==================== gray_frame_reader
**src/rtl/img_pkg.sv**
```systemverilog
// img_pkg: shared state encoding and pixel widths for the grayscale frame path
package img_pkg;
    typedef enum logic [2:0] {IDLE, LOAD, FILL, ACTIVE, DONE} rd_state_t;
    localparam int GRAY_W = 12;
    localparam int VGA_W  = 10;
endpackage

```
**src/rtl/raster_counter.sv**
```systemverilog
// raster_counter: x/y position of the next pixel to be served in the active area
module raster_counter #(
    parameter int H_ACT = 640,
    parameter int V_ACT = 480
) (
    input  logic        clk,
    input  logic        rst_n,
    input  logic        clr,
    input  logic        adv,
    output logic [10:0] x,
    output logic [9:0]  y,
    output logic        last
);
    assign last = (x == 11'(H_ACT - 1)) && (y == 10'(V_ACT - 1));
    // advance column, wrap to next line at end of line and to top after the last line
    always_ff @(posedge clk or negedge rst_n) begin
        if (!rst_n) begin
            x <= '0;
            y <= '0;
        end else if (clr) begin
            x <= '0;
            y <= '0;
        end else if (adv) begin
            x <= (x == 11'(H_ACT - 1)) ? '0 : x + 11'd1;
            y <= (x != 11'(H_ACT - 1)) ? y : last ? '0 : y + 10'd1;
        end
    end
endmodule

```
**src/rtl/gray_frame_reader.sv**
```systemverilog
// gray_frame_reader: streams one grayscale frame from the SDRAM read FIFO to the VGA controller
module gray_frame_reader
    import img_pkg::*;
#(
    parameter int               H_ACT     = 640,
    parameter int               V_ACT     = 480,
    parameter int               ADDR_W    = 23,
    parameter int               BASE_ADDR = 0,
    parameter logic [7:0]       BURST_LEN = 8'd128
) (
    input  logic              clk,
    input  logic              rst_n,
    input  logic              frame_start,
    input  logic              vga_req,
    input  logic [15:0]       rd_data,
    input  logic              rd_empty,
    output logic              rd,
    output logic              rd_load,
    output logic [ADDR_W-1:0] rd_addr,
    output logic [ADDR_W-1:0] rd_max_addr,
    output logic [7:0]        rd_length,
    output logic [VGA_W-1:0]  vga_r,
    output logic [VGA_W-1:0]  vga_g,
    output logic [VGA_W-1:0]  vga_b,
    output logic              pix_valid,
    output logic [10:0]       pix_x,
    output logic [9:0]        pix_y,
    output logic              underflow
);
    rd_state_t          r_state, w_next;
    logic               w_accept, w_uf_set, w_last, w_unused;
    logic               r_rd_load, r_p1_valid, r_p1_fifo, r_pix_valid, r_underflow;
    logic [VGA_W-1:0]   r_pix;

    assign w_accept    = vga_req && (r_state == ACTIVE) && !frame_start;
    assign rd          = w_accept && !rd_empty;
    assign w_uf_set    = (w_accept && rd_empty) || (vga_req && (r_state == FILL) && !frame_start);
    assign rd_addr     = ADDR_W'(BASE_ADDR);
    assign rd_max_addr = ADDR_W'(BASE_ADDR + H_ACT * V_ACT);
    assign rd_length   = BURST_LEN;
    assign rd_load     = r_rd_load;
    assign vga_r       = r_pix;
    assign vga_g       = r_pix;
    assign vga_b       = r_pix;
    assign pix_valid   = r_pix_valid;
    assign underflow   = r_underflow;
    assign w_unused    = &{1'b0, rd_data[15:GRAY_W], rd_data[GRAY_W-VGA_W-1:0]};

    // state register
    always_ff @(posedge clk or negedge rst_n) begin
        if (!rst_n) r_state <= IDLE;
        else        r_state <= w_next;
    end

    // next state: frame_start restarts the frame from any state
    always_comb begin
        w_next = r_state;
        w_next = frame_start                     ? LOAD   :
                 (r_state == LOAD)               ? FILL   :
                 (r_state == FILL && !rd_empty)  ? ACTIVE :
                 (w_accept && w_last)            ? DONE   : r_state;
    end

    // reload pulse coincides with the single LOAD cycle
    always_ff @(posedge clk or negedge rst_n) begin
        if (!rst_n) r_rd_load <= 1'b0;
        else        r_rd_load <= frame_start;
    end

    // two-stage pixel pipeline; the fifo bit selects FIFO data or black when data arrives
    always_ff @(posedge clk or negedge rst_n) begin
        if (!rst_n) begin
            r_p1_valid  <= 1'b0;
            r_p1_fifo   <= 1'b0;
            r_pix_valid <= 1'b0;
            r_pix       <= '0;
        end else begin
            r_p1_valid  <= vga_req;
            r_p1_fifo   <= rd;
            r_pix_valid <= r_p1_valid;
            r_pix       <= r_p1_fifo ? rd_data[GRAY_W-1 -: VGA_W] : '0;
        end
    end

    // sticky underflow, cleared when a new frame is loaded
    always_ff @(posedge clk or negedge rst_n) begin
        if (!rst_n)                r_underflow <= 1'b0;
        else if (r_state == LOAD)  r_underflow <= 1'b0;
        else if (w_uf_set)         r_underflow <= 1'b1;
    end

    raster_counter #(.H_ACT(H_ACT), .V_ACT(V_ACT)) u_raster (
        .clk  (clk),
        .rst_n(rst_n),
        .clr  (r_state == LOAD),
        .adv  (w_accept),
        .x    (pix_x),
        .y    (pix_y),
        .last (w_last)
    );
endmodule

```
**config.mk**
```make
export PLATFORM = sky130hd
export DESIGN_NAME = gray_frame_reader
export DESIGN_NICKNAME = d
export VERILOG_FILES = /design/src/rtl/img_pkg.sv /design/src/rtl/raster_counter.sv /design/src/rtl/gray_frame_reader.sv
export SDC_FILE = /design/constraint.sdc
export NUM_CORES = 1
export LEC_CHECK = 0
export CORE_ASPECT_RATIO = 1.5
export CORE_MARGIN = 1
export CORE_UTILIZATION = 30
export DETAILED_ROUTE_END_ITERATION = 10
export PLACE_DENSITY = 0.74
export SYNTH_ARGS = -nofsm -noshare
export SYNTH_HDL_FRONTEND = slang
export SYNTH_SLANG_ARGS = --single-unit
export TNS_END_PERCENT = 50
```
**constraint.sdc**
```tcl
create_clock -name clk -period 3.9 [get_ports clk]
set_input_delay 0.39 -clock clk [delete_from_list [all_inputs] [get_ports clk]]
set_output_delay 0.39 -clock clk [all_outputs]
set_load 0.01 [all_outputs]
```
Fig. 1: gray_frame_reader, close-up of the layout
Region (23, 19) to (53, 49) um. Cells in grey, sequential cells in the stronger grey; small squares are vias.
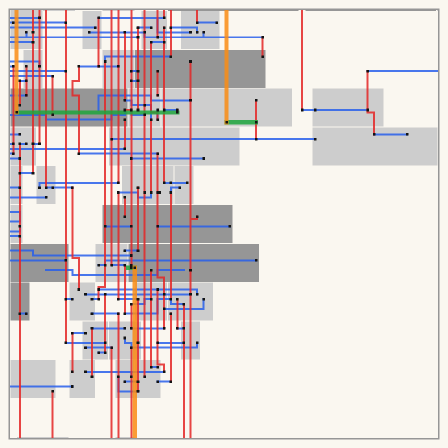
M3 -> green
M4 -> orange
M1 -> blue
M2 -> red
sequential cells in the window = 4
most frequent = dfrtp_1 (4)
netlist names of flops here include = r_state (3), u_raster.x (1)
cells with their middle in the window = 30

==> qor.log <==
qor: place.place.gp.congestion 0.818
qor: place.portBuffers 69
qor: final_layout.layout.cells.largest_class combinational gates
qor: synthesis.ys_top_cells_by_count buf_4 (74), dfrtp_1 (39), nand3_1 (20)
qor: clock_network.cts-root-to-sink-buffers 2
qor: floorplan.fp.dieW 75.9 um
qor: drt.via_per_inst 4.54
qor: final_layout.sh_comb_area 35.4%
qor: final_layout.layout.buffer.nonclock.area_share 22.3%
qor: outcome.outcome complete, no violations
qor: final_layout.area_of_all_sequential_standard_cells 976 um^2
qor: floorplan.tapCellCount 105
qor: global_route.grt_start_max_net_pins 40
qor: clock_network.tritoncts built
qor: synthesis.count_of_warnings_emitted_by_yosys 0

==================== mem_arbiter
Fig. 2: mem_arbiter, wire density map
(3 px per um) The die is cut into 28 by 28 equal tiles; white is low, dark blue is high, scaled to the fullest tile. Values are wire area over tile area, all layers added.
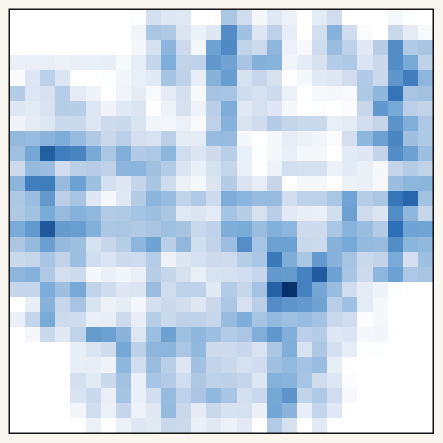
### src/rtl/mem_arbiter_pkg.sv
// Shared definitions for the two-master memory bus arbiter: FSM encoding, master indices and
// default timeout/error-data values.
package mem_arbiter_pkg;

  typedef enum logic [1:0] {
    StIdle  = 2'd0,
    StIssue = 2'd1,
    StWait  = 2'd2
  } arb_state_e;

  localparam int unsigned MASTER_CORE = 0;
  localparam int unsigned MASTER_DMA  = 1;

  localparam int unsigned DEFAULT_TIMEOUT  = 255;
  localparam logic [15:0] DEFAULT_ERR_DATA = 16'hFFFF;

endpackage

### src/rtl/mem_arbiter_req.sv
// Per-master front end: accepts a request while ready, holds it until the arbiter completes it,
// and returns the response data with a one-cycle data_ready pulse.
module mem_arbiter_req #(
  parameter int unsigned ADDR_WIDTH = 16,
  parameter int unsigned DATA_WIDTH = 16
) (
  input  logic                  clk_i,
  input  logic                  rst_i,
  input  logic                  exec_i,
  input  logic                  write_i,
  input  logic [1:0]            size_i,
  input  logic [ADDR_WIDTH-1:0] addr_i,
  input  logic [DATA_WIDTH-1:0] data_out_i,
  input  logic                  complete_i,
  input  logic [DATA_WIDTH-1:0] rsp_data_i,
  output logic                  ready_o,
  output logic                  data_ready_o,
  output logic [DATA_WIDTH-1:0] data_in_o,
  output logic                  pending_o,
  output logic                  req_write_o,
  output logic [1:0]            req_size_o,
  output logic [ADDR_WIDTH-1:0] req_addr_o,
  output logic [DATA_WIDTH-1:0] req_data_o
);

  logic                  pending_d, pending_q;
  logic                  data_ready_d, data_ready_q;
  logic [DATA_WIDTH-1:0] data_in_d, data_in_q;
  logic                  write_d, write_q;
  logic [1:0]            size_d, size_q;
  logic [ADDR_WIDTH-1:0] addr_d, addr_q;
  logic [DATA_WIDTH-1:0] wdata_d, wdata_q;

  // Completion only happens while pending, so it can never coincide with an accept.
  always_comb begin
    pending_d    = pending_q;
    data_in_d    = data_in_q;
    write_d      = write_q;
    size_d       = size_q;
    addr_d       = addr_q;
    wdata_d      = wdata_q;
    data_ready_d = complete_i;
    if (complete_i) begin
      pending_d = 1'b0;
      data_in_d = rsp_data_i;
    end else if (exec_i && !pending_q) begin
      pending_d = 1'b1;
      write_d   = write_i;
      size_d    = size_i;
      addr_d    = addr_i;
      wdata_d   = data_out_i;
    end
  end

  always_ff @(posedge clk_i) begin
    if (rst_i) begin
      pending_q    <= 1'b0;
      data_ready_q <= 1'b0;
      data_in_q    <= '0;
      write_q      <= 1'b0;
      size_q       <= '0;
      addr_q       <= '0;
      wdata_q      <= '0;
    end else begin
      pending_q    <= pending_d;
      data_ready_q <= data_ready_d;
      data_in_q    <= data_in_d;
      write_q      <= write_d;
      size_q       <= size_d;
      addr_q       <= addr_d;
      wdata_q      <= wdata_d;
    end
  end

  assign ready_o      = ~pending_q;
  assign data_ready_o = data_ready_q;
  assign data_in_o    = data_in_q;
  assign pending_o    = pending_q;
  assign req_write_o  = write_q;
  assign req_size_o   = size_q;
  assign req_addr_o   = addr_q;
  assign req_data_o   = wdata_q;

endmodule

### src/rtl/mem_arbiter.sv
// Two-master round-robin arbiter for the system memory/peripheral bus, with a per-transaction
// timeout that completes hung accesses with ERR_DATA and a bus error pulse.
module mem_arbiter
  import mem_arbiter_pkg::*;
#(
  parameter int unsigned           ADDR_WIDTH = 16,
  parameter int unsigned           DATA_WIDTH = 16,
  parameter int unsigned           TIMEOUT    = DEFAULT_TIMEOUT,
  parameter logic [DATA_WIDTH-1:0] ERR_DATA   = DATA_WIDTH'(DEFAULT_ERR_DATA)
) (
  input  logic                  I_clk,
  input  logic                  I_reset,
  input  logic                  M0_exec,
  input  logic                  M0_write,
  input  logic [1:0]            M0_size,
  input  logic [ADDR_WIDTH-1:0] M0_addr,
  input  logic [DATA_WIDTH-1:0] M0_data_out,
  output logic                  M0_ready,
  output logic [DATA_WIDTH-1:0] M0_data_in,
  output logic                  M0_data_ready,
  input  logic                  M1_exec,
  input  logic                  M1_write,
  input  logic [1:0]            M1_size,
  input  logic [ADDR_WIDTH-1:0] M1_addr,
  input  logic [DATA_WIDTH-1:0] M1_data_out,
  output logic                  M1_ready,
  output logic [DATA_WIDTH-1:0] M1_data_in,
  output logic                  M1_data_ready,
  output logic                  S_exec,
  output logic                  S_write,
  output logic [1:0]            S_size,
  output logic [ADDR_WIDTH-1:0] S_addr,
  output logic [DATA_WIDTH-1:0] S_data_out,
  input  logic                  S_ready,
  input  logic [DATA_WIDTH-1:0] S_data_in,
  input  logic                  S_data_ready,
  output logic                  O_bus_error,
  output logic                  O_grant
);

  localparam int unsigned TimerW = (TIMEOUT > 1) ? $clog2(TIMEOUT) : 1;

  arb_state_e state_d, state_q;
  logic       grant_d, grant_q;
  logic       last_grant_d, last_grant_q;
  logic [TimerW-1:0] timer_d, timer_q;
  logic       s_exec_d, s_exec_q;
  logic       s_write_d, s_write_q;
  logic [1:0] s_size_d, s_size_q;
  logic [ADDR_WIDTH-1:0] s_addr_d, s_addr_q;
  logic [DATA_WIDTH-1:0] s_data_d, s_data_q;
  logic       bus_error_d, bus_error_q;

  logic [1:0]                 pending;
  logic [1:0]                 req_write;
  logic [1:0][1:0]            req_size;
  logic [1:0][ADDR_WIDTH-1:0] req_addr;
  logic [1:0][DATA_WIDTH-1:0] req_data;
  logic                       winner;
  logic                       complete;
  logic                       timed_out;
  logic [1:0]                 complete_vec;
  logic [DATA_WIDTH-1:0]      rsp_data;

  // On a tie the master that did not win last time goes first.
  assign winner = (&pending) ? ~last_grant_q : pending[MASTER_DMA];

  always_comb begin
    state_d      = state_q;
    grant_d      = grant_q;
    last_grant_d = last_grant_q;
    timer_d      = timer_q;
    s_exec_d     = 1'b0;
    s_write_d    = s_write_q;
    s_size_d     = s_size_q;
    s_addr_d     = s_addr_q;
    s_data_d     = s_data_q;
    bus_error_d  = 1'b0;
    complete     = 1'b0;
    timed_out    = 1'b0;
    unique case (state_q)
      StIdle: begin
        if ((|pending) && S_ready) begin
          grant_d   = winner;
          s_write_d = req_write[winner];
          s_size_d  = req_size[winner];
          s_addr_d  = req_addr[winner];
          s_data_d  = req_data[winner];
          s_exec_d  = 1'b1;
          state_d   = StIssue;
        end
      end
      StIssue: begin
        timer_d = '0;
        state_d = StWait;
      end
      StWait: begin
        if (S_data_ready) begin
          complete     = 1'b1;
          last_grant_d = grant_q;
          state_d      = StIdle;
        end else if ((TIMEOUT != 0) && (timer_q == TimerW'(TIMEOUT - 1))) begin
          complete     = 1'b1;
          timed_out    = 1'b1;
          bus_error_d  = 1'b1;
          last_grant_d = grant_q;
          state_d      = StIdle;
        end else begin
          timer_d = timer_q + TimerW'(1);
        end
      end
      default: state_d = StIdle;
    endcase
  end

  always_ff @(posedge I_clk) begin
    if (I_reset) begin
      state_q      <= StIdle;
      grant_q      <= 1'b0;
      last_grant_q <= 1'b1;
      timer_q      <= '0;
      s_exec_q     <= 1'b0;
      s_write_q    <= 1'b0;
      s_size_q     <= '0;
      s_addr_q     <= '0;
      s_data_q     <= '0;
      bus_error_q  <= 1'b0;
    end else begin
      state_q      <= state_d;
      grant_q      <= grant_d;
      last_grant_q <= last_grant_d;
      timer_q      <= timer_d;
      s_exec_q     <= s_exec_d;
      s_write_q    <= s_write_d;
      s_size_q     <= s_size_d;
      s_addr_q     <= s_addr_d;
      s_data_q     <= s_data_d;
      bus_error_q  <= bus_error_d;
    end
  end

  assign complete_vec[MASTER_CORE] = complete && (grant_q == 1'b0);
  assign complete_vec[MASTER_DMA]  = complete && (grant_q == 1'b1);
  assign rsp_data = timed_out ? ERR_DATA : S_data_in;

  mem_arbiter_req #(
    .ADDR_WIDTH(ADDR_WIDTH),
    .DATA_WIDTH(DATA_WIDTH)
  ) u_req_core (
    .clk_i       (I_clk),
    .rst_i       (I_reset),
    .exec_i      (M0_exec),
    .write_i     (M0_write),
    .size_i      (M0_size),
    .addr_i      (M0_addr),
    .data_out_i  (M0_data_out),
    .complete_i  (complete_vec[MASTER_CORE]),
    .rsp_data_i  (rsp_data),
    .ready_o     (M0_ready),
    .data_ready_o(M0_data_ready),
    .data_in_o   (M0_data_in),
    .pending_o   (pending[MASTER_CORE]),
    .req_write_o (req_write[MASTER_CORE]),
    .req_size_o  (req_size[MASTER_CORE]),
    .req_addr_o  (req_addr[MASTER_CORE]),
    .req_data_o  (req_data[MASTER_CORE])
  );

  mem_arbiter_req #(
    .ADDR_WIDTH(ADDR_WIDTH),
    .DATA_WIDTH(DATA_WIDTH)
  ) u_req_dma (
    .clk_i       (I_clk),
    .rst_i       (I_reset),
    .exec_i      (M1_exec),
    .write_i     (M1_write),
    .size_i      (M1_size),
    .addr_i      (M1_addr),
    .data_out_i  (M1_data_out),
    .complete_i  (complete_vec[MASTER_DMA]),
    .rsp_data_i  (rsp_data),
    .ready_o     (M1_ready),
    .data_ready_o(M1_data_ready),
    .data_in_o   (M1_data_in),
    .pending_o   (pending[MASTER_DMA]),
    .req_write_o (req_write[MASTER_DMA]),
    .req_size_o  (req_size[MASTER_DMA]),
    .req_addr_o  (req_addr[MASTER_DMA]),
    .req_data_o  (req_data[MASTER_DMA])
  );

  assign S_exec      = s_exec_q;
  assign S_write     = s_write_q;
  assign S_size      = s_size_q;
  assign S_addr      = s_addr_q;
  assign S_data_out  = s_data_q;
  assign O_bus_error = bus_error_q;
  assign O_grant     = grant_q;

endmodule

### config.mk
export PLATFORM = sky130hd
export DESIGN_NAME = mem_arbiter
export DESIGN_NICKNAME = d
export VERILOG_FILES = /design/src/rtl/mem_arbiter_pkg.sv /design/src/rtl/mem_arbiter_req.sv /design/src/rtl/mem_arbiter.sv
export SDC_FILE = /design/constraint.sdc
export NUM_CORES = 1
export LEC_CHECK = 0
export CAP_MARGIN = 10
export CORE_MARGIN = 2
export CORE_UTILIZATION = 35
export DETAILED_ROUTE_END_ITERATION = 10
export DONT_BUFFER_PORTS = 1
export GPL_ROUTABILITY_DRIVEN = 0
export GPL_TIMING_DRIVEN = 0
export PLACE_DENSITY_LB_ADDON = 0.2
export SYNTH_ARGS = -nofsm -noshare
export SYNTH_HDL_FRONTEND = slang
export SYNTH_SLANG_ARGS = --single-unit
### constraint.sdc
create_clock -name I_clk -period 1.9 [get_ports I_clk]
set_clock_uncertainty 0.05 [all_clocks]
set_input_delay 0.38 -clock I_clk [delete_from_list [all_inputs] [get_ports I_clk]]
set_output_delay 0.38 -clock I_clk [all_outputs]
set_load 0.005 [all_outputs]
==> qor.log <==
qor: outcome.outcome complete, no violations
qor: final_layout.finish.cell_count_without_fillers 924
qor: clock_network.tritoncts built
qor: drt.drtPass1Iterations 4
qor: final_timing.fin_hold_ws 0.0561 ns
qor: synthesis.ys_top_cells_by_count dfxtp_1 (155), nand2b_1 (148), mux2i_1 (106)
qor: synthesis.synth_area_per_cell 10.2 um^2
qor: place.dpl.cell_count 876
qor: synthesis.synth.largest_area_cell dfxtp_1
qor: synthesis.ff_type dfxtp_1
qor: drt.ant_nets 0
qor: final_timing.part_of_the_cycle_the_worst_path_needs 98.3%
qor: power.switching_share_of_total_power 26.7%
qor: floorplan.dieHeight 141 um
qor: synthesis.synth_stat.cells 642
qor: global_route.grt_pass1_wl 27.6 mm
qor: final_timing.unrepaired_setup_endpoints_after_global_routing true
qor: clock_network.cts-resized-gates 27
qor: final_timing.hold_viol 0
qor: global_route.antenna_found_initial 0
qor: final_layout.layout.buffer.nonclock.area_share 6.32%
qor: setup_path.critPathArrivalTime 2.17 ns
qor: setup_path.worst_path_top_cell_family_by_delay buffers and inverters
qor: setup_path.cpMaxStageDelayCell dfxtp_2
qor: final_layout.fillCellCount 1809
qor: final_layout.logic_gate_count 433
qor: drt.num_vias 4784
qor: synthesis.synth.mux.area_fraction 16.4%
qor: synthesis.synthAoiAreaFrac 11.0%
qor: power.comb_power 776 uW
## Picture notes: Fig. 2
fullest tile = 0.61
mean over tiles = 0.15
emptiest ninth of the die = lower right
tiles over half the peak = 9.2%
nearly empty tiles = 17%


==================== fwd_hazard_unit
Fig. 3: fwd_hazard_unit, wire density map
(4 px per um) The die is cut into 17 by 17 equal tiles; white is low, dark blue is high, scaled to the fullest tile. Values are wire area over tile area, all layers added.
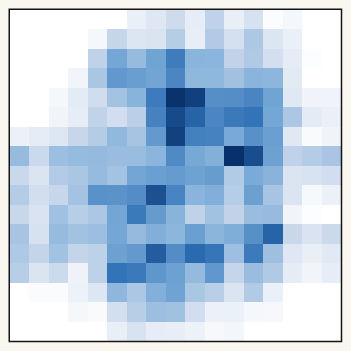
Fig. 4: fwd_hazard_unit, routing congestion map
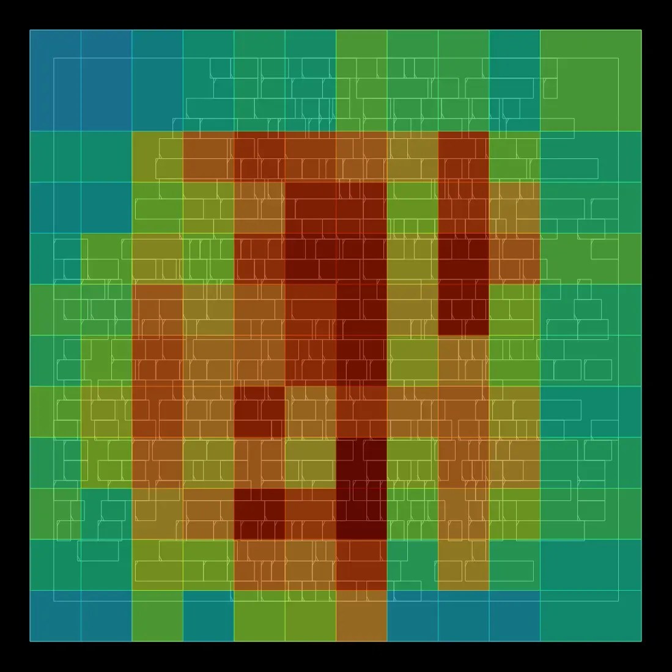
## src/rtl/fwd_hazard_unit.sv

```systemverilog
// Forwarding and load-use hazard unit for the 5-stage pipeline.
// Resolves operand sources in ID and registers them for the EX muxes.
module fwd_hazard_unit #(
    parameter int REG_ADDR_W = 5,
    parameter int NUM_SRC    = 2,
    parameter int LOAD_LAT   = 1,
    parameter int CNT_W      = 16
) (
    input  logic                          clk,
    input  logic                          rst_n,
    input  logic                          hold,
    input  logic                          clr_cnt,
    input  logic [NUM_SRC*REG_ADDR_W-1:0] id_src_addr,
    input  logic [NUM_SRC-1:0]            id_src_used,
    input  logic                          ex_reg_write,
    input  logic                          ex_mem_read,
    input  logic [REG_ADDR_W-1:0]         ex_dst_addr,
    input  logic                          mem_reg_write,
    input  logic [REG_ADDR_W-1:0]         mem_dst_addr,
    output logic [2*NUM_SRC-1:0]          fwd_sel,
    output logic                          stall,
    output logic                          bubble,
    output logic [CNT_W-1:0]              stall_cycles,
    output logic [CNT_W-1:0]              fwd_events
);

    typedef enum logic {RUN, STALL} state_t;

    localparam logic [3:0]       STALL_INIT = 4'(LOAD_LAT - 1);
    localparam logic [CNT_W-1:0] CNT_ONE    = CNT_W'(1);
    localparam logic [CNT_W-1:0] CNT_MAX    = {CNT_W{1'b1}};

    state_t               state_q;
    state_t               state_d;
    logic [3:0]           cnt_q;
    logic [3:0]           cnt_d;
    logic [NUM_SRC-1:0]   hit_ex;
    logic [NUM_SRC-1:0]   hit_mem;
    logic [2*NUM_SRC-1:0] sel_nxt;
    logic [2*NUM_SRC-1:0] sel_lat;
    logic                 load_use;
    logic                 stall_c;

    // EX beats MEM so the youngest producer wins
    always_comb begin
        hit_ex  = '0;
        hit_mem = '0;
        sel_nxt = '0;
        for (int k = 0; k < NUM_SRC; k++) begin
            hit_ex[k] = id_src_used[k] & ex_reg_write
                      & (ex_dst_addr != '0)
                      & (ex_dst_addr ==
                         id_src_addr[k*REG_ADDR_W +: REG_ADDR_W]);
            hit_mem[k] = id_src_used[k] & mem_reg_write
                       & (mem_dst_addr != '0)
                       & (mem_dst_addr ==
                          id_src_addr[k*REG_ADDR_W +: REG_ADDR_W]);
            if (hit_ex[k]) begin
                sel_nxt[2*k +: 2] = 2'b10;
            end else if (hit_mem[k]) begin
                sel_nxt[2*k +: 2] = 2'b01;
            end
        end
    end

    assign load_use = ex_mem_read & (|hit_ex);

    always_comb begin
        state_d = state_q;
        cnt_d   = cnt_q;
        stall_c = 1'b0;
        unique case (state_q)
            RUN: begin
                stall_c = load_use;
                if (load_use && (LOAD_LAT > 1)) begin
                    state_d = STALL;
                    cnt_d   = STALL_INIT;
                end
            end
            STALL: begin
                stall_c = 1'b1;
                cnt_d   = cnt_q - 4'd1;
                if (cnt_q == 4'd1) begin
                    state_d = RUN;
                end
            end
            default: begin
                state_d = RUN;
            end
        endcase
    end

    // load_use is combinational, so mask it while reset is held
    assign stall   = stall_c & rst_n;
    assign bubble  = stall_c & rst_n;
    assign sel_lat = stall_c ? '0 : sel_nxt;

    always_ff @(posedge clk or negedge rst_n) begin
        if (!rst_n) begin
            state_q <= RUN;
            cnt_q   <= '0;
            fwd_sel <= '0;
        end else if (!hold) begin
            state_q <= state_d;
            cnt_q   <= cnt_d;
            fwd_sel <= sel_lat;
        end
    end

    always_ff @(posedge clk or negedge rst_n) begin
        if (!rst_n) begin
            stall_cycles <= '0;
            fwd_events   <= '0;
        end else if (clr_cnt) begin
            stall_cycles <= '0;
            fwd_events   <= '0;
        end else if (!hold) begin
            if (stall_c && (stall_cycles != CNT_MAX)) begin
                stall_cycles <= stall_cycles + CNT_ONE;
            end
            if ((|sel_lat) && (fwd_events != CNT_MAX)) begin
                fwd_events <= fwd_events + CNT_ONE;
            end
        end
    end

endmodule

```

## config.mk

```make
export PLATFORM = sky130hd
export DESIGN_NAME = fwd_hazard_unit
export DESIGN_NICKNAME = d
export VERILOG_FILES = /design/src/rtl/fwd_hazard_unit.sv
export SDC_FILE = /design/constraint.sdc
export NUM_CORES = 1
export LEC_CHECK = 0
export CORE_MARGIN = 3
export CORE_UTILIZATION = 44
export CTS_CLUSTER_SIZE = 10
export DETAILED_ROUTE_END_ITERATION = 7
export GPL_TIMING_DRIVEN = 0
export MAX_ROUTING_LAYER = met4
export PLACE_DENSITY = 0.78
export SLEW_MARGIN = 10
export SYNTH_ARGS = -nofsm -noshare
export SYNTH_HDL_FRONTEND = slang
export SYNTH_SLANG_ARGS = --single-unit
export TNS_END_PERCENT = 30
```

## constraint.sdc

```tcl
create_clock -name clk -period 2.22 [get_ports clk]
set_input_delay 0.333 -clock clk [delete_from_list [all_inputs] [get_ports clk]]
set_output_delay 0.333 -clock clk [all_outputs]
set_load 0.01 [all_outputs]
```

==> qor.log <==
qor: power.comb_power 685 uW
qor: global_route.grt-busiest-layer met2
qor: floorplan.fp_util 46.1%
qor: outcome.outcome finished, violations left
qor: global_route.grt.overflow.total 0
qor: outcome.failing_checks negative setup slack
qor: drt.via_per_inst 5.98
qor: place.place.gp.congestion 0.849
qor: clock_network.post-cts-setup-buffer-count 13
qor: final_timing.slew-limit-headroom 60.0%
qor: hold_path.min_path_type in2async
qor: final_timing.timing.final.setup_violations 6
qor: final_timing.layout_setup_ws -0.0981 ns
qor: final_timing.part_of_the_cycle_the_worst_path_needs 104%
qor: final_timing.finalWorstPathRequiredPeriod 2.32 ns
qor: final_layout.sh_comb_area 43.3%
qor: final_layout.largest_registers fwd_events (16), stall_cycles (16)
qor: setup_path.worst_path_top_cell_family_by_delay simple AND/OR/NAND/NOR gates
## Picture notes: Fig. 3
nearly empty tiles = 18%
fullest tile = 0.65
densest ninth of the die = centre
mean over tiles = 0.19

## Picture notes: Fig. 4
share of the core filled with cells: 68.8%
global routing met3 resource utilization: 4.12%


==================== vigilancia_monitor
`src/rtl/vigilancia_pkg.sv`:
```
// vigilancia_pkg: shared types, sizes and group stepping for the camera-scan monitor
package vigilancia_pkg;
  localparam int NGROUPS = 3;
  localparam int CAMS_PER_GROUP = 3;
  localparam int NCAMS = 9;
  typedef logic [1:0] group_t;
  typedef enum logic [1:0] {IDLE, TRACK, FAULT} state_t;
  function automatic group_t next_group(input group_t g);
    return (g == 2'd2) ? 2'd0 : g + 2'd1;
  endfunction
endpackage

```
`src/rtl/vigilancia_group_decoder.sv`:
```
// vigilancia_group_decoder: reduces the camera enables to a live group index and pattern class
module vigilancia_group_decoder
  import vigilancia_pkg::*;
(
  input  logic [NCAMS-1:0] cam,
  output group_t           group,
  output logic             valid,
  output logic             none,
  output logic             multi
);
  logic [NGROUPS-1:0] hit;
  for (genvar k = 0; k < NGROUPS; k++) begin : g_hit
    assign hit[k] = |cam[CAMS_PER_GROUP*k +: CAMS_PER_GROUP];
  end
  always_comb begin
    none  = hit == '0;
    multi = (hit & (hit - 3'd1)) != '0;
    valid = !none && !multi;
    group = hit[2] ? 2'd2 : hit[1] ? 2'd1 : 2'd0;
  end
endmodule

```
`src/rtl/vigilancia_monitor.sv`:
```
// vigilancia_monitor: checks strict 0->1->2 group rotation with bounded dwell,
// counts rotations and latches a sticky alarm with one cause flag per fault.
module vigilancia_monitor
  import vigilancia_pkg::*;
#(
  parameter int MAX_DWELL = 2,
  parameter int NBITS_ROT = 8
) (
  input  logic                 clk,
  input  logic                 reset,
  input  logic [NCAMS-1:0]     cam,
  input  logic                 clear_alarm,
  output logic [1:0]           active_group,
  output logic                 group_valid,
  output logic [NBITS_ROT-1:0] rotations,
  output logic                 alarm,
  output logic                 seq_err,
  output logic                 stuck_err,
  output logic                 pattern_err
);
  state_t state_q, state_d;
  group_t group_q, group_d, k;
  logic [NBITS_ROT-1:0] rot_q, rot_d;
  logic [3:0] dwell_q, dwell_d;
  logic seq_q, seq_d, stuck_q, stuck_d, pat_q, pat_d;
  logic valid, none, multi;
  vigilancia_group_decoder u_dec (
    .cam   (cam),
    .group (k),
    .valid (valid),
    .none  (none),
    .multi (multi)
  );
  always_comb begin
    state_d = state_q;
    group_d = group_q;
    rot_d   = rot_q;
    dwell_d = dwell_q;
    seq_d   = seq_q;
    stuck_d = stuck_q;
    pat_d   = pat_q;
    case (state_q)
      IDLE: begin
        if (multi) begin
          pat_d   = 1'b1;
          state_d = FAULT;
        end else if (valid) begin
          state_d = TRACK;
          group_d = k;
          dwell_d = 4'd1;
        end
      end
      TRACK: begin
        if (!valid) begin
          pat_d   = 1'b1;
          state_d = FAULT;
        end else if (k == group_q) begin
          if (dwell_q == 4'(MAX_DWELL)) begin
            stuck_d = 1'b1;
            state_d = FAULT;
          end else dwell_d = dwell_q + 4'd1;
        end else if (k == next_group(group_q)) begin
          group_d = k;
          dwell_d = 4'd1;
          rot_d   = (group_q == 2'd2) ? rot_q + 1'b1 : rot_q;
        end else begin
          seq_d   = 1'b1;
          state_d = FAULT;
        end
      end
      FAULT: begin
        if (clear_alarm) begin
          state_d = IDLE;
          seq_d   = 1'b0;
          stuck_d = 1'b0;
          pat_d   = 1'b0;
          dwell_d = 4'd0;
        end
      end
      default: state_d = IDLE;
    endcase
  end
  always_ff @(posedge clk or negedge reset) begin
    if (!reset) begin
      state_q <= IDLE;
      group_q <= 2'd0;
      rot_q   <= '0;
      dwell_q <= 4'd0;
      seq_q   <= 1'b0;
      stuck_q <= 1'b0;
      pat_q   <= 1'b0;
    end else begin
      state_q <= state_d;
      group_q <= group_d;
      rot_q   <= rot_d;
      dwell_q <= dwell_d;
      seq_q   <= seq_d;
      stuck_q <= stuck_d;
      pat_q   <= pat_d;
    end
  end
  assign active_group = group_q;
  assign group_valid  = state_q == TRACK;
  assign alarm        = state_q == FAULT;
  assign rotations    = rot_q;
  assign seq_err      = seq_q;
  assign stuck_err    = stuck_q;
  assign pattern_err  = pat_q;
endmodule

```
`config.mk`:
```
export PLATFORM = sky130hd
export DESIGN_NAME = vigilancia_monitor
export DESIGN_NICKNAME = d
export VERILOG_FILES = /design/src/rtl/vigilancia_pkg.sv /design/src/rtl/vigilancia_group_decoder.sv /design/src/rtl/vigilancia_monitor.sv
export SDC_FILE = /design/constraint.sdc
export NUM_CORES = 1
export LEC_CHECK = 0
export CORE_AREA = 2 2 62 50
export CTS_CLUSTER_SIZE = 30
export DETAILED_ROUTE_END_ITERATION = 16
export DIE_AREA = 0 0 64 52
export PLACE_DENSITY = 0.88
export SKIP_LAST_GASP = 1
export SYNTH_ARGS = -nofsm -noshare
export SYNTH_HDL_FRONTEND = slang
export SYNTH_SLANG_ARGS = --single-unit
```
`constraint.sdc`:
```
create_clock -name clk -period 2.5 [get_ports clk]
set_input_delay 0.5 -clock clk [delete_from_list [all_inputs] [get_ports clk]]
set_output_delay 0.5 -clock clk [all_outputs]
set_load 0.05 [all_outputs]
```
==> qor.log <==
qor: outcome.outcome complete, no violations
qor: final_layout.layout.cells.largest_class combinational gates
qor: setup_path.worst_path_top_cell_family_by_delay AND-OR/OR-AND gates
qor: final_layout.layout.non_clock_inverters 6
qor: setup_path.worstSetupPathType in2reg
qor: final_timing.fin_tns_setup 0 ns
qor: final_timing.fin_hold_ws 0.470 ns
qor: setup_path.crit_start cam[6]
qor: synthesis.enable_flop_cells 0
qor: final_layout.finish.cell_count_without_fillers 226
qor: power.cellPowerDensity 597 nW/um^2
qor: global_route.antenna_found_initial 0
qor: final_timing.max_freq 413 MHz
qor: final_timing.finalWorstPathRequiredPeriod 2.42 ns
qor: drt.routedLengthMet1 1.50 mm
qor: final_timing.unrepaired_setup_endpoints_after_global_routing true
qor: final_timing.slew-limit-headroom 44.8%
qor: setup_path.crit_cells 8
qor: synthesis.topCellsByArea dfrtp_1 (37%), ha_1 (6.8%), nand2_1 (4.9%)
qor: power.clock_network_power 154 uW
qor: floorplan.fp.dieW 64 um
qor: power.p_sw 428 uW
qor: power.switching_share_of_total_power 40.6%
qor: power.top_power_consumer_group combinational logic
qor: hold_path.min_path_type reg2reg
qor: setup_path.timing.critical_path.from_type primary input
qor: setup_path.reg2reg_depth 8
qor: synthesis.syn-cell-area 1290 um^2
qor: place.hpwl 2.56 mm
qor: drt.post_drt_wl_per_cell 14.7 um
Fig. 5: vigilancia_monitor, wire density map
(6 px per um) The die is cut into 13 by 10 equal tiles; white is low, dark blue is high, scaled to the fullest tile. Values are wire area over tile area, all layers added.
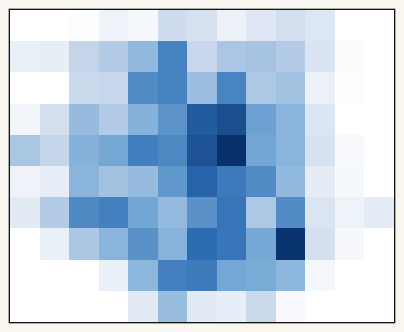
fullest tile = 0.54
mean over tiles = 0.16
tiles over half the peak = 25%
nearly empty tiles = 22%

Fig. 6: vigilancia_monitor, routing congestion map
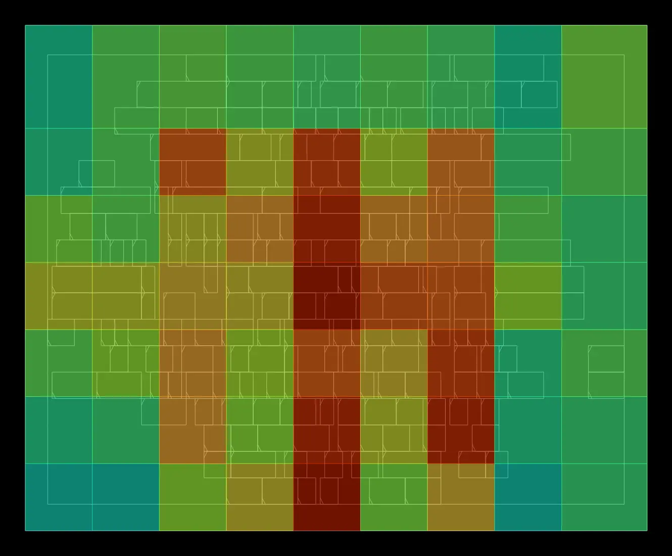
global routing met3 resource utilization: 5.84%
met2 layer usage reported by global route: 36.1%
global-route usage over all layers: 21.2%
share of the core filled with cells: 64.4%
gr busiest metal: met2


==================== parity_arbiter_flat
Fig. 7: parity_arbiter_flat, gate-type map
(8 px per um)
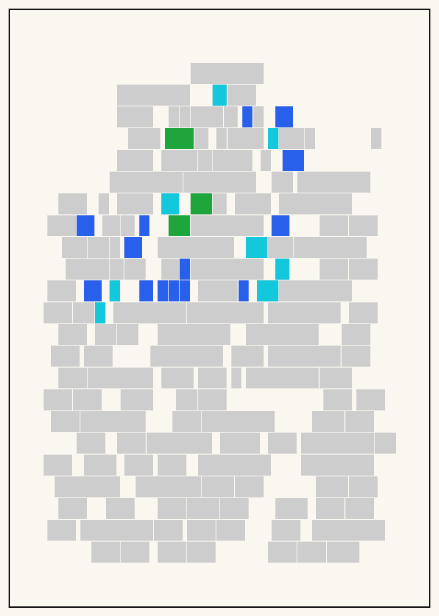
Fig. 8: parity_arbiter_flat, clock wires, drivers and flops
(4 px per um)
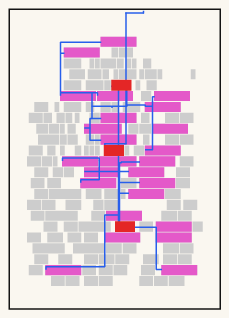
### config.mk
export PLATFORM = sky130hd
export DESIGN_NAME = parity_arbiter_flat
export DESIGN_NICKNAME = d
export VERILOG_FILES = /design/src/rtl/parity_arbiter_pkg.sv /design/src/rtl/parity_arbiter_if.sv /design/src/rtl/parity_arbiter_rr_pick.sv /design/src/rtl/parity_arbiter.sv /design/src/flat_wrapper.sv
export SDC_FILE = /design/constraint.sdc
export NUM_CORES = 1
export LEC_CHECK = 0
export CAP_MARGIN = 15
export CORE_ASPECT_RATIO = 1.5
export CORE_MARGIN = 4
export CORE_UTILIZATION = 43
export DETAILED_ROUTE_END_ITERATION = 8
export GPL_TIMING_DRIVEN = 1
export PLACE_DENSITY = 0.79
export SLEW_MARGIN = 20
export SYNTH_ARGS = -nofsm -noshare
export SYNTH_HDL_FRONTEND = slang
export SYNTH_HIERARCHICAL = 1
export SYNTH_SLANG_ARGS = --single-unit
### constraint.sdc
create_clock -name clk -period 2.25 [get_ports clk]
set_clock_uncertainty 0.05 [all_clocks]
set_input_delay 0.45 -clock clk [delete_from_list [all_inputs] [get_ports clk]]
set_output_delay 0.45 -clock clk [all_outputs]
set_load 0.01 [all_outputs]
### src/rtl/parity_arbiter_pkg.sv
// -----------------------------------------------------------------------------
// parity_arbiter_pkg
//   Shared definitions for the parity_arbiter slice:
//     - state_e   : FSM state encoding (IDLE/START/WAIT/DONE)
//     - DEF_*     : default parameter values (requesters, data width, latency)
//     - idx_width : width of an index able to address 0..n-1 (at least 1 bit)
// -----------------------------------------------------------------------------
package parity_arbiter_pkg;

  typedef enum logic [1:0] {
    IDLE  = 2'd0,
    START = 2'd1,
    WAIT  = 2'd2,
    DONE  = 2'd3
  } state_e;

  localparam int DEF_NREQ       = 4;
  localparam int DEF_DW         = 5;
  localparam int DEF_ENGINE_LAT = 7;

  // A one-entry range still needs a one-bit index.
  function automatic int idx_width(input int n);
    return (n > 1) ? $clog2(n) : 1;
  endfunction

endpackage

### src/rtl/parity_arbiter_if.sv
// -----------------------------------------------------------------------------
// parity_arbiter_if
//   Requester-side bus of the parity arbiter.
//     req        : per-requester level request, held until its ack
//     req_data   : flattened data, requester i owns bits [i*DW +: DW]
//     ack        : one-hot, one-cycle result-valid pulse
//     res_parity : captured engine result {data, p}, held between acks
//   Modports:
//     master : the requester clients (drive req/req_data)
//     slave  : the arbiter (drives ack/res_parity)
// -----------------------------------------------------------------------------
interface parity_arbiter_if
  import parity_arbiter_pkg::*;
#(
  parameter int NREQ = DEF_NREQ,
  parameter int DW   = DEF_DW
);

  logic [NREQ-1:0]    req;
  logic [NREQ*DW-1:0] req_data;
  logic [NREQ-1:0]    ack;
  logic [DW:0]        res_parity;

  modport master (
    output req,
    output req_data,
    input  ack,
    input  res_parity
  );

  modport slave (
    input  req,
    input  req_data,
    output ack,
    output res_parity
  );

endinterface

### src/rtl/parity_arbiter_rr_pick.sv
// -----------------------------------------------------------------------------
// parity_arbiter_rr_pick
//   Combinational round-robin selector. Searches req_i upward, with wrap,
//   starting one position above the last-grant pointer.
//     req_i   : request vector
//     ptr_i   : index of the most recent grant
//     gnt_o   : index of the selected requester (0 when nothing is requested)
//     valid_o : at least one request is set
// -----------------------------------------------------------------------------
module parity_arbiter_rr_pick
  import parity_arbiter_pkg::*;
#(
  parameter int NREQ = DEF_NREQ,
  parameter int PW   = idx_width(DEF_NREQ)
) (
  input  logic [NREQ-1:0] req_i,
  input  logic [PW-1:0]   ptr_i,
  output logic [PW-1:0]   gnt_o,
  output logic            valid_o
);

  logic [PW-1:0] idx;

  // Walk the offsets from farthest to nearest so the nearest set bit after
  // the pointer is the one left standing.
  always_comb begin
    // NOTE: every variable gets a default before any conditional write, so no latch is inferred.
    gnt_o   = '0;
    idx     = '0;
    valid_o = |req_i;
    for (int off = NREQ; off >= 1; off--) begin
      idx = PW'((int'(ptr_i) + off) % NREQ);
      if (req_i[idx]) gnt_o = idx;
    end
  end

endmodule

### src/rtl/parity_arbiter.sv
// -----------------------------------------------------------------------------
// parity_arbiter
//   Round-robin sequencer sharing one multi-cycle parity engine between NREQ
//   requesters. A granted word is sent to the engine with a one-cycle start
//   pulse; after ENGINE_LAT cycles the engine result is captured and returned
//   with a one-cycle ack to the granted requester.
//
//   Ports:
//     clk        : system clock, rising edge
//     n_rst      : asynchronous active-low reset
//     bus        : requester bus (req, req_data, ack, res_parity), slave side
//     busy       : high whenever the FSM is not IDLE
//     eng_data   : registered data word to the engine
//     eng_start  : one-cycle start pulse to the engine
//     eng_parity : engine result {data, ^data}
//     err        : sticky engine-result mismatch flag
//
//   Build option:
//     PARITY_ARBITER_CHECK_EN : when defined, the captured engine result is
//                               compared against {eng_data, ^eng_data} and any
//                               mismatch sets err until reset. Otherwise err
//                               is tied low.
// -----------------------------------------------------------------------------
module parity_arbiter
  import parity_arbiter_pkg::*;
#(
  parameter int NREQ       = DEF_NREQ,
  parameter int DW         = DEF_DW,
  parameter int ENGINE_LAT = DEF_ENGINE_LAT
) (
  input  logic                   clk,
  input  logic                   n_rst,
  parity_arbiter_if.slave        bus,
  output logic                   busy,
  output logic [DW-1:0]          eng_data,
  output logic                   eng_start,
  input  logic [DW:0]            eng_parity,
  output logic                   err
);

  localparam int PW = idx_width(NREQ);
  localparam int CW = idx_width(ENGINE_LAT);

  state_e          state_q;
  logic [PW-1:0]   gnt_q;
  logic [PW-1:0]   ptr_q;
  logic [CW-1:0]   cnt_q;
  logic [DW-1:0]   eng_data_q;
  logic            eng_start_q;
  logic [NREQ-1:0] ack_q;
  logic [DW:0]     res_q;

  logic [PW-1:0]   pick_gnt;
  logic            pick_valid;
  logic [DW-1:0]   pick_data;

  parity_arbiter_rr_pick #(
    .NREQ (NREQ),
    .PW   (PW)
  ) u_rr_pick (
    .req_i   (bus.req),
    .ptr_i   (ptr_q),
    .gnt_o   (pick_gnt),
    .valid_o (pick_valid)
  );

  assign pick_data = bus.req_data[pick_gnt*DW +: DW];

`ifdef PARITY_ARBITER_CHECK_EN
  logic       err_q;
  logic [DW:0] local_res;
  assign local_res = {eng_data_q, ^eng_data_q};
`endif

  always_ff @(posedge clk or negedge n_rst) begin
    if (!n_rst) begin
      state_q     <= IDLE;
      gnt_q       <= '0;
      // Pointer starts on the last requester so requester 0 wins first.
      ptr_q       <= PW'(NREQ - 1);
      cnt_q       <= '0;
      eng_data_q  <= '0;
      eng_start_q <= 1'b0;
      ack_q       <= '0;
      res_q       <= '0;
`ifdef PARITY_ARBITER_CHECK_EN
      err_q       <= 1'b0;
`endif
    end else begin
      // NOTE: sequential state uses non-blocking assignments so every register samples pre-edge values.
      // Pulse outputs fall back to zero unless a state raises them.
      eng_start_q <= 1'b0;
      ack_q       <= '0;
      case (state_q)
        IDLE: begin
          if (pick_valid) begin
            gnt_q       <= pick_gnt;
            ptr_q       <= pick_gnt;
            eng_data_q  <= pick_data;
            eng_start_q <= 1'b1;
            state_q     <= START;
          end
        end
        START: begin
          cnt_q   <= CW'(ENGINE_LAT - 1);
          state_q <= WAIT;
        end
        WAIT: begin
          if (cnt_q == '0) begin
            res_q   <= eng_parity;
            ack_q   <= NREQ'(1) << gnt_q;
            state_q <= DONE;
`ifdef PARITY_ARBITER_CHECK_EN
            if (eng_parity != local_res) err_q <= 1'b1;
`endif
          end else begin
            cnt_q <= cnt_q - CW'(1);
          end
        end
        DONE: begin
          state_q <= IDLE;
        end
        default: begin
          state_q <= IDLE;
        end
      endcase
    end
  end

  assign busy           = (state_q != IDLE);
  assign eng_data       = eng_data_q;
  assign eng_start      = eng_start_q;
  assign bus.ack        = ack_q;
  assign bus.res_parity = res_q;

`ifdef PARITY_ARBITER_CHECK_EN
  assign err = err_q;
`else
  assign err = 1'b0;
`endif

endmodule

### src/flat_wrapper.sv
// flat-port wrapper written by rule: the top's interface ports become plain ports
module parity_arbiter_flat import parity_arbiter_pkg::*;
#(
  parameter int NREQ       = DEF_NREQ,
  parameter int DW         = DEF_DW,
  parameter int ENGINE_LAT = DEF_ENGINE_LAT
)
  (clk, n_rst, busy, eng_data, eng_start, eng_parity, err, bus_req, bus_req_data, bus_ack, bus_res_parity);
  parity_arbiter_if #(.NREQ(NREQ), .DW(DW)) bus_i ();
  input  logic clk;
  input  logic n_rst;
  output logic busy;
  output logic [DW-1:0] eng_data;
  output logic eng_start;
  input  logic [DW:0] eng_parity;
  output logic err;
  input wire logic [$bits(bus_i.req)-1:0] bus_req;
  input wire logic [$bits(bus_i.req_data)-1:0] bus_req_data;
  output wire logic [$bits(bus_i.ack)-1:0] bus_ack;
  output wire logic [$bits(bus_i.res_parity)-1:0] bus_res_parity;
  assign bus_i.req = bus_req;
  assign bus_i.req_data = bus_req_data;
  assign bus_ack = bus_i.ack;
  assign bus_res_parity = bus_i.res_parity;
  parity_arbiter #(.NREQ(NREQ), .DW(DW), .ENGINE_LAT(ENGINE_LAT)) u_core (.clk(clk), .n_rst(n_rst), .bus(bus_i), .busy(busy), .eng_data(eng_data), .eng_start(eng_start), .eng_parity(eng_parity), .err(err));
endmodule
==> qor.log <==
qor: place.post-place-ws -0.239 ns
qor: power.power_frac_seq 37.3%
qor: drt.drtPass1Iterations 4
qor: final_layout.largest_register_ff_count 6
qor: clock_network.worstSkewPairLatency 0.27 ns
qor: place.portBuffers 48
qor: place.place.gp.congestion 0.671
qor: setup_path.worstReg2RegEnd u_core/eng_data[0]$_DFFE_PN0P_
qor: floorplan.dieHeight 74.6 um
qor: place.hpwl 2.24 mm
qor: outcome.outcome complete, no violations
qor: global_route.via_count_of_the_first_global_routing_pass 993
qor: drt.routedLengthMet1 929 um
qor: synthesis.yosys.cell_types.count 30
qor: drt.num_vias 970
qor: flow_run.tool_warnings 30
qor: synthesis.netlist.area_leader.share 45.3%
qor: final_timing.part_of_the_cycle_the_worst_path_needs 97.4%
qor: hold_path.timing.hold.worst_path_depth 1
qor: hold_path.holdPathEnd u_core/cnt_q[0]$_DFFE_PN0P_
qor: final_layout.non_clock_buffer_count 54
qor: setup_path.worst_path_top_cell_family_by_delay multiplexers
qor: final_timing.final-max-slew-violation-count 0
qor: power.total_power 2120 uW
qor: clock_network.tritoncts built
qor: final_layout.area_of_all_sequential_standard_cells 628 um^2
qor: drt.drtIter0Drc 5
qor: drt.drt_drc_violations_left 0
qor: final_timing.finalWorstPathRequiredPeriod 2.19 ns
qor: final_timing.hold_viol 0
## Picture notes: Fig. 7
nor cells -> cyan  # cells 8
non-inverting ao/oa cells -> green  # cells 3
nand cells -> blue  # cells 14
most frequent standard cell in the layout excluding fill and tap cells: clkdlybuf4s50_1
final std cells w/o fill: 194
Comb area share: 31.5%

## Picture notes: Fig. 8
flip-flops -> magenta  # count 25
clock-net drivers -> red  # count 3
clock wires -> blue  # length 286 um
routed clock nets = 4


==================== rsa_load_ctrl
<file path="src/rtl/rsa_ctrl_pkg.sv">
// Shared types and helpers for the RSA byte-stream load controller.
package rsa_ctrl_pkg;

   typedef enum logic [2:0] {
      LOAD_M,
      LOAD_E,
      LOAD_N,
      START,
      WAIT,
      SEND
   } load_state_t;

   localparam int DEF_TIMEOUT_CYCLES = 1000000;

   function automatic int bytes_per_op(input int n);
      return n / 8;
   endfunction

endpackage

</file>
<file path="src/rtl/byte_shift_reg.sv">
// N-bit byte-granular shift register: parallel load, shift-in byte at the
// LSB end, shift-out toward the MSB end, and the MSB byte as an output.
module byte_shift_reg #(
   parameter int N = 16
) (
   input  logic         clk,
   input  logic         rst_n,
   input  logic         load,
   input  logic [N-1:0] load_val,
   input  logic         shift_in,
   input  logic [7:0]   byte_in,
   input  logic         shift_out,
   output logic [N-1:0] q,
   output logic [7:0]   msb_byte
);

   always_ff @(posedge clk or negedge rst_n) begin
      if (!rst_n)         q <= '0;
      else if (load)      q <= load_val;
      else if (shift_in)  q <= {q[N-9:0], byte_in};
      else if (shift_out) q <= {q[N-9:0], 8'h00};
   end

   assign msb_byte = q[N-1 -: 8];

endmodule

</file>
<file path="src/rtl/rsa_load_ctrl.sv">
// Frames M, E, N from the rx byte stream, kicks the modexp core, and streams
// the result out MSB byte first. Optional inter-byte timeout: RSA_LOAD_TIMEOUT_EN.
module rsa_load_ctrl
   import rsa_ctrl_pkg::*;
#(
   parameter int N              = 16,
   parameter int TIMEOUT_CYCLES = DEF_TIMEOUT_CYCLES
) (
   input  logic         clk,
   input  logic         rst_n,
   input  logic         rx_valid,
   input  logic [7:0]   rx_byte,
   output logic [N-1:0] op_m,
   output logic [N-1:0] op_e,
   output logic [N-1:0] op_n,
   output logic         core_start,
   input  logic         core_done,
   input  logic [N-1:0] core_result,
   output logic         tx_valid,
   output logic [7:0]   tx_byte,
   input  logic         tx_ready,
   output logic         busy,
   output logic         overrun,
   output logic         timeout
);

   localparam int CW = $clog2(bytes_per_op(N)) + 1;
   localparam logic [CW-1:0] LAST = CW'(bytes_per_op(N) - 1);

   load_state_t   state, state_d;
   logic [CW-1:0] cnt, cnt_d;
   logic          busy_q, overrun_q;
   logic          in_load, tmo_hit;
   logic [7:0]    unused_m_msb, unused_e_msb, unused_n_msb;
   logic [N-1:0]  unused_tx_q;

   assign in_load = (state == LOAD_M) || (state == LOAD_E) || (state == LOAD_N);

`ifdef RSA_LOAD_TIMEOUT_EN
   localparam int TW = $clog2(TIMEOUT_CYCLES + 1);
   logic [TW-1:0] tcnt;
   logic          partial, timeout_q;

   // A frame is partial once any byte of it has been taken.
   assign partial = in_load && ((state != LOAD_M) || (cnt != '0));
   assign tmo_hit = partial && !rx_valid && (tcnt == TW'(TIMEOUT_CYCLES - 1));

   always_ff @(posedge clk or negedge rst_n) begin
      if (!rst_n) begin
         tcnt      <= '0;
         timeout_q <= 1'b0;
      end else begin
         timeout_q <= tmo_hit;
         if (!partial || rx_valid || tmo_hit) tcnt <= '0;
         else                                 tcnt <= tcnt + TW'(1);
      end
   end

   assign timeout = timeout_q;
`else
   logic [31:0] unused_tmo;
   assign unused_tmo = 32'(TIMEOUT_CYCLES);
   assign tmo_hit    = 1'b0;
   assign timeout    = 1'b0;
`endif

   always_comb begin
      state_d = state;
      cnt_d   = cnt;
      case (state)
         LOAD_M, LOAD_E, LOAD_N: begin
            if (rx_valid) begin
               if (cnt == LAST) begin
                  cnt_d = '0;
                  case (state)
                     LOAD_M:  state_d = LOAD_E;
                     LOAD_E:  state_d = LOAD_N;
                     default: state_d = START;
                  endcase
               end else begin
                  cnt_d = cnt + CW'(1);
               end
            end
         end
         START: state_d = WAIT;
         WAIT:  if (core_done) state_d = SEND;
         SEND: begin
            if (tx_ready) begin
               if (cnt == LAST) begin
                  cnt_d   = '0;
                  state_d = LOAD_M;
               end else begin
                  cnt_d = cnt + CW'(1);
               end
            end
         end
         default: begin
            state_d = LOAD_M;
            cnt_d   = '0;
         end
      endcase
      if (tmo_hit) begin
         state_d = LOAD_M;
         cnt_d   = '0;
      end
   end

   always_ff @(posedge clk or negedge rst_n) begin
      if (!rst_n) begin
         state     <= LOAD_M;
         cnt       <= '0;
         busy_q    <= 1'b0;
         overrun_q <= 1'b0;
      end else begin
         state     <= state_d;
         cnt       <= cnt_d;
         busy_q    <= (state_d == START) || (state_d == WAIT) || (state_d == SEND);
         if (rx_valid && busy_q) overrun_q <= 1'b1;
      end
   end

   assign busy       = busy_q;
   assign overrun    = overrun_q;
   assign core_start = (state == START);
   assign tx_valid   = (state == SEND);

   byte_shift_reg #(.N(N)) u_op_m (
      .clk(clk), .rst_n(rst_n), .load(1'b0), .load_val('0),
      .shift_in(rx_valid && (state == LOAD_M)), .byte_in(rx_byte),
      .shift_out(1'b0), .q(op_m), .msb_byte(unused_m_msb)
   );

   byte_shift_reg #(.N(N)) u_op_e (
      .clk(clk), .rst_n(rst_n), .load(1'b0), .load_val('0),
      .shift_in(rx_valid && (state == LOAD_E)), .byte_in(rx_byte),
      .shift_out(1'b0), .q(op_e), .msb_byte(unused_e_msb)
   );

   byte_shift_reg #(.N(N)) u_op_n (
      .clk(clk), .rst_n(rst_n), .load(1'b0), .load_val('0),
      .shift_in(rx_valid && (state == LOAD_N)), .byte_in(rx_byte),
      .shift_out(1'b0), .q(op_n), .msb_byte(unused_n_msb)
   );

   // Result register: captured once in WAIT, drained one byte per handshake.
   byte_shift_reg #(.N(N)) u_tx (
      .clk(clk), .rst_n(rst_n),
      .load((state == WAIT) && core_done), .load_val(core_result),
      .shift_in(1'b0), .byte_in(8'h00),
      .shift_out((state == SEND) && tx_ready),
      .q(unused_tx_q), .msb_byte(tx_byte)
   );

endmodule

</file>
<file path="config.mk">
export PLATFORM = sky130hd
export DESIGN_NAME = rsa_load_ctrl
export DESIGN_NICKNAME = d
export VERILOG_FILES = /design/src/rtl/rsa_ctrl_pkg.sv /design/src/rtl/byte_shift_reg.sv /design/src/rtl/rsa_load_ctrl.sv
export SDC_FILE = /design/constraint.sdc
export NUM_CORES = 1
export LEC_CHECK = 0
export CAP_MARGIN = 15
export CORE_ASPECT_RATIO = 1.2
export CORE_UTILIZATION = 45
export DETAILED_ROUTE_END_ITERATION = 8
export MAX_ROUTING_LAYER = met4
export PLACE_DENSITY = 0.8
export SLEW_MARGIN = 0
export SYNTH_ARGS = -nofsm -noshare
export SYNTH_HDL_FRONTEND = slang
export SYNTH_SLANG_ARGS = --single-unit
export TNS_END_PERCENT = 20
</file>
<file path="constraint.sdc">
create_clock -name clk -period 2.29 [get_ports clk]
set_input_delay 0.687 -clock clk [delete_from_list [all_inputs] [get_ports clk]]
set_output_delay 0.687 -clock clk [all_outputs]
set_load 0.02 [all_outputs]
</file>
Fig. 9: rsa_load_ctrl, clock wires, drivers and flops
(4 px per um)
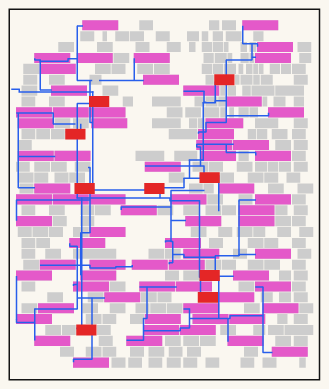
clock wires -> blue  # length 828 um
clock-net drivers -> red  # count 9
flip-flops -> magenta  # count 71
routed clock nets = 10
flops lie = widely spread

==> qor.log <==
qor: global_route.antenna_found_initial 0
qor: power.total_power 6390 uW
qor: setup_path.endpoint tx_valid
qor: final_layout.diodes 0
qor: power.clock_network_power 1060 uW
qor: power.switching_share_of_total_power 37.0%
qor: final_timing.final-max-slew-violation-count 0
qor: clock_network.cts.htree.levels 3
qor: setup_path.worst_ep_required_time 1.60 ns
qor: synthesis.synthAoiAreaFrac 5.78%
qor: drt.num_vias 2003
qor: synthesis.synth.largest_area_cell dfrtp_1
qor: final_layout.n_clock_buffer 9
qor: drt.drt_drc_violations_left 0
qor: clock_network.cts_bufs_inserted 9
qor: synthesis.topCellsByArea dfrtp_1 (58%), mux2_1 (21%), buf_4 (2.7%)
qor: place.placement.cell_area 4070 um^2
qor: outcome.outcome complete, no violations
qor: power.p_leak 0.00185 uW
qor: drt.routedLengthMet1 2.76 mm
qor: synthesis.yosys.cell_types.count 32
qor: hold_path.min_path_type in2async

==================== train_step_sequencer
Fig. 10: train_step_sequencer, close-up of the layout
Region (47, 22) to (77, 52) um. Cells in grey, sequential cells in the stronger grey; small squares are vias.
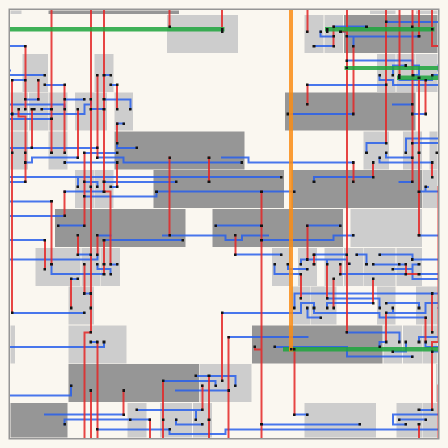
Fig. 11: train_step_sequencer, routing congestion map
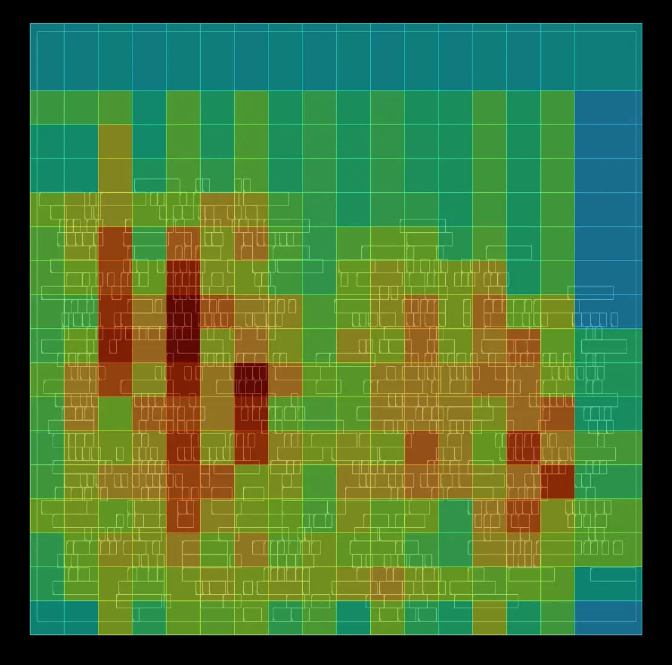
===== src/rtl/train_ctrl_pkg.sv =====
// Shared train-controller definitions: FSM states, step indices, counter sizing.
package train_ctrl_pkg;

  typedef enum logic [2:0] {
    ST_IDLE,
    ST_ARM,
    ST_WAIT,
    ST_ADVANCE,
    ST_FAULT
  } state_e;

  // Step index, shared with the condition synchronizer side.
  typedef logic [3:0] step_t;

  localparam step_t STEP_TIMED_FIRST = 4'd2;
  localparam step_t STEP_TIMED_LAST  = 4'd5;
  localparam step_t STEP_LAST        = 4'd15;

  // Bits needed to hold 0..n-1, never less than one bit.
  function automatic int cnt_width(input int n);
    return (n <= 1) ? 1 : $clog2(n);
  endfunction

  // Steps whose condition is the dwell timer.
  function automatic logic is_timed(input step_t s);
    return (s >= STEP_TIMED_FIRST) && (s <= STEP_TIMED_LAST);
  endfunction

endpackage


===== src/rtl/train_dwell_timer.sv =====
// Loadable saturating down-counter with a zero flag. Used for the dwell
// timer and, loaded with its limit, as the per-step watchdog.
module train_dwell_timer #(
  parameter int WIDTH = 4
) (
  input  logic             clk,
  input  logic             rst_n,
  input  logic             load,
  input  logic             en,
  input  logic [WIDTH-1:0] load_val,
  output logic             zero
);

  logic [WIDTH-1:0] count;

  // Load wins over counting; counting stops at zero instead of wrapping.
  always_ff @(posedge clk or negedge rst_n) begin
    if (!rst_n)                  count <= '0;
    else if (load)               count <= load_val;
    else if (en && count != '0)  count <= count - 1'b1;
  end

  assign zero = (count == '0);

endmodule


===== src/rtl/train_step_sequencer.sv =====
// Train route step sequencer: walks the 4-bit step index, advancing once per
// debounced condition Y, with a dwell flag on timed steps and a per-step
// watchdog that latches a fault when a step stalls.
module train_step_sequencer
  import train_ctrl_pkg::*;
#(
  parameter int DWELL_CYCLES    = 50_000_000,
  parameter int DEBOUNCE_CYCLES = 4,
  parameter int WATCHDOG_CYCLES = 500_000_000
) (
  input  logic  CLK,
  input  logic  RST_N,
  input  logic  START,
  input  logic  STOP,
  input  logic  Y,
  output step_t Selector,
  output logic  Enable,
  output logic  TIMER,
  output logic  Busy,
  output logic  StepDone,
  output logic  Lap,
  output logic  Fault
);

  localparam int DW = cnt_width(DWELL_CYCLES);
  localparam int BW = cnt_width(DEBOUNCE_CYCLES);
  localparam int WW = cnt_width(WATCHDOG_CYCLES);

  localparam logic [DW-1:0] DWELL_LOAD = DW'(DWELL_CYCLES - 1);
  localparam logic [BW-1:0] DEB_LAST   = BW'(DEBOUNCE_CYCLES - 1);
  localparam logic [WW-1:0] WD_LOAD    = WW'(WATCHDOG_CYCLES - 1);

  state_e          state_q, state_d;
  step_t           sel_q;
  logic [BW-1:0]   deb_q;
  logic            in_arm, in_wait;
  logic            dwell_zero, wd_zero;
  logic            advance;

  assign in_arm  = (state_q == ST_ARM);
  assign in_wait = (state_q == ST_WAIT);

  // Dwell: loaded in ARM, so it reaches zero on WAIT clock DWELL_CYCLES.
  train_dwell_timer #(.WIDTH(DW)) u_dwell (
    .clk      (CLK),
    .rst_n    (RST_N),
    .load     (in_arm),
    .en       (in_wait),
    .load_val (DWELL_LOAD),
    .zero     (dwell_zero)
  );

  // Watchdog counts remaining WAIT clocks; zero means the step has sat in
  // WAIT for WATCHDOG_CYCLES clocks (elapsed count reached the limit).
  train_dwell_timer #(.WIDTH(WW)) u_watchdog (
    .clk      (CLK),
    .rst_n    (RST_N),
    .load     (in_arm),
    .en       (in_wait),
    .load_val (WD_LOAD),
    .zero     (wd_zero)
  );

  // Accept on the clock that completes DEBOUNCE_CYCLES consecutive highs.
  assign advance = in_wait && Y && (deb_q == DEB_LAST);

  // Debounce: run length of consecutive high Y inside WAIT, saturating.
  always_ff @(posedge CLK or negedge RST_N) begin
    if (!RST_N)                   deb_q <= '0;
    else if (!in_wait || !Y)      deb_q <= '0;
    else if (deb_q != DEB_LAST)   deb_q <= deb_q + 1'b1;
  end

  // Step register: moves only on ADVANCE, even if STOP arrives that clock.
  always_ff @(posedge CLK or negedge RST_N) begin
    if (!RST_N)                      sel_q <= '0;
    else if (state_q == ST_ADVANCE)  sel_q <= sel_q + 4'd1;
  end

  // FSM state register.
  always_ff @(posedge CLK or negedge RST_N) begin
    if (!RST_N) state_q <= ST_IDLE;
    else        state_q <= state_d;
  end

  // FSM next state: STOP dominates, advance beats watchdog expiry.
  always_comb begin
    state_d = state_q;
    unique case (state_q)
      ST_IDLE:    if (START && !STOP) state_d = ST_ARM;
      ST_ARM:     state_d = STOP ? ST_IDLE : ST_WAIT;
      ST_WAIT: begin
        if (STOP)         state_d = ST_IDLE;
        else if (advance) state_d = ST_ADVANCE;
        else if (wd_zero) state_d = ST_FAULT;
      end
      ST_ADVANCE: state_d = STOP ? ST_IDLE : ST_ARM;
      ST_FAULT:   if (STOP) state_d = ST_IDLE;
      default:    state_d = ST_IDLE;
    endcase
  end

  // FSM outputs, decoded from registered state only (no path from Y).
  always_comb begin
    Enable   = 1'b0;
    Busy     = (state_q != ST_IDLE);
    StepDone = 1'b0;
    Lap      = 1'b0;
    Fault    = 1'b0;
    TIMER    = in_wait && is_timed(sel_q) && dwell_zero;
    unique case (state_q)
      ST_ARM, ST_WAIT: Enable = 1'b1;
      ST_ADVANCE: begin
        Enable   = 1'b1;
        StepDone = 1'b1;
        Lap      = (sel_q == STEP_LAST);
      end
      ST_FAULT:   Fault = 1'b1;
      default:    ;
    endcase
  end

  assign Selector = sel_q;

endmodule


===== config.mk =====
export PLATFORM = sky130hd
export DESIGN_NAME = train_step_sequencer
export DESIGN_NICKNAME = d
export VERILOG_FILES = /design/src/rtl/train_ctrl_pkg.sv /design/src/rtl/train_dwell_timer.sv /design/src/rtl/train_step_sequencer.sv
export SDC_FILE = /design/constraint.sdc
export NUM_CORES = 1
export LEC_CHECK = 0
export ABC_AREA = 1
export CAP_MARGIN = 20
export CORE_UTILIZATION = 30
export CTS_BUF_LIST = sky130_fd_sc_hd__clkbuf_4 sky130_fd_sc_hd__clkbuf_8
export DETAILED_ROUTE_END_ITERATION = 8
export PLACE_DENSITY_LB_ADDON = 0.25
export SLEW_MARGIN = 20
export SYNTH_ARGS = -nofsm -noshare
export SYNTH_HDL_FRONTEND = slang
export SYNTH_SLANG_ARGS = --single-unit

===== constraint.sdc =====
create_clock -name CLK -period 4.2 [get_ports CLK]
set_input_delay 0.42 -clock CLK [delete_from_list [all_inputs] [get_ports CLK]]
set_output_delay 0.42 -clock CLK [all_outputs]
set_load 0.05 [all_outputs]

==> qor.log <==
qor: floorplan.dieHeight 124 um
qor: setup_path.critical_path.cell_chain inv_1, ha_1, nand2_2, nor2_4, nand2_2, nor2_4, nor4b_1, clkdlybuf4s50_1
qor: global_route.grt.overflow.total 0
qor: final_layout.fillCellCount 1611
qor: synthesis.yosys.area_share.adder 2.24%
qor: global_route.antenna_found_initial 0
qor: floorplan.fp_util 30.7%
qor: drt.routedLengthMet1 5.15 mm
qor: final_timing.part_of_the_cycle_the_worst_path_needs 79.5%
qor: outcome.outcome complete, no violations
qor: synthesis.syn-cell-area 4470 um^2
qor: final_timing.max_slew.worst_pin.slew 0.813 ns
qor: synthesis.most_frequent_cell_after_synthesis nand2_1
qor: final_layout.layout.buffer.nonclock.area_share 3.04%
qor: drt.drtPass1Iterations 5
## Picture notes: Fig. 10
M2 -> red
M4 -> orange
M3 -> green
M1 -> blue
sequential cells in the window = 9
most frequent = nand2_1 (22), dfrtp_1 (9), nand3_1 (6)
netlist names of flops here include = u_dwell.count (5), u_watchdog.count (3)
cells with their middle in the window = 53

## Picture notes: Fig. 11
gr busiest metal: met2
met2 layer usage reported by global route: 27.5%
M1 GR Usage: 19.6%
global-route usage over all layers: 15.9%


==================== pulse_measure
<file path="config.mk">
export PLATFORM = sky130hd
export DESIGN_NAME = pulse_measure
export DESIGN_NICKNAME = d
export VERILOG_FILES = /design/src/rtl/pulse_measure.sv
export SDC_FILE = /design/constraint.sdc
export NUM_CORES = 1
export LEC_CHECK = 0
export ABC_AREA = 1
export CAP_MARGIN = 30
export CORE_MARGIN = 8
export CORE_UTILIZATION = 57
export DETAILED_ROUTE_END_ITERATION = 8
export PLACE_DENSITY = 0.89
export SYNTH_ARGS = -nofsm -noshare
export SYNTH_HDL_FRONTEND = slang
export SYNTH_SLANG_ARGS = --single-unit
</file>
<file path="constraint.sdc">
create_clock -name clk -period 7.6 [get_ports clk]
set_input_delay 1.14 -clock clk [delete_from_list [all_inputs] [get_ports clk]]
set_output_delay 1.14 -clock clk [all_outputs]
set_load 0.1 [all_outputs]
</file>
<file path="src/rtl/pulse_measure.sv">
// Pulse width / signed peak measurement behind the trigger detector.
// One record per completed pulse leaves on an AXI-Stream master with a one-entry output register.
module pulse_measure #(
    parameter int WIDTH     = 16,
    parameter int CNT_WIDTH = 16
) (
    input  logic                       clk,
    input  logic                       reset,
    input  logic                       enable,
    input  logic                       s_tvalid,
    output logic                       s_tready,
    input  logic [WIDTH-1:0]           s_tdata,
    input  logic [1:0]                 s_tuser,
    output logic                       m_tvalid,
    input  logic                       m_tready,
    output logic [WIDTH+CNT_WIDTH-1:0] m_tdata,
    output logic                       m_tuser,
    output logic [31:0]                pulse_count
);

    localparam logic [0:0] ST_IDLE     = 1'b0;
    localparam logic [0:0] ST_IN_PULSE = 1'b1;

    localparam logic [CNT_WIDTH-1:0] WIDTH_MAX = '1;

    logic [0:0]                 state_q, state_d;
    logic [CNT_WIDTH-1:0]       width_q, width_d;
    logic signed [WIDTH-1:0]    peak_q, peak_d;
    logic                       sat_q, sat_d;
    logic                       mvalid_q, mvalid_d;
    logic [WIDTH+CNT_WIDTH-1:0] mdata_q, mdata_d;
    logic                       muser_q, muser_d;
    logic [31:0]                count_q, count_d;

    logic beat_acc;
    logic out_take;

    // Input only stalls while a record is pending and not being taken this cycle.
    assign s_tready = ~mvalid_q | m_tready;
    assign beat_acc = s_tvalid & s_tready;
    assign out_take = mvalid_q & m_tready;

    always_comb begin
        state_d  = state_q;
        width_d  = width_q;
        peak_d   = peak_q;
        sat_d    = sat_q;
        mvalid_d = mvalid_q;
        mdata_d  = mdata_q;
        muser_d  = muser_q;
        count_d  = count_q;

        if (out_take) begin
            mvalid_d = 1'b0;
            count_d  = count_q + 32'd1;
        end

        if (beat_acc) begin
            case (state_q)
                ST_IDLE: begin
                    // Rising wins over falling; a lone falling flag is ignored here.
                    if (s_tuser[0] && enable) begin
                        state_d = ST_IN_PULSE;
                        width_d = CNT_WIDTH'(1);
                        peak_d  = $signed(s_tdata);
                        sat_d   = 1'b0;
                    end
                end
                ST_IN_PULSE: begin
                    if (s_tuser[1]) begin
                        // Falling beat closes the pulse and is not part of it.
                        state_d  = ST_IDLE;
                        mdata_d  = {peak_q, width_q};
                        muser_d  = sat_q;
                        mvalid_d = 1'b1;
                    end else begin
                        if (width_q == WIDTH_MAX) begin
                            sat_d = 1'b1;
                        end else begin
                            width_d = width_q + 1'b1;
                        end
                        if ($signed(s_tdata) > peak_q) begin
                            peak_d = $signed(s_tdata);
                        end
                    end
                end
                default: state_d = ST_IDLE;
            endcase
        end
    end

    always_ff @(posedge clk or posedge reset) begin
        if (reset) begin
            state_q  <= ST_IDLE;
            width_q  <= '0;
            peak_q   <= '0;
            sat_q    <= 1'b0;
            mvalid_q <= 1'b0;
            mdata_q  <= '0;
            muser_q  <= 1'b0;
            count_q  <= '0;
        end else begin
            state_q  <= state_d;
            width_q  <= width_d;
            peak_q   <= peak_d;
            sat_q    <= sat_d;
            mvalid_q <= mvalid_d;
            mdata_q  <= mdata_d;
            muser_q  <= muser_d;
            count_q  <= count_d;
        end
    end

    assign m_tvalid    = mvalid_q;
    assign m_tdata     = mdata_q;
    assign m_tuser     = muser_q;
    assign pulse_count = count_q;

endmodule

</file>
Fig. 12: pulse_measure, close-up of the layout
Region (40, 18) to (70, 48) um. Cells in grey, sequential cells in the stronger grey; small squares are vias.
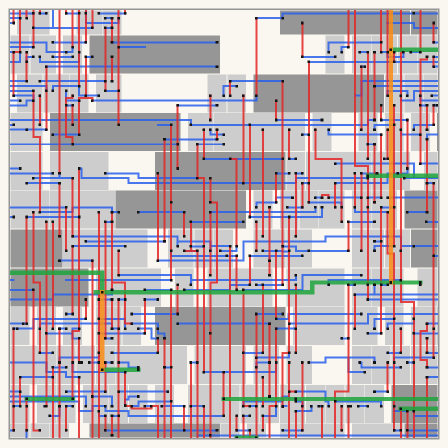
M3 -> green
M4 -> orange
M2 -> red
M1 -> blue
netlist names of flops here include = peak_q (5), width_q (2)
most frequent = nand2_1 (33), inv_1 (14), nand3_1 (11)
cells with their middle in the window = 98
sequential cells in the window = 8

==> qor.log <==
qor: setup_path.regToRegStartpoint state_q$_DFFE_PP0P_
qor: final_layout.proportion_of_cell_area_occupied_by_registers 40.5%
qor: synthesis.synth.cellmix.simpleShare 25.8%
qor: synthesis.enable_flop_cells 0
qor: floorplan.tapCellCount 108
qor: global_route.grt-busiest-layer met2
qor: synthesis.synth_stat.cells 585
qor: global_route.grt_pass1_wl 19.3 mm
qor: setup_path.endpoint s_tready
qor: outcome.outcome complete, no violations
qor: setup_path.setup.worst_path.end_class output pin
qor: global_route.grt_start_max_net_pins 66
qor: final_layout.synthToLayoutAreaGrowth 21.8%
qor: synthesis.syn-cell-area 5070 um^2
qor: setup_path.worstReg2RegEnd width_q[8]$_DFFE_PP0P_
qor: synthesis.topCellsByArea dfrtp_1 (49%), nand2_1 (12%), inv_1 (5.0%)
Fig. 13: pulse_measure, M4 wires
(4 px per um) Supply wires on this layer in grey.
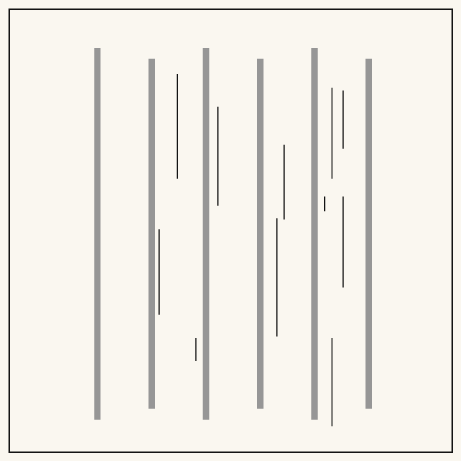
wire length on this layer = 209 um
share of all routed wire = 1.8%
total number of vias: 4198
overall routed net length: 11.7 mm



==> layout pictures side by side <==
Wire density map.
picture 1
(4 px per um) The die is cut into 10 by 15 equal tiles; white is low, dark blue is high, scaled to the fullest tile. Values are wire area over tile area, all layers added.
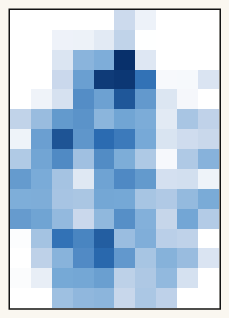
picture 2
(3 px per um) The die is cut into 25 by 25 equal tiles; white is low, dark blue is high, scaled to the fullest tile. Values are wire area over tile area, all layers added.
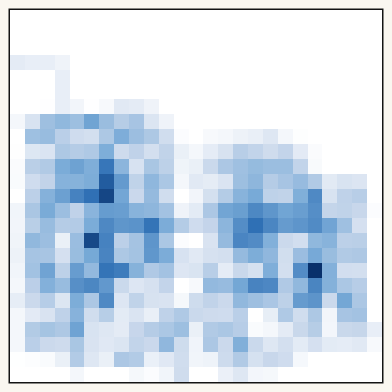
picture 3
(4 px per um) The die is cut into 15 by 18 equal tiles; white is low, dark blue is high, scaled to the fullest tile. Values are wire area over tile area, all layers added.
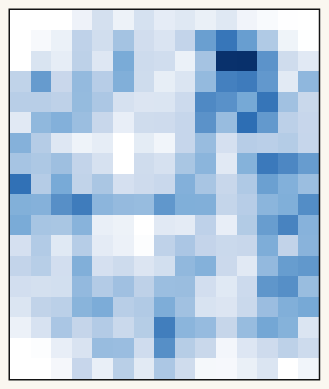
picture 4
(3 px per um) The die is cut into 22 by 22 equal tiles; white is low, dark blue is high, scaled to the fullest tile. Values are wire area over tile area, all layers added.
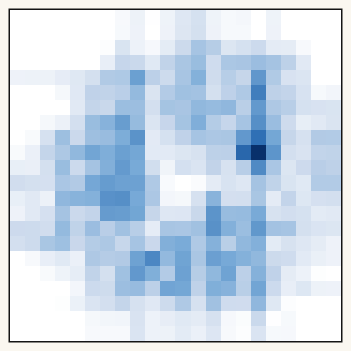
picture 5
(3 px per um) The die is cut into 15 by 23 equal tiles; white is low, dark blue is high, scaled to the fullest tile. Values are wire area over tile area, all layers added.
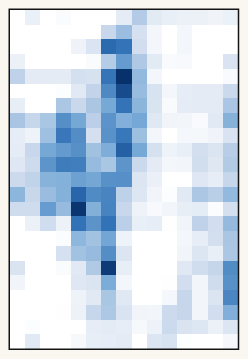
parity_arbiter_flat is picture 1.
train_step_sequencer is picture 2.
rsa_load_ctrl is picture 3.
pulse_measure is picture 4.
gray_frame_reader is picture 5.
Of these, smallest die: picture 1
Of these, largest die: picture 2

Key to picture 4:
mean over tiles = 0.16
nearly empty tiles = 19%
emptiest ninth of the die = upper left


==> notes/layouts.md <==
Pictures saved along the way, in no particular order.

Gate-type map.
panel A
(4 px per um)
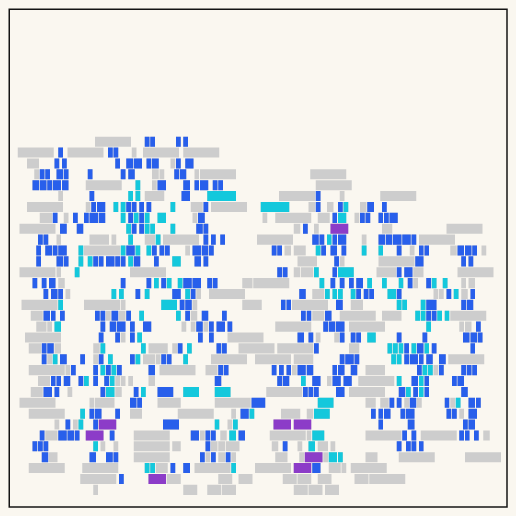
panel B
(4 px per um)
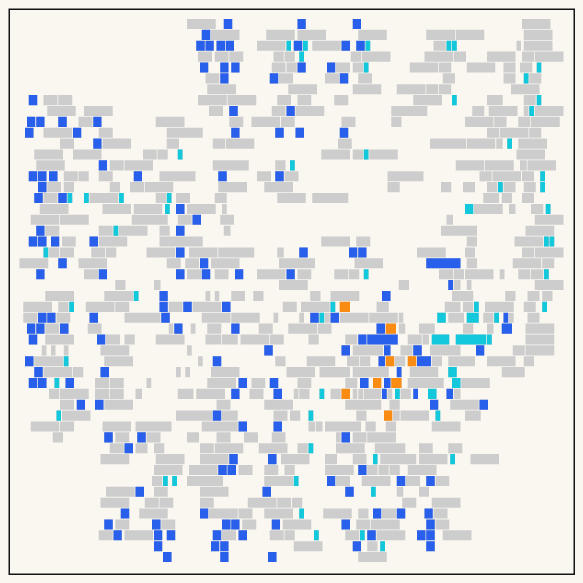
panel C
(4 px per um)
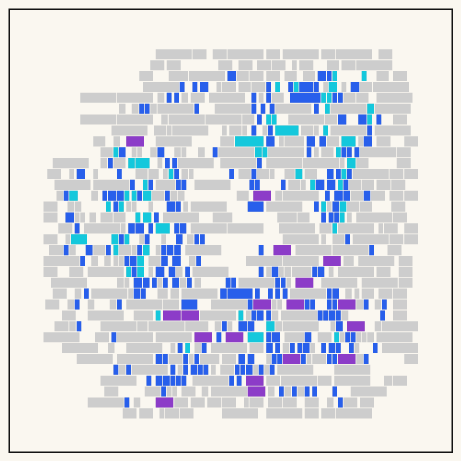
panel D
(10 px per um)
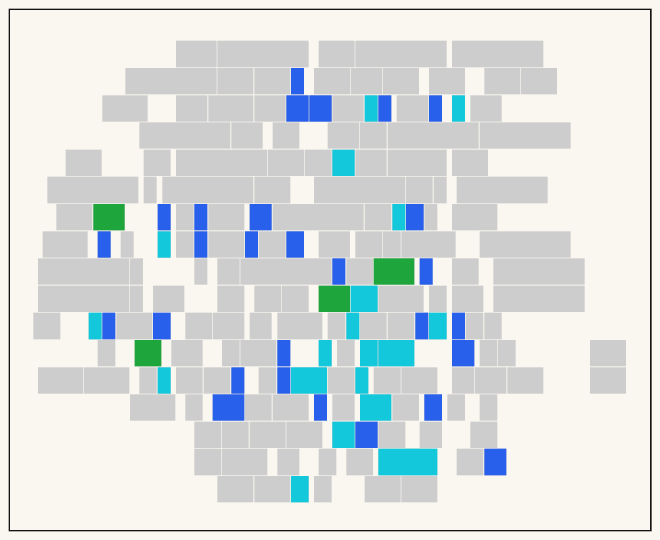
panel E
(6 px per um)
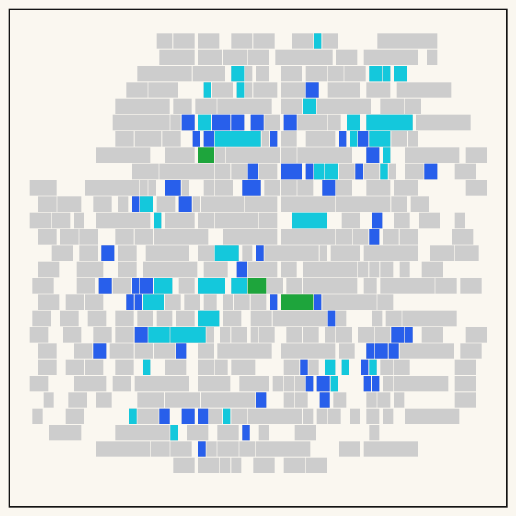
panel F
(4 px per um)
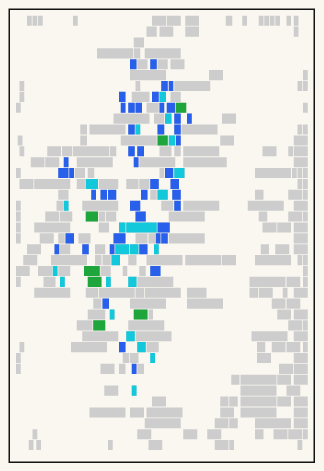
For mem_arbiter, see panel B.
For pulse_measure, see panel C.
For vigilancia_monitor, see panel D.
For train_step_sequencer, see panel A.
For fwd_hazard_unit, see panel E.
For gray_frame_reader, see panel F.

Key to panel F:
nand cells -> blue  # cells 47
nor cells -> cyan  # cells 23
non-inverting ao/oa cells -> green  # cells 7

Power is estimated from default activity; no workload was simulated.
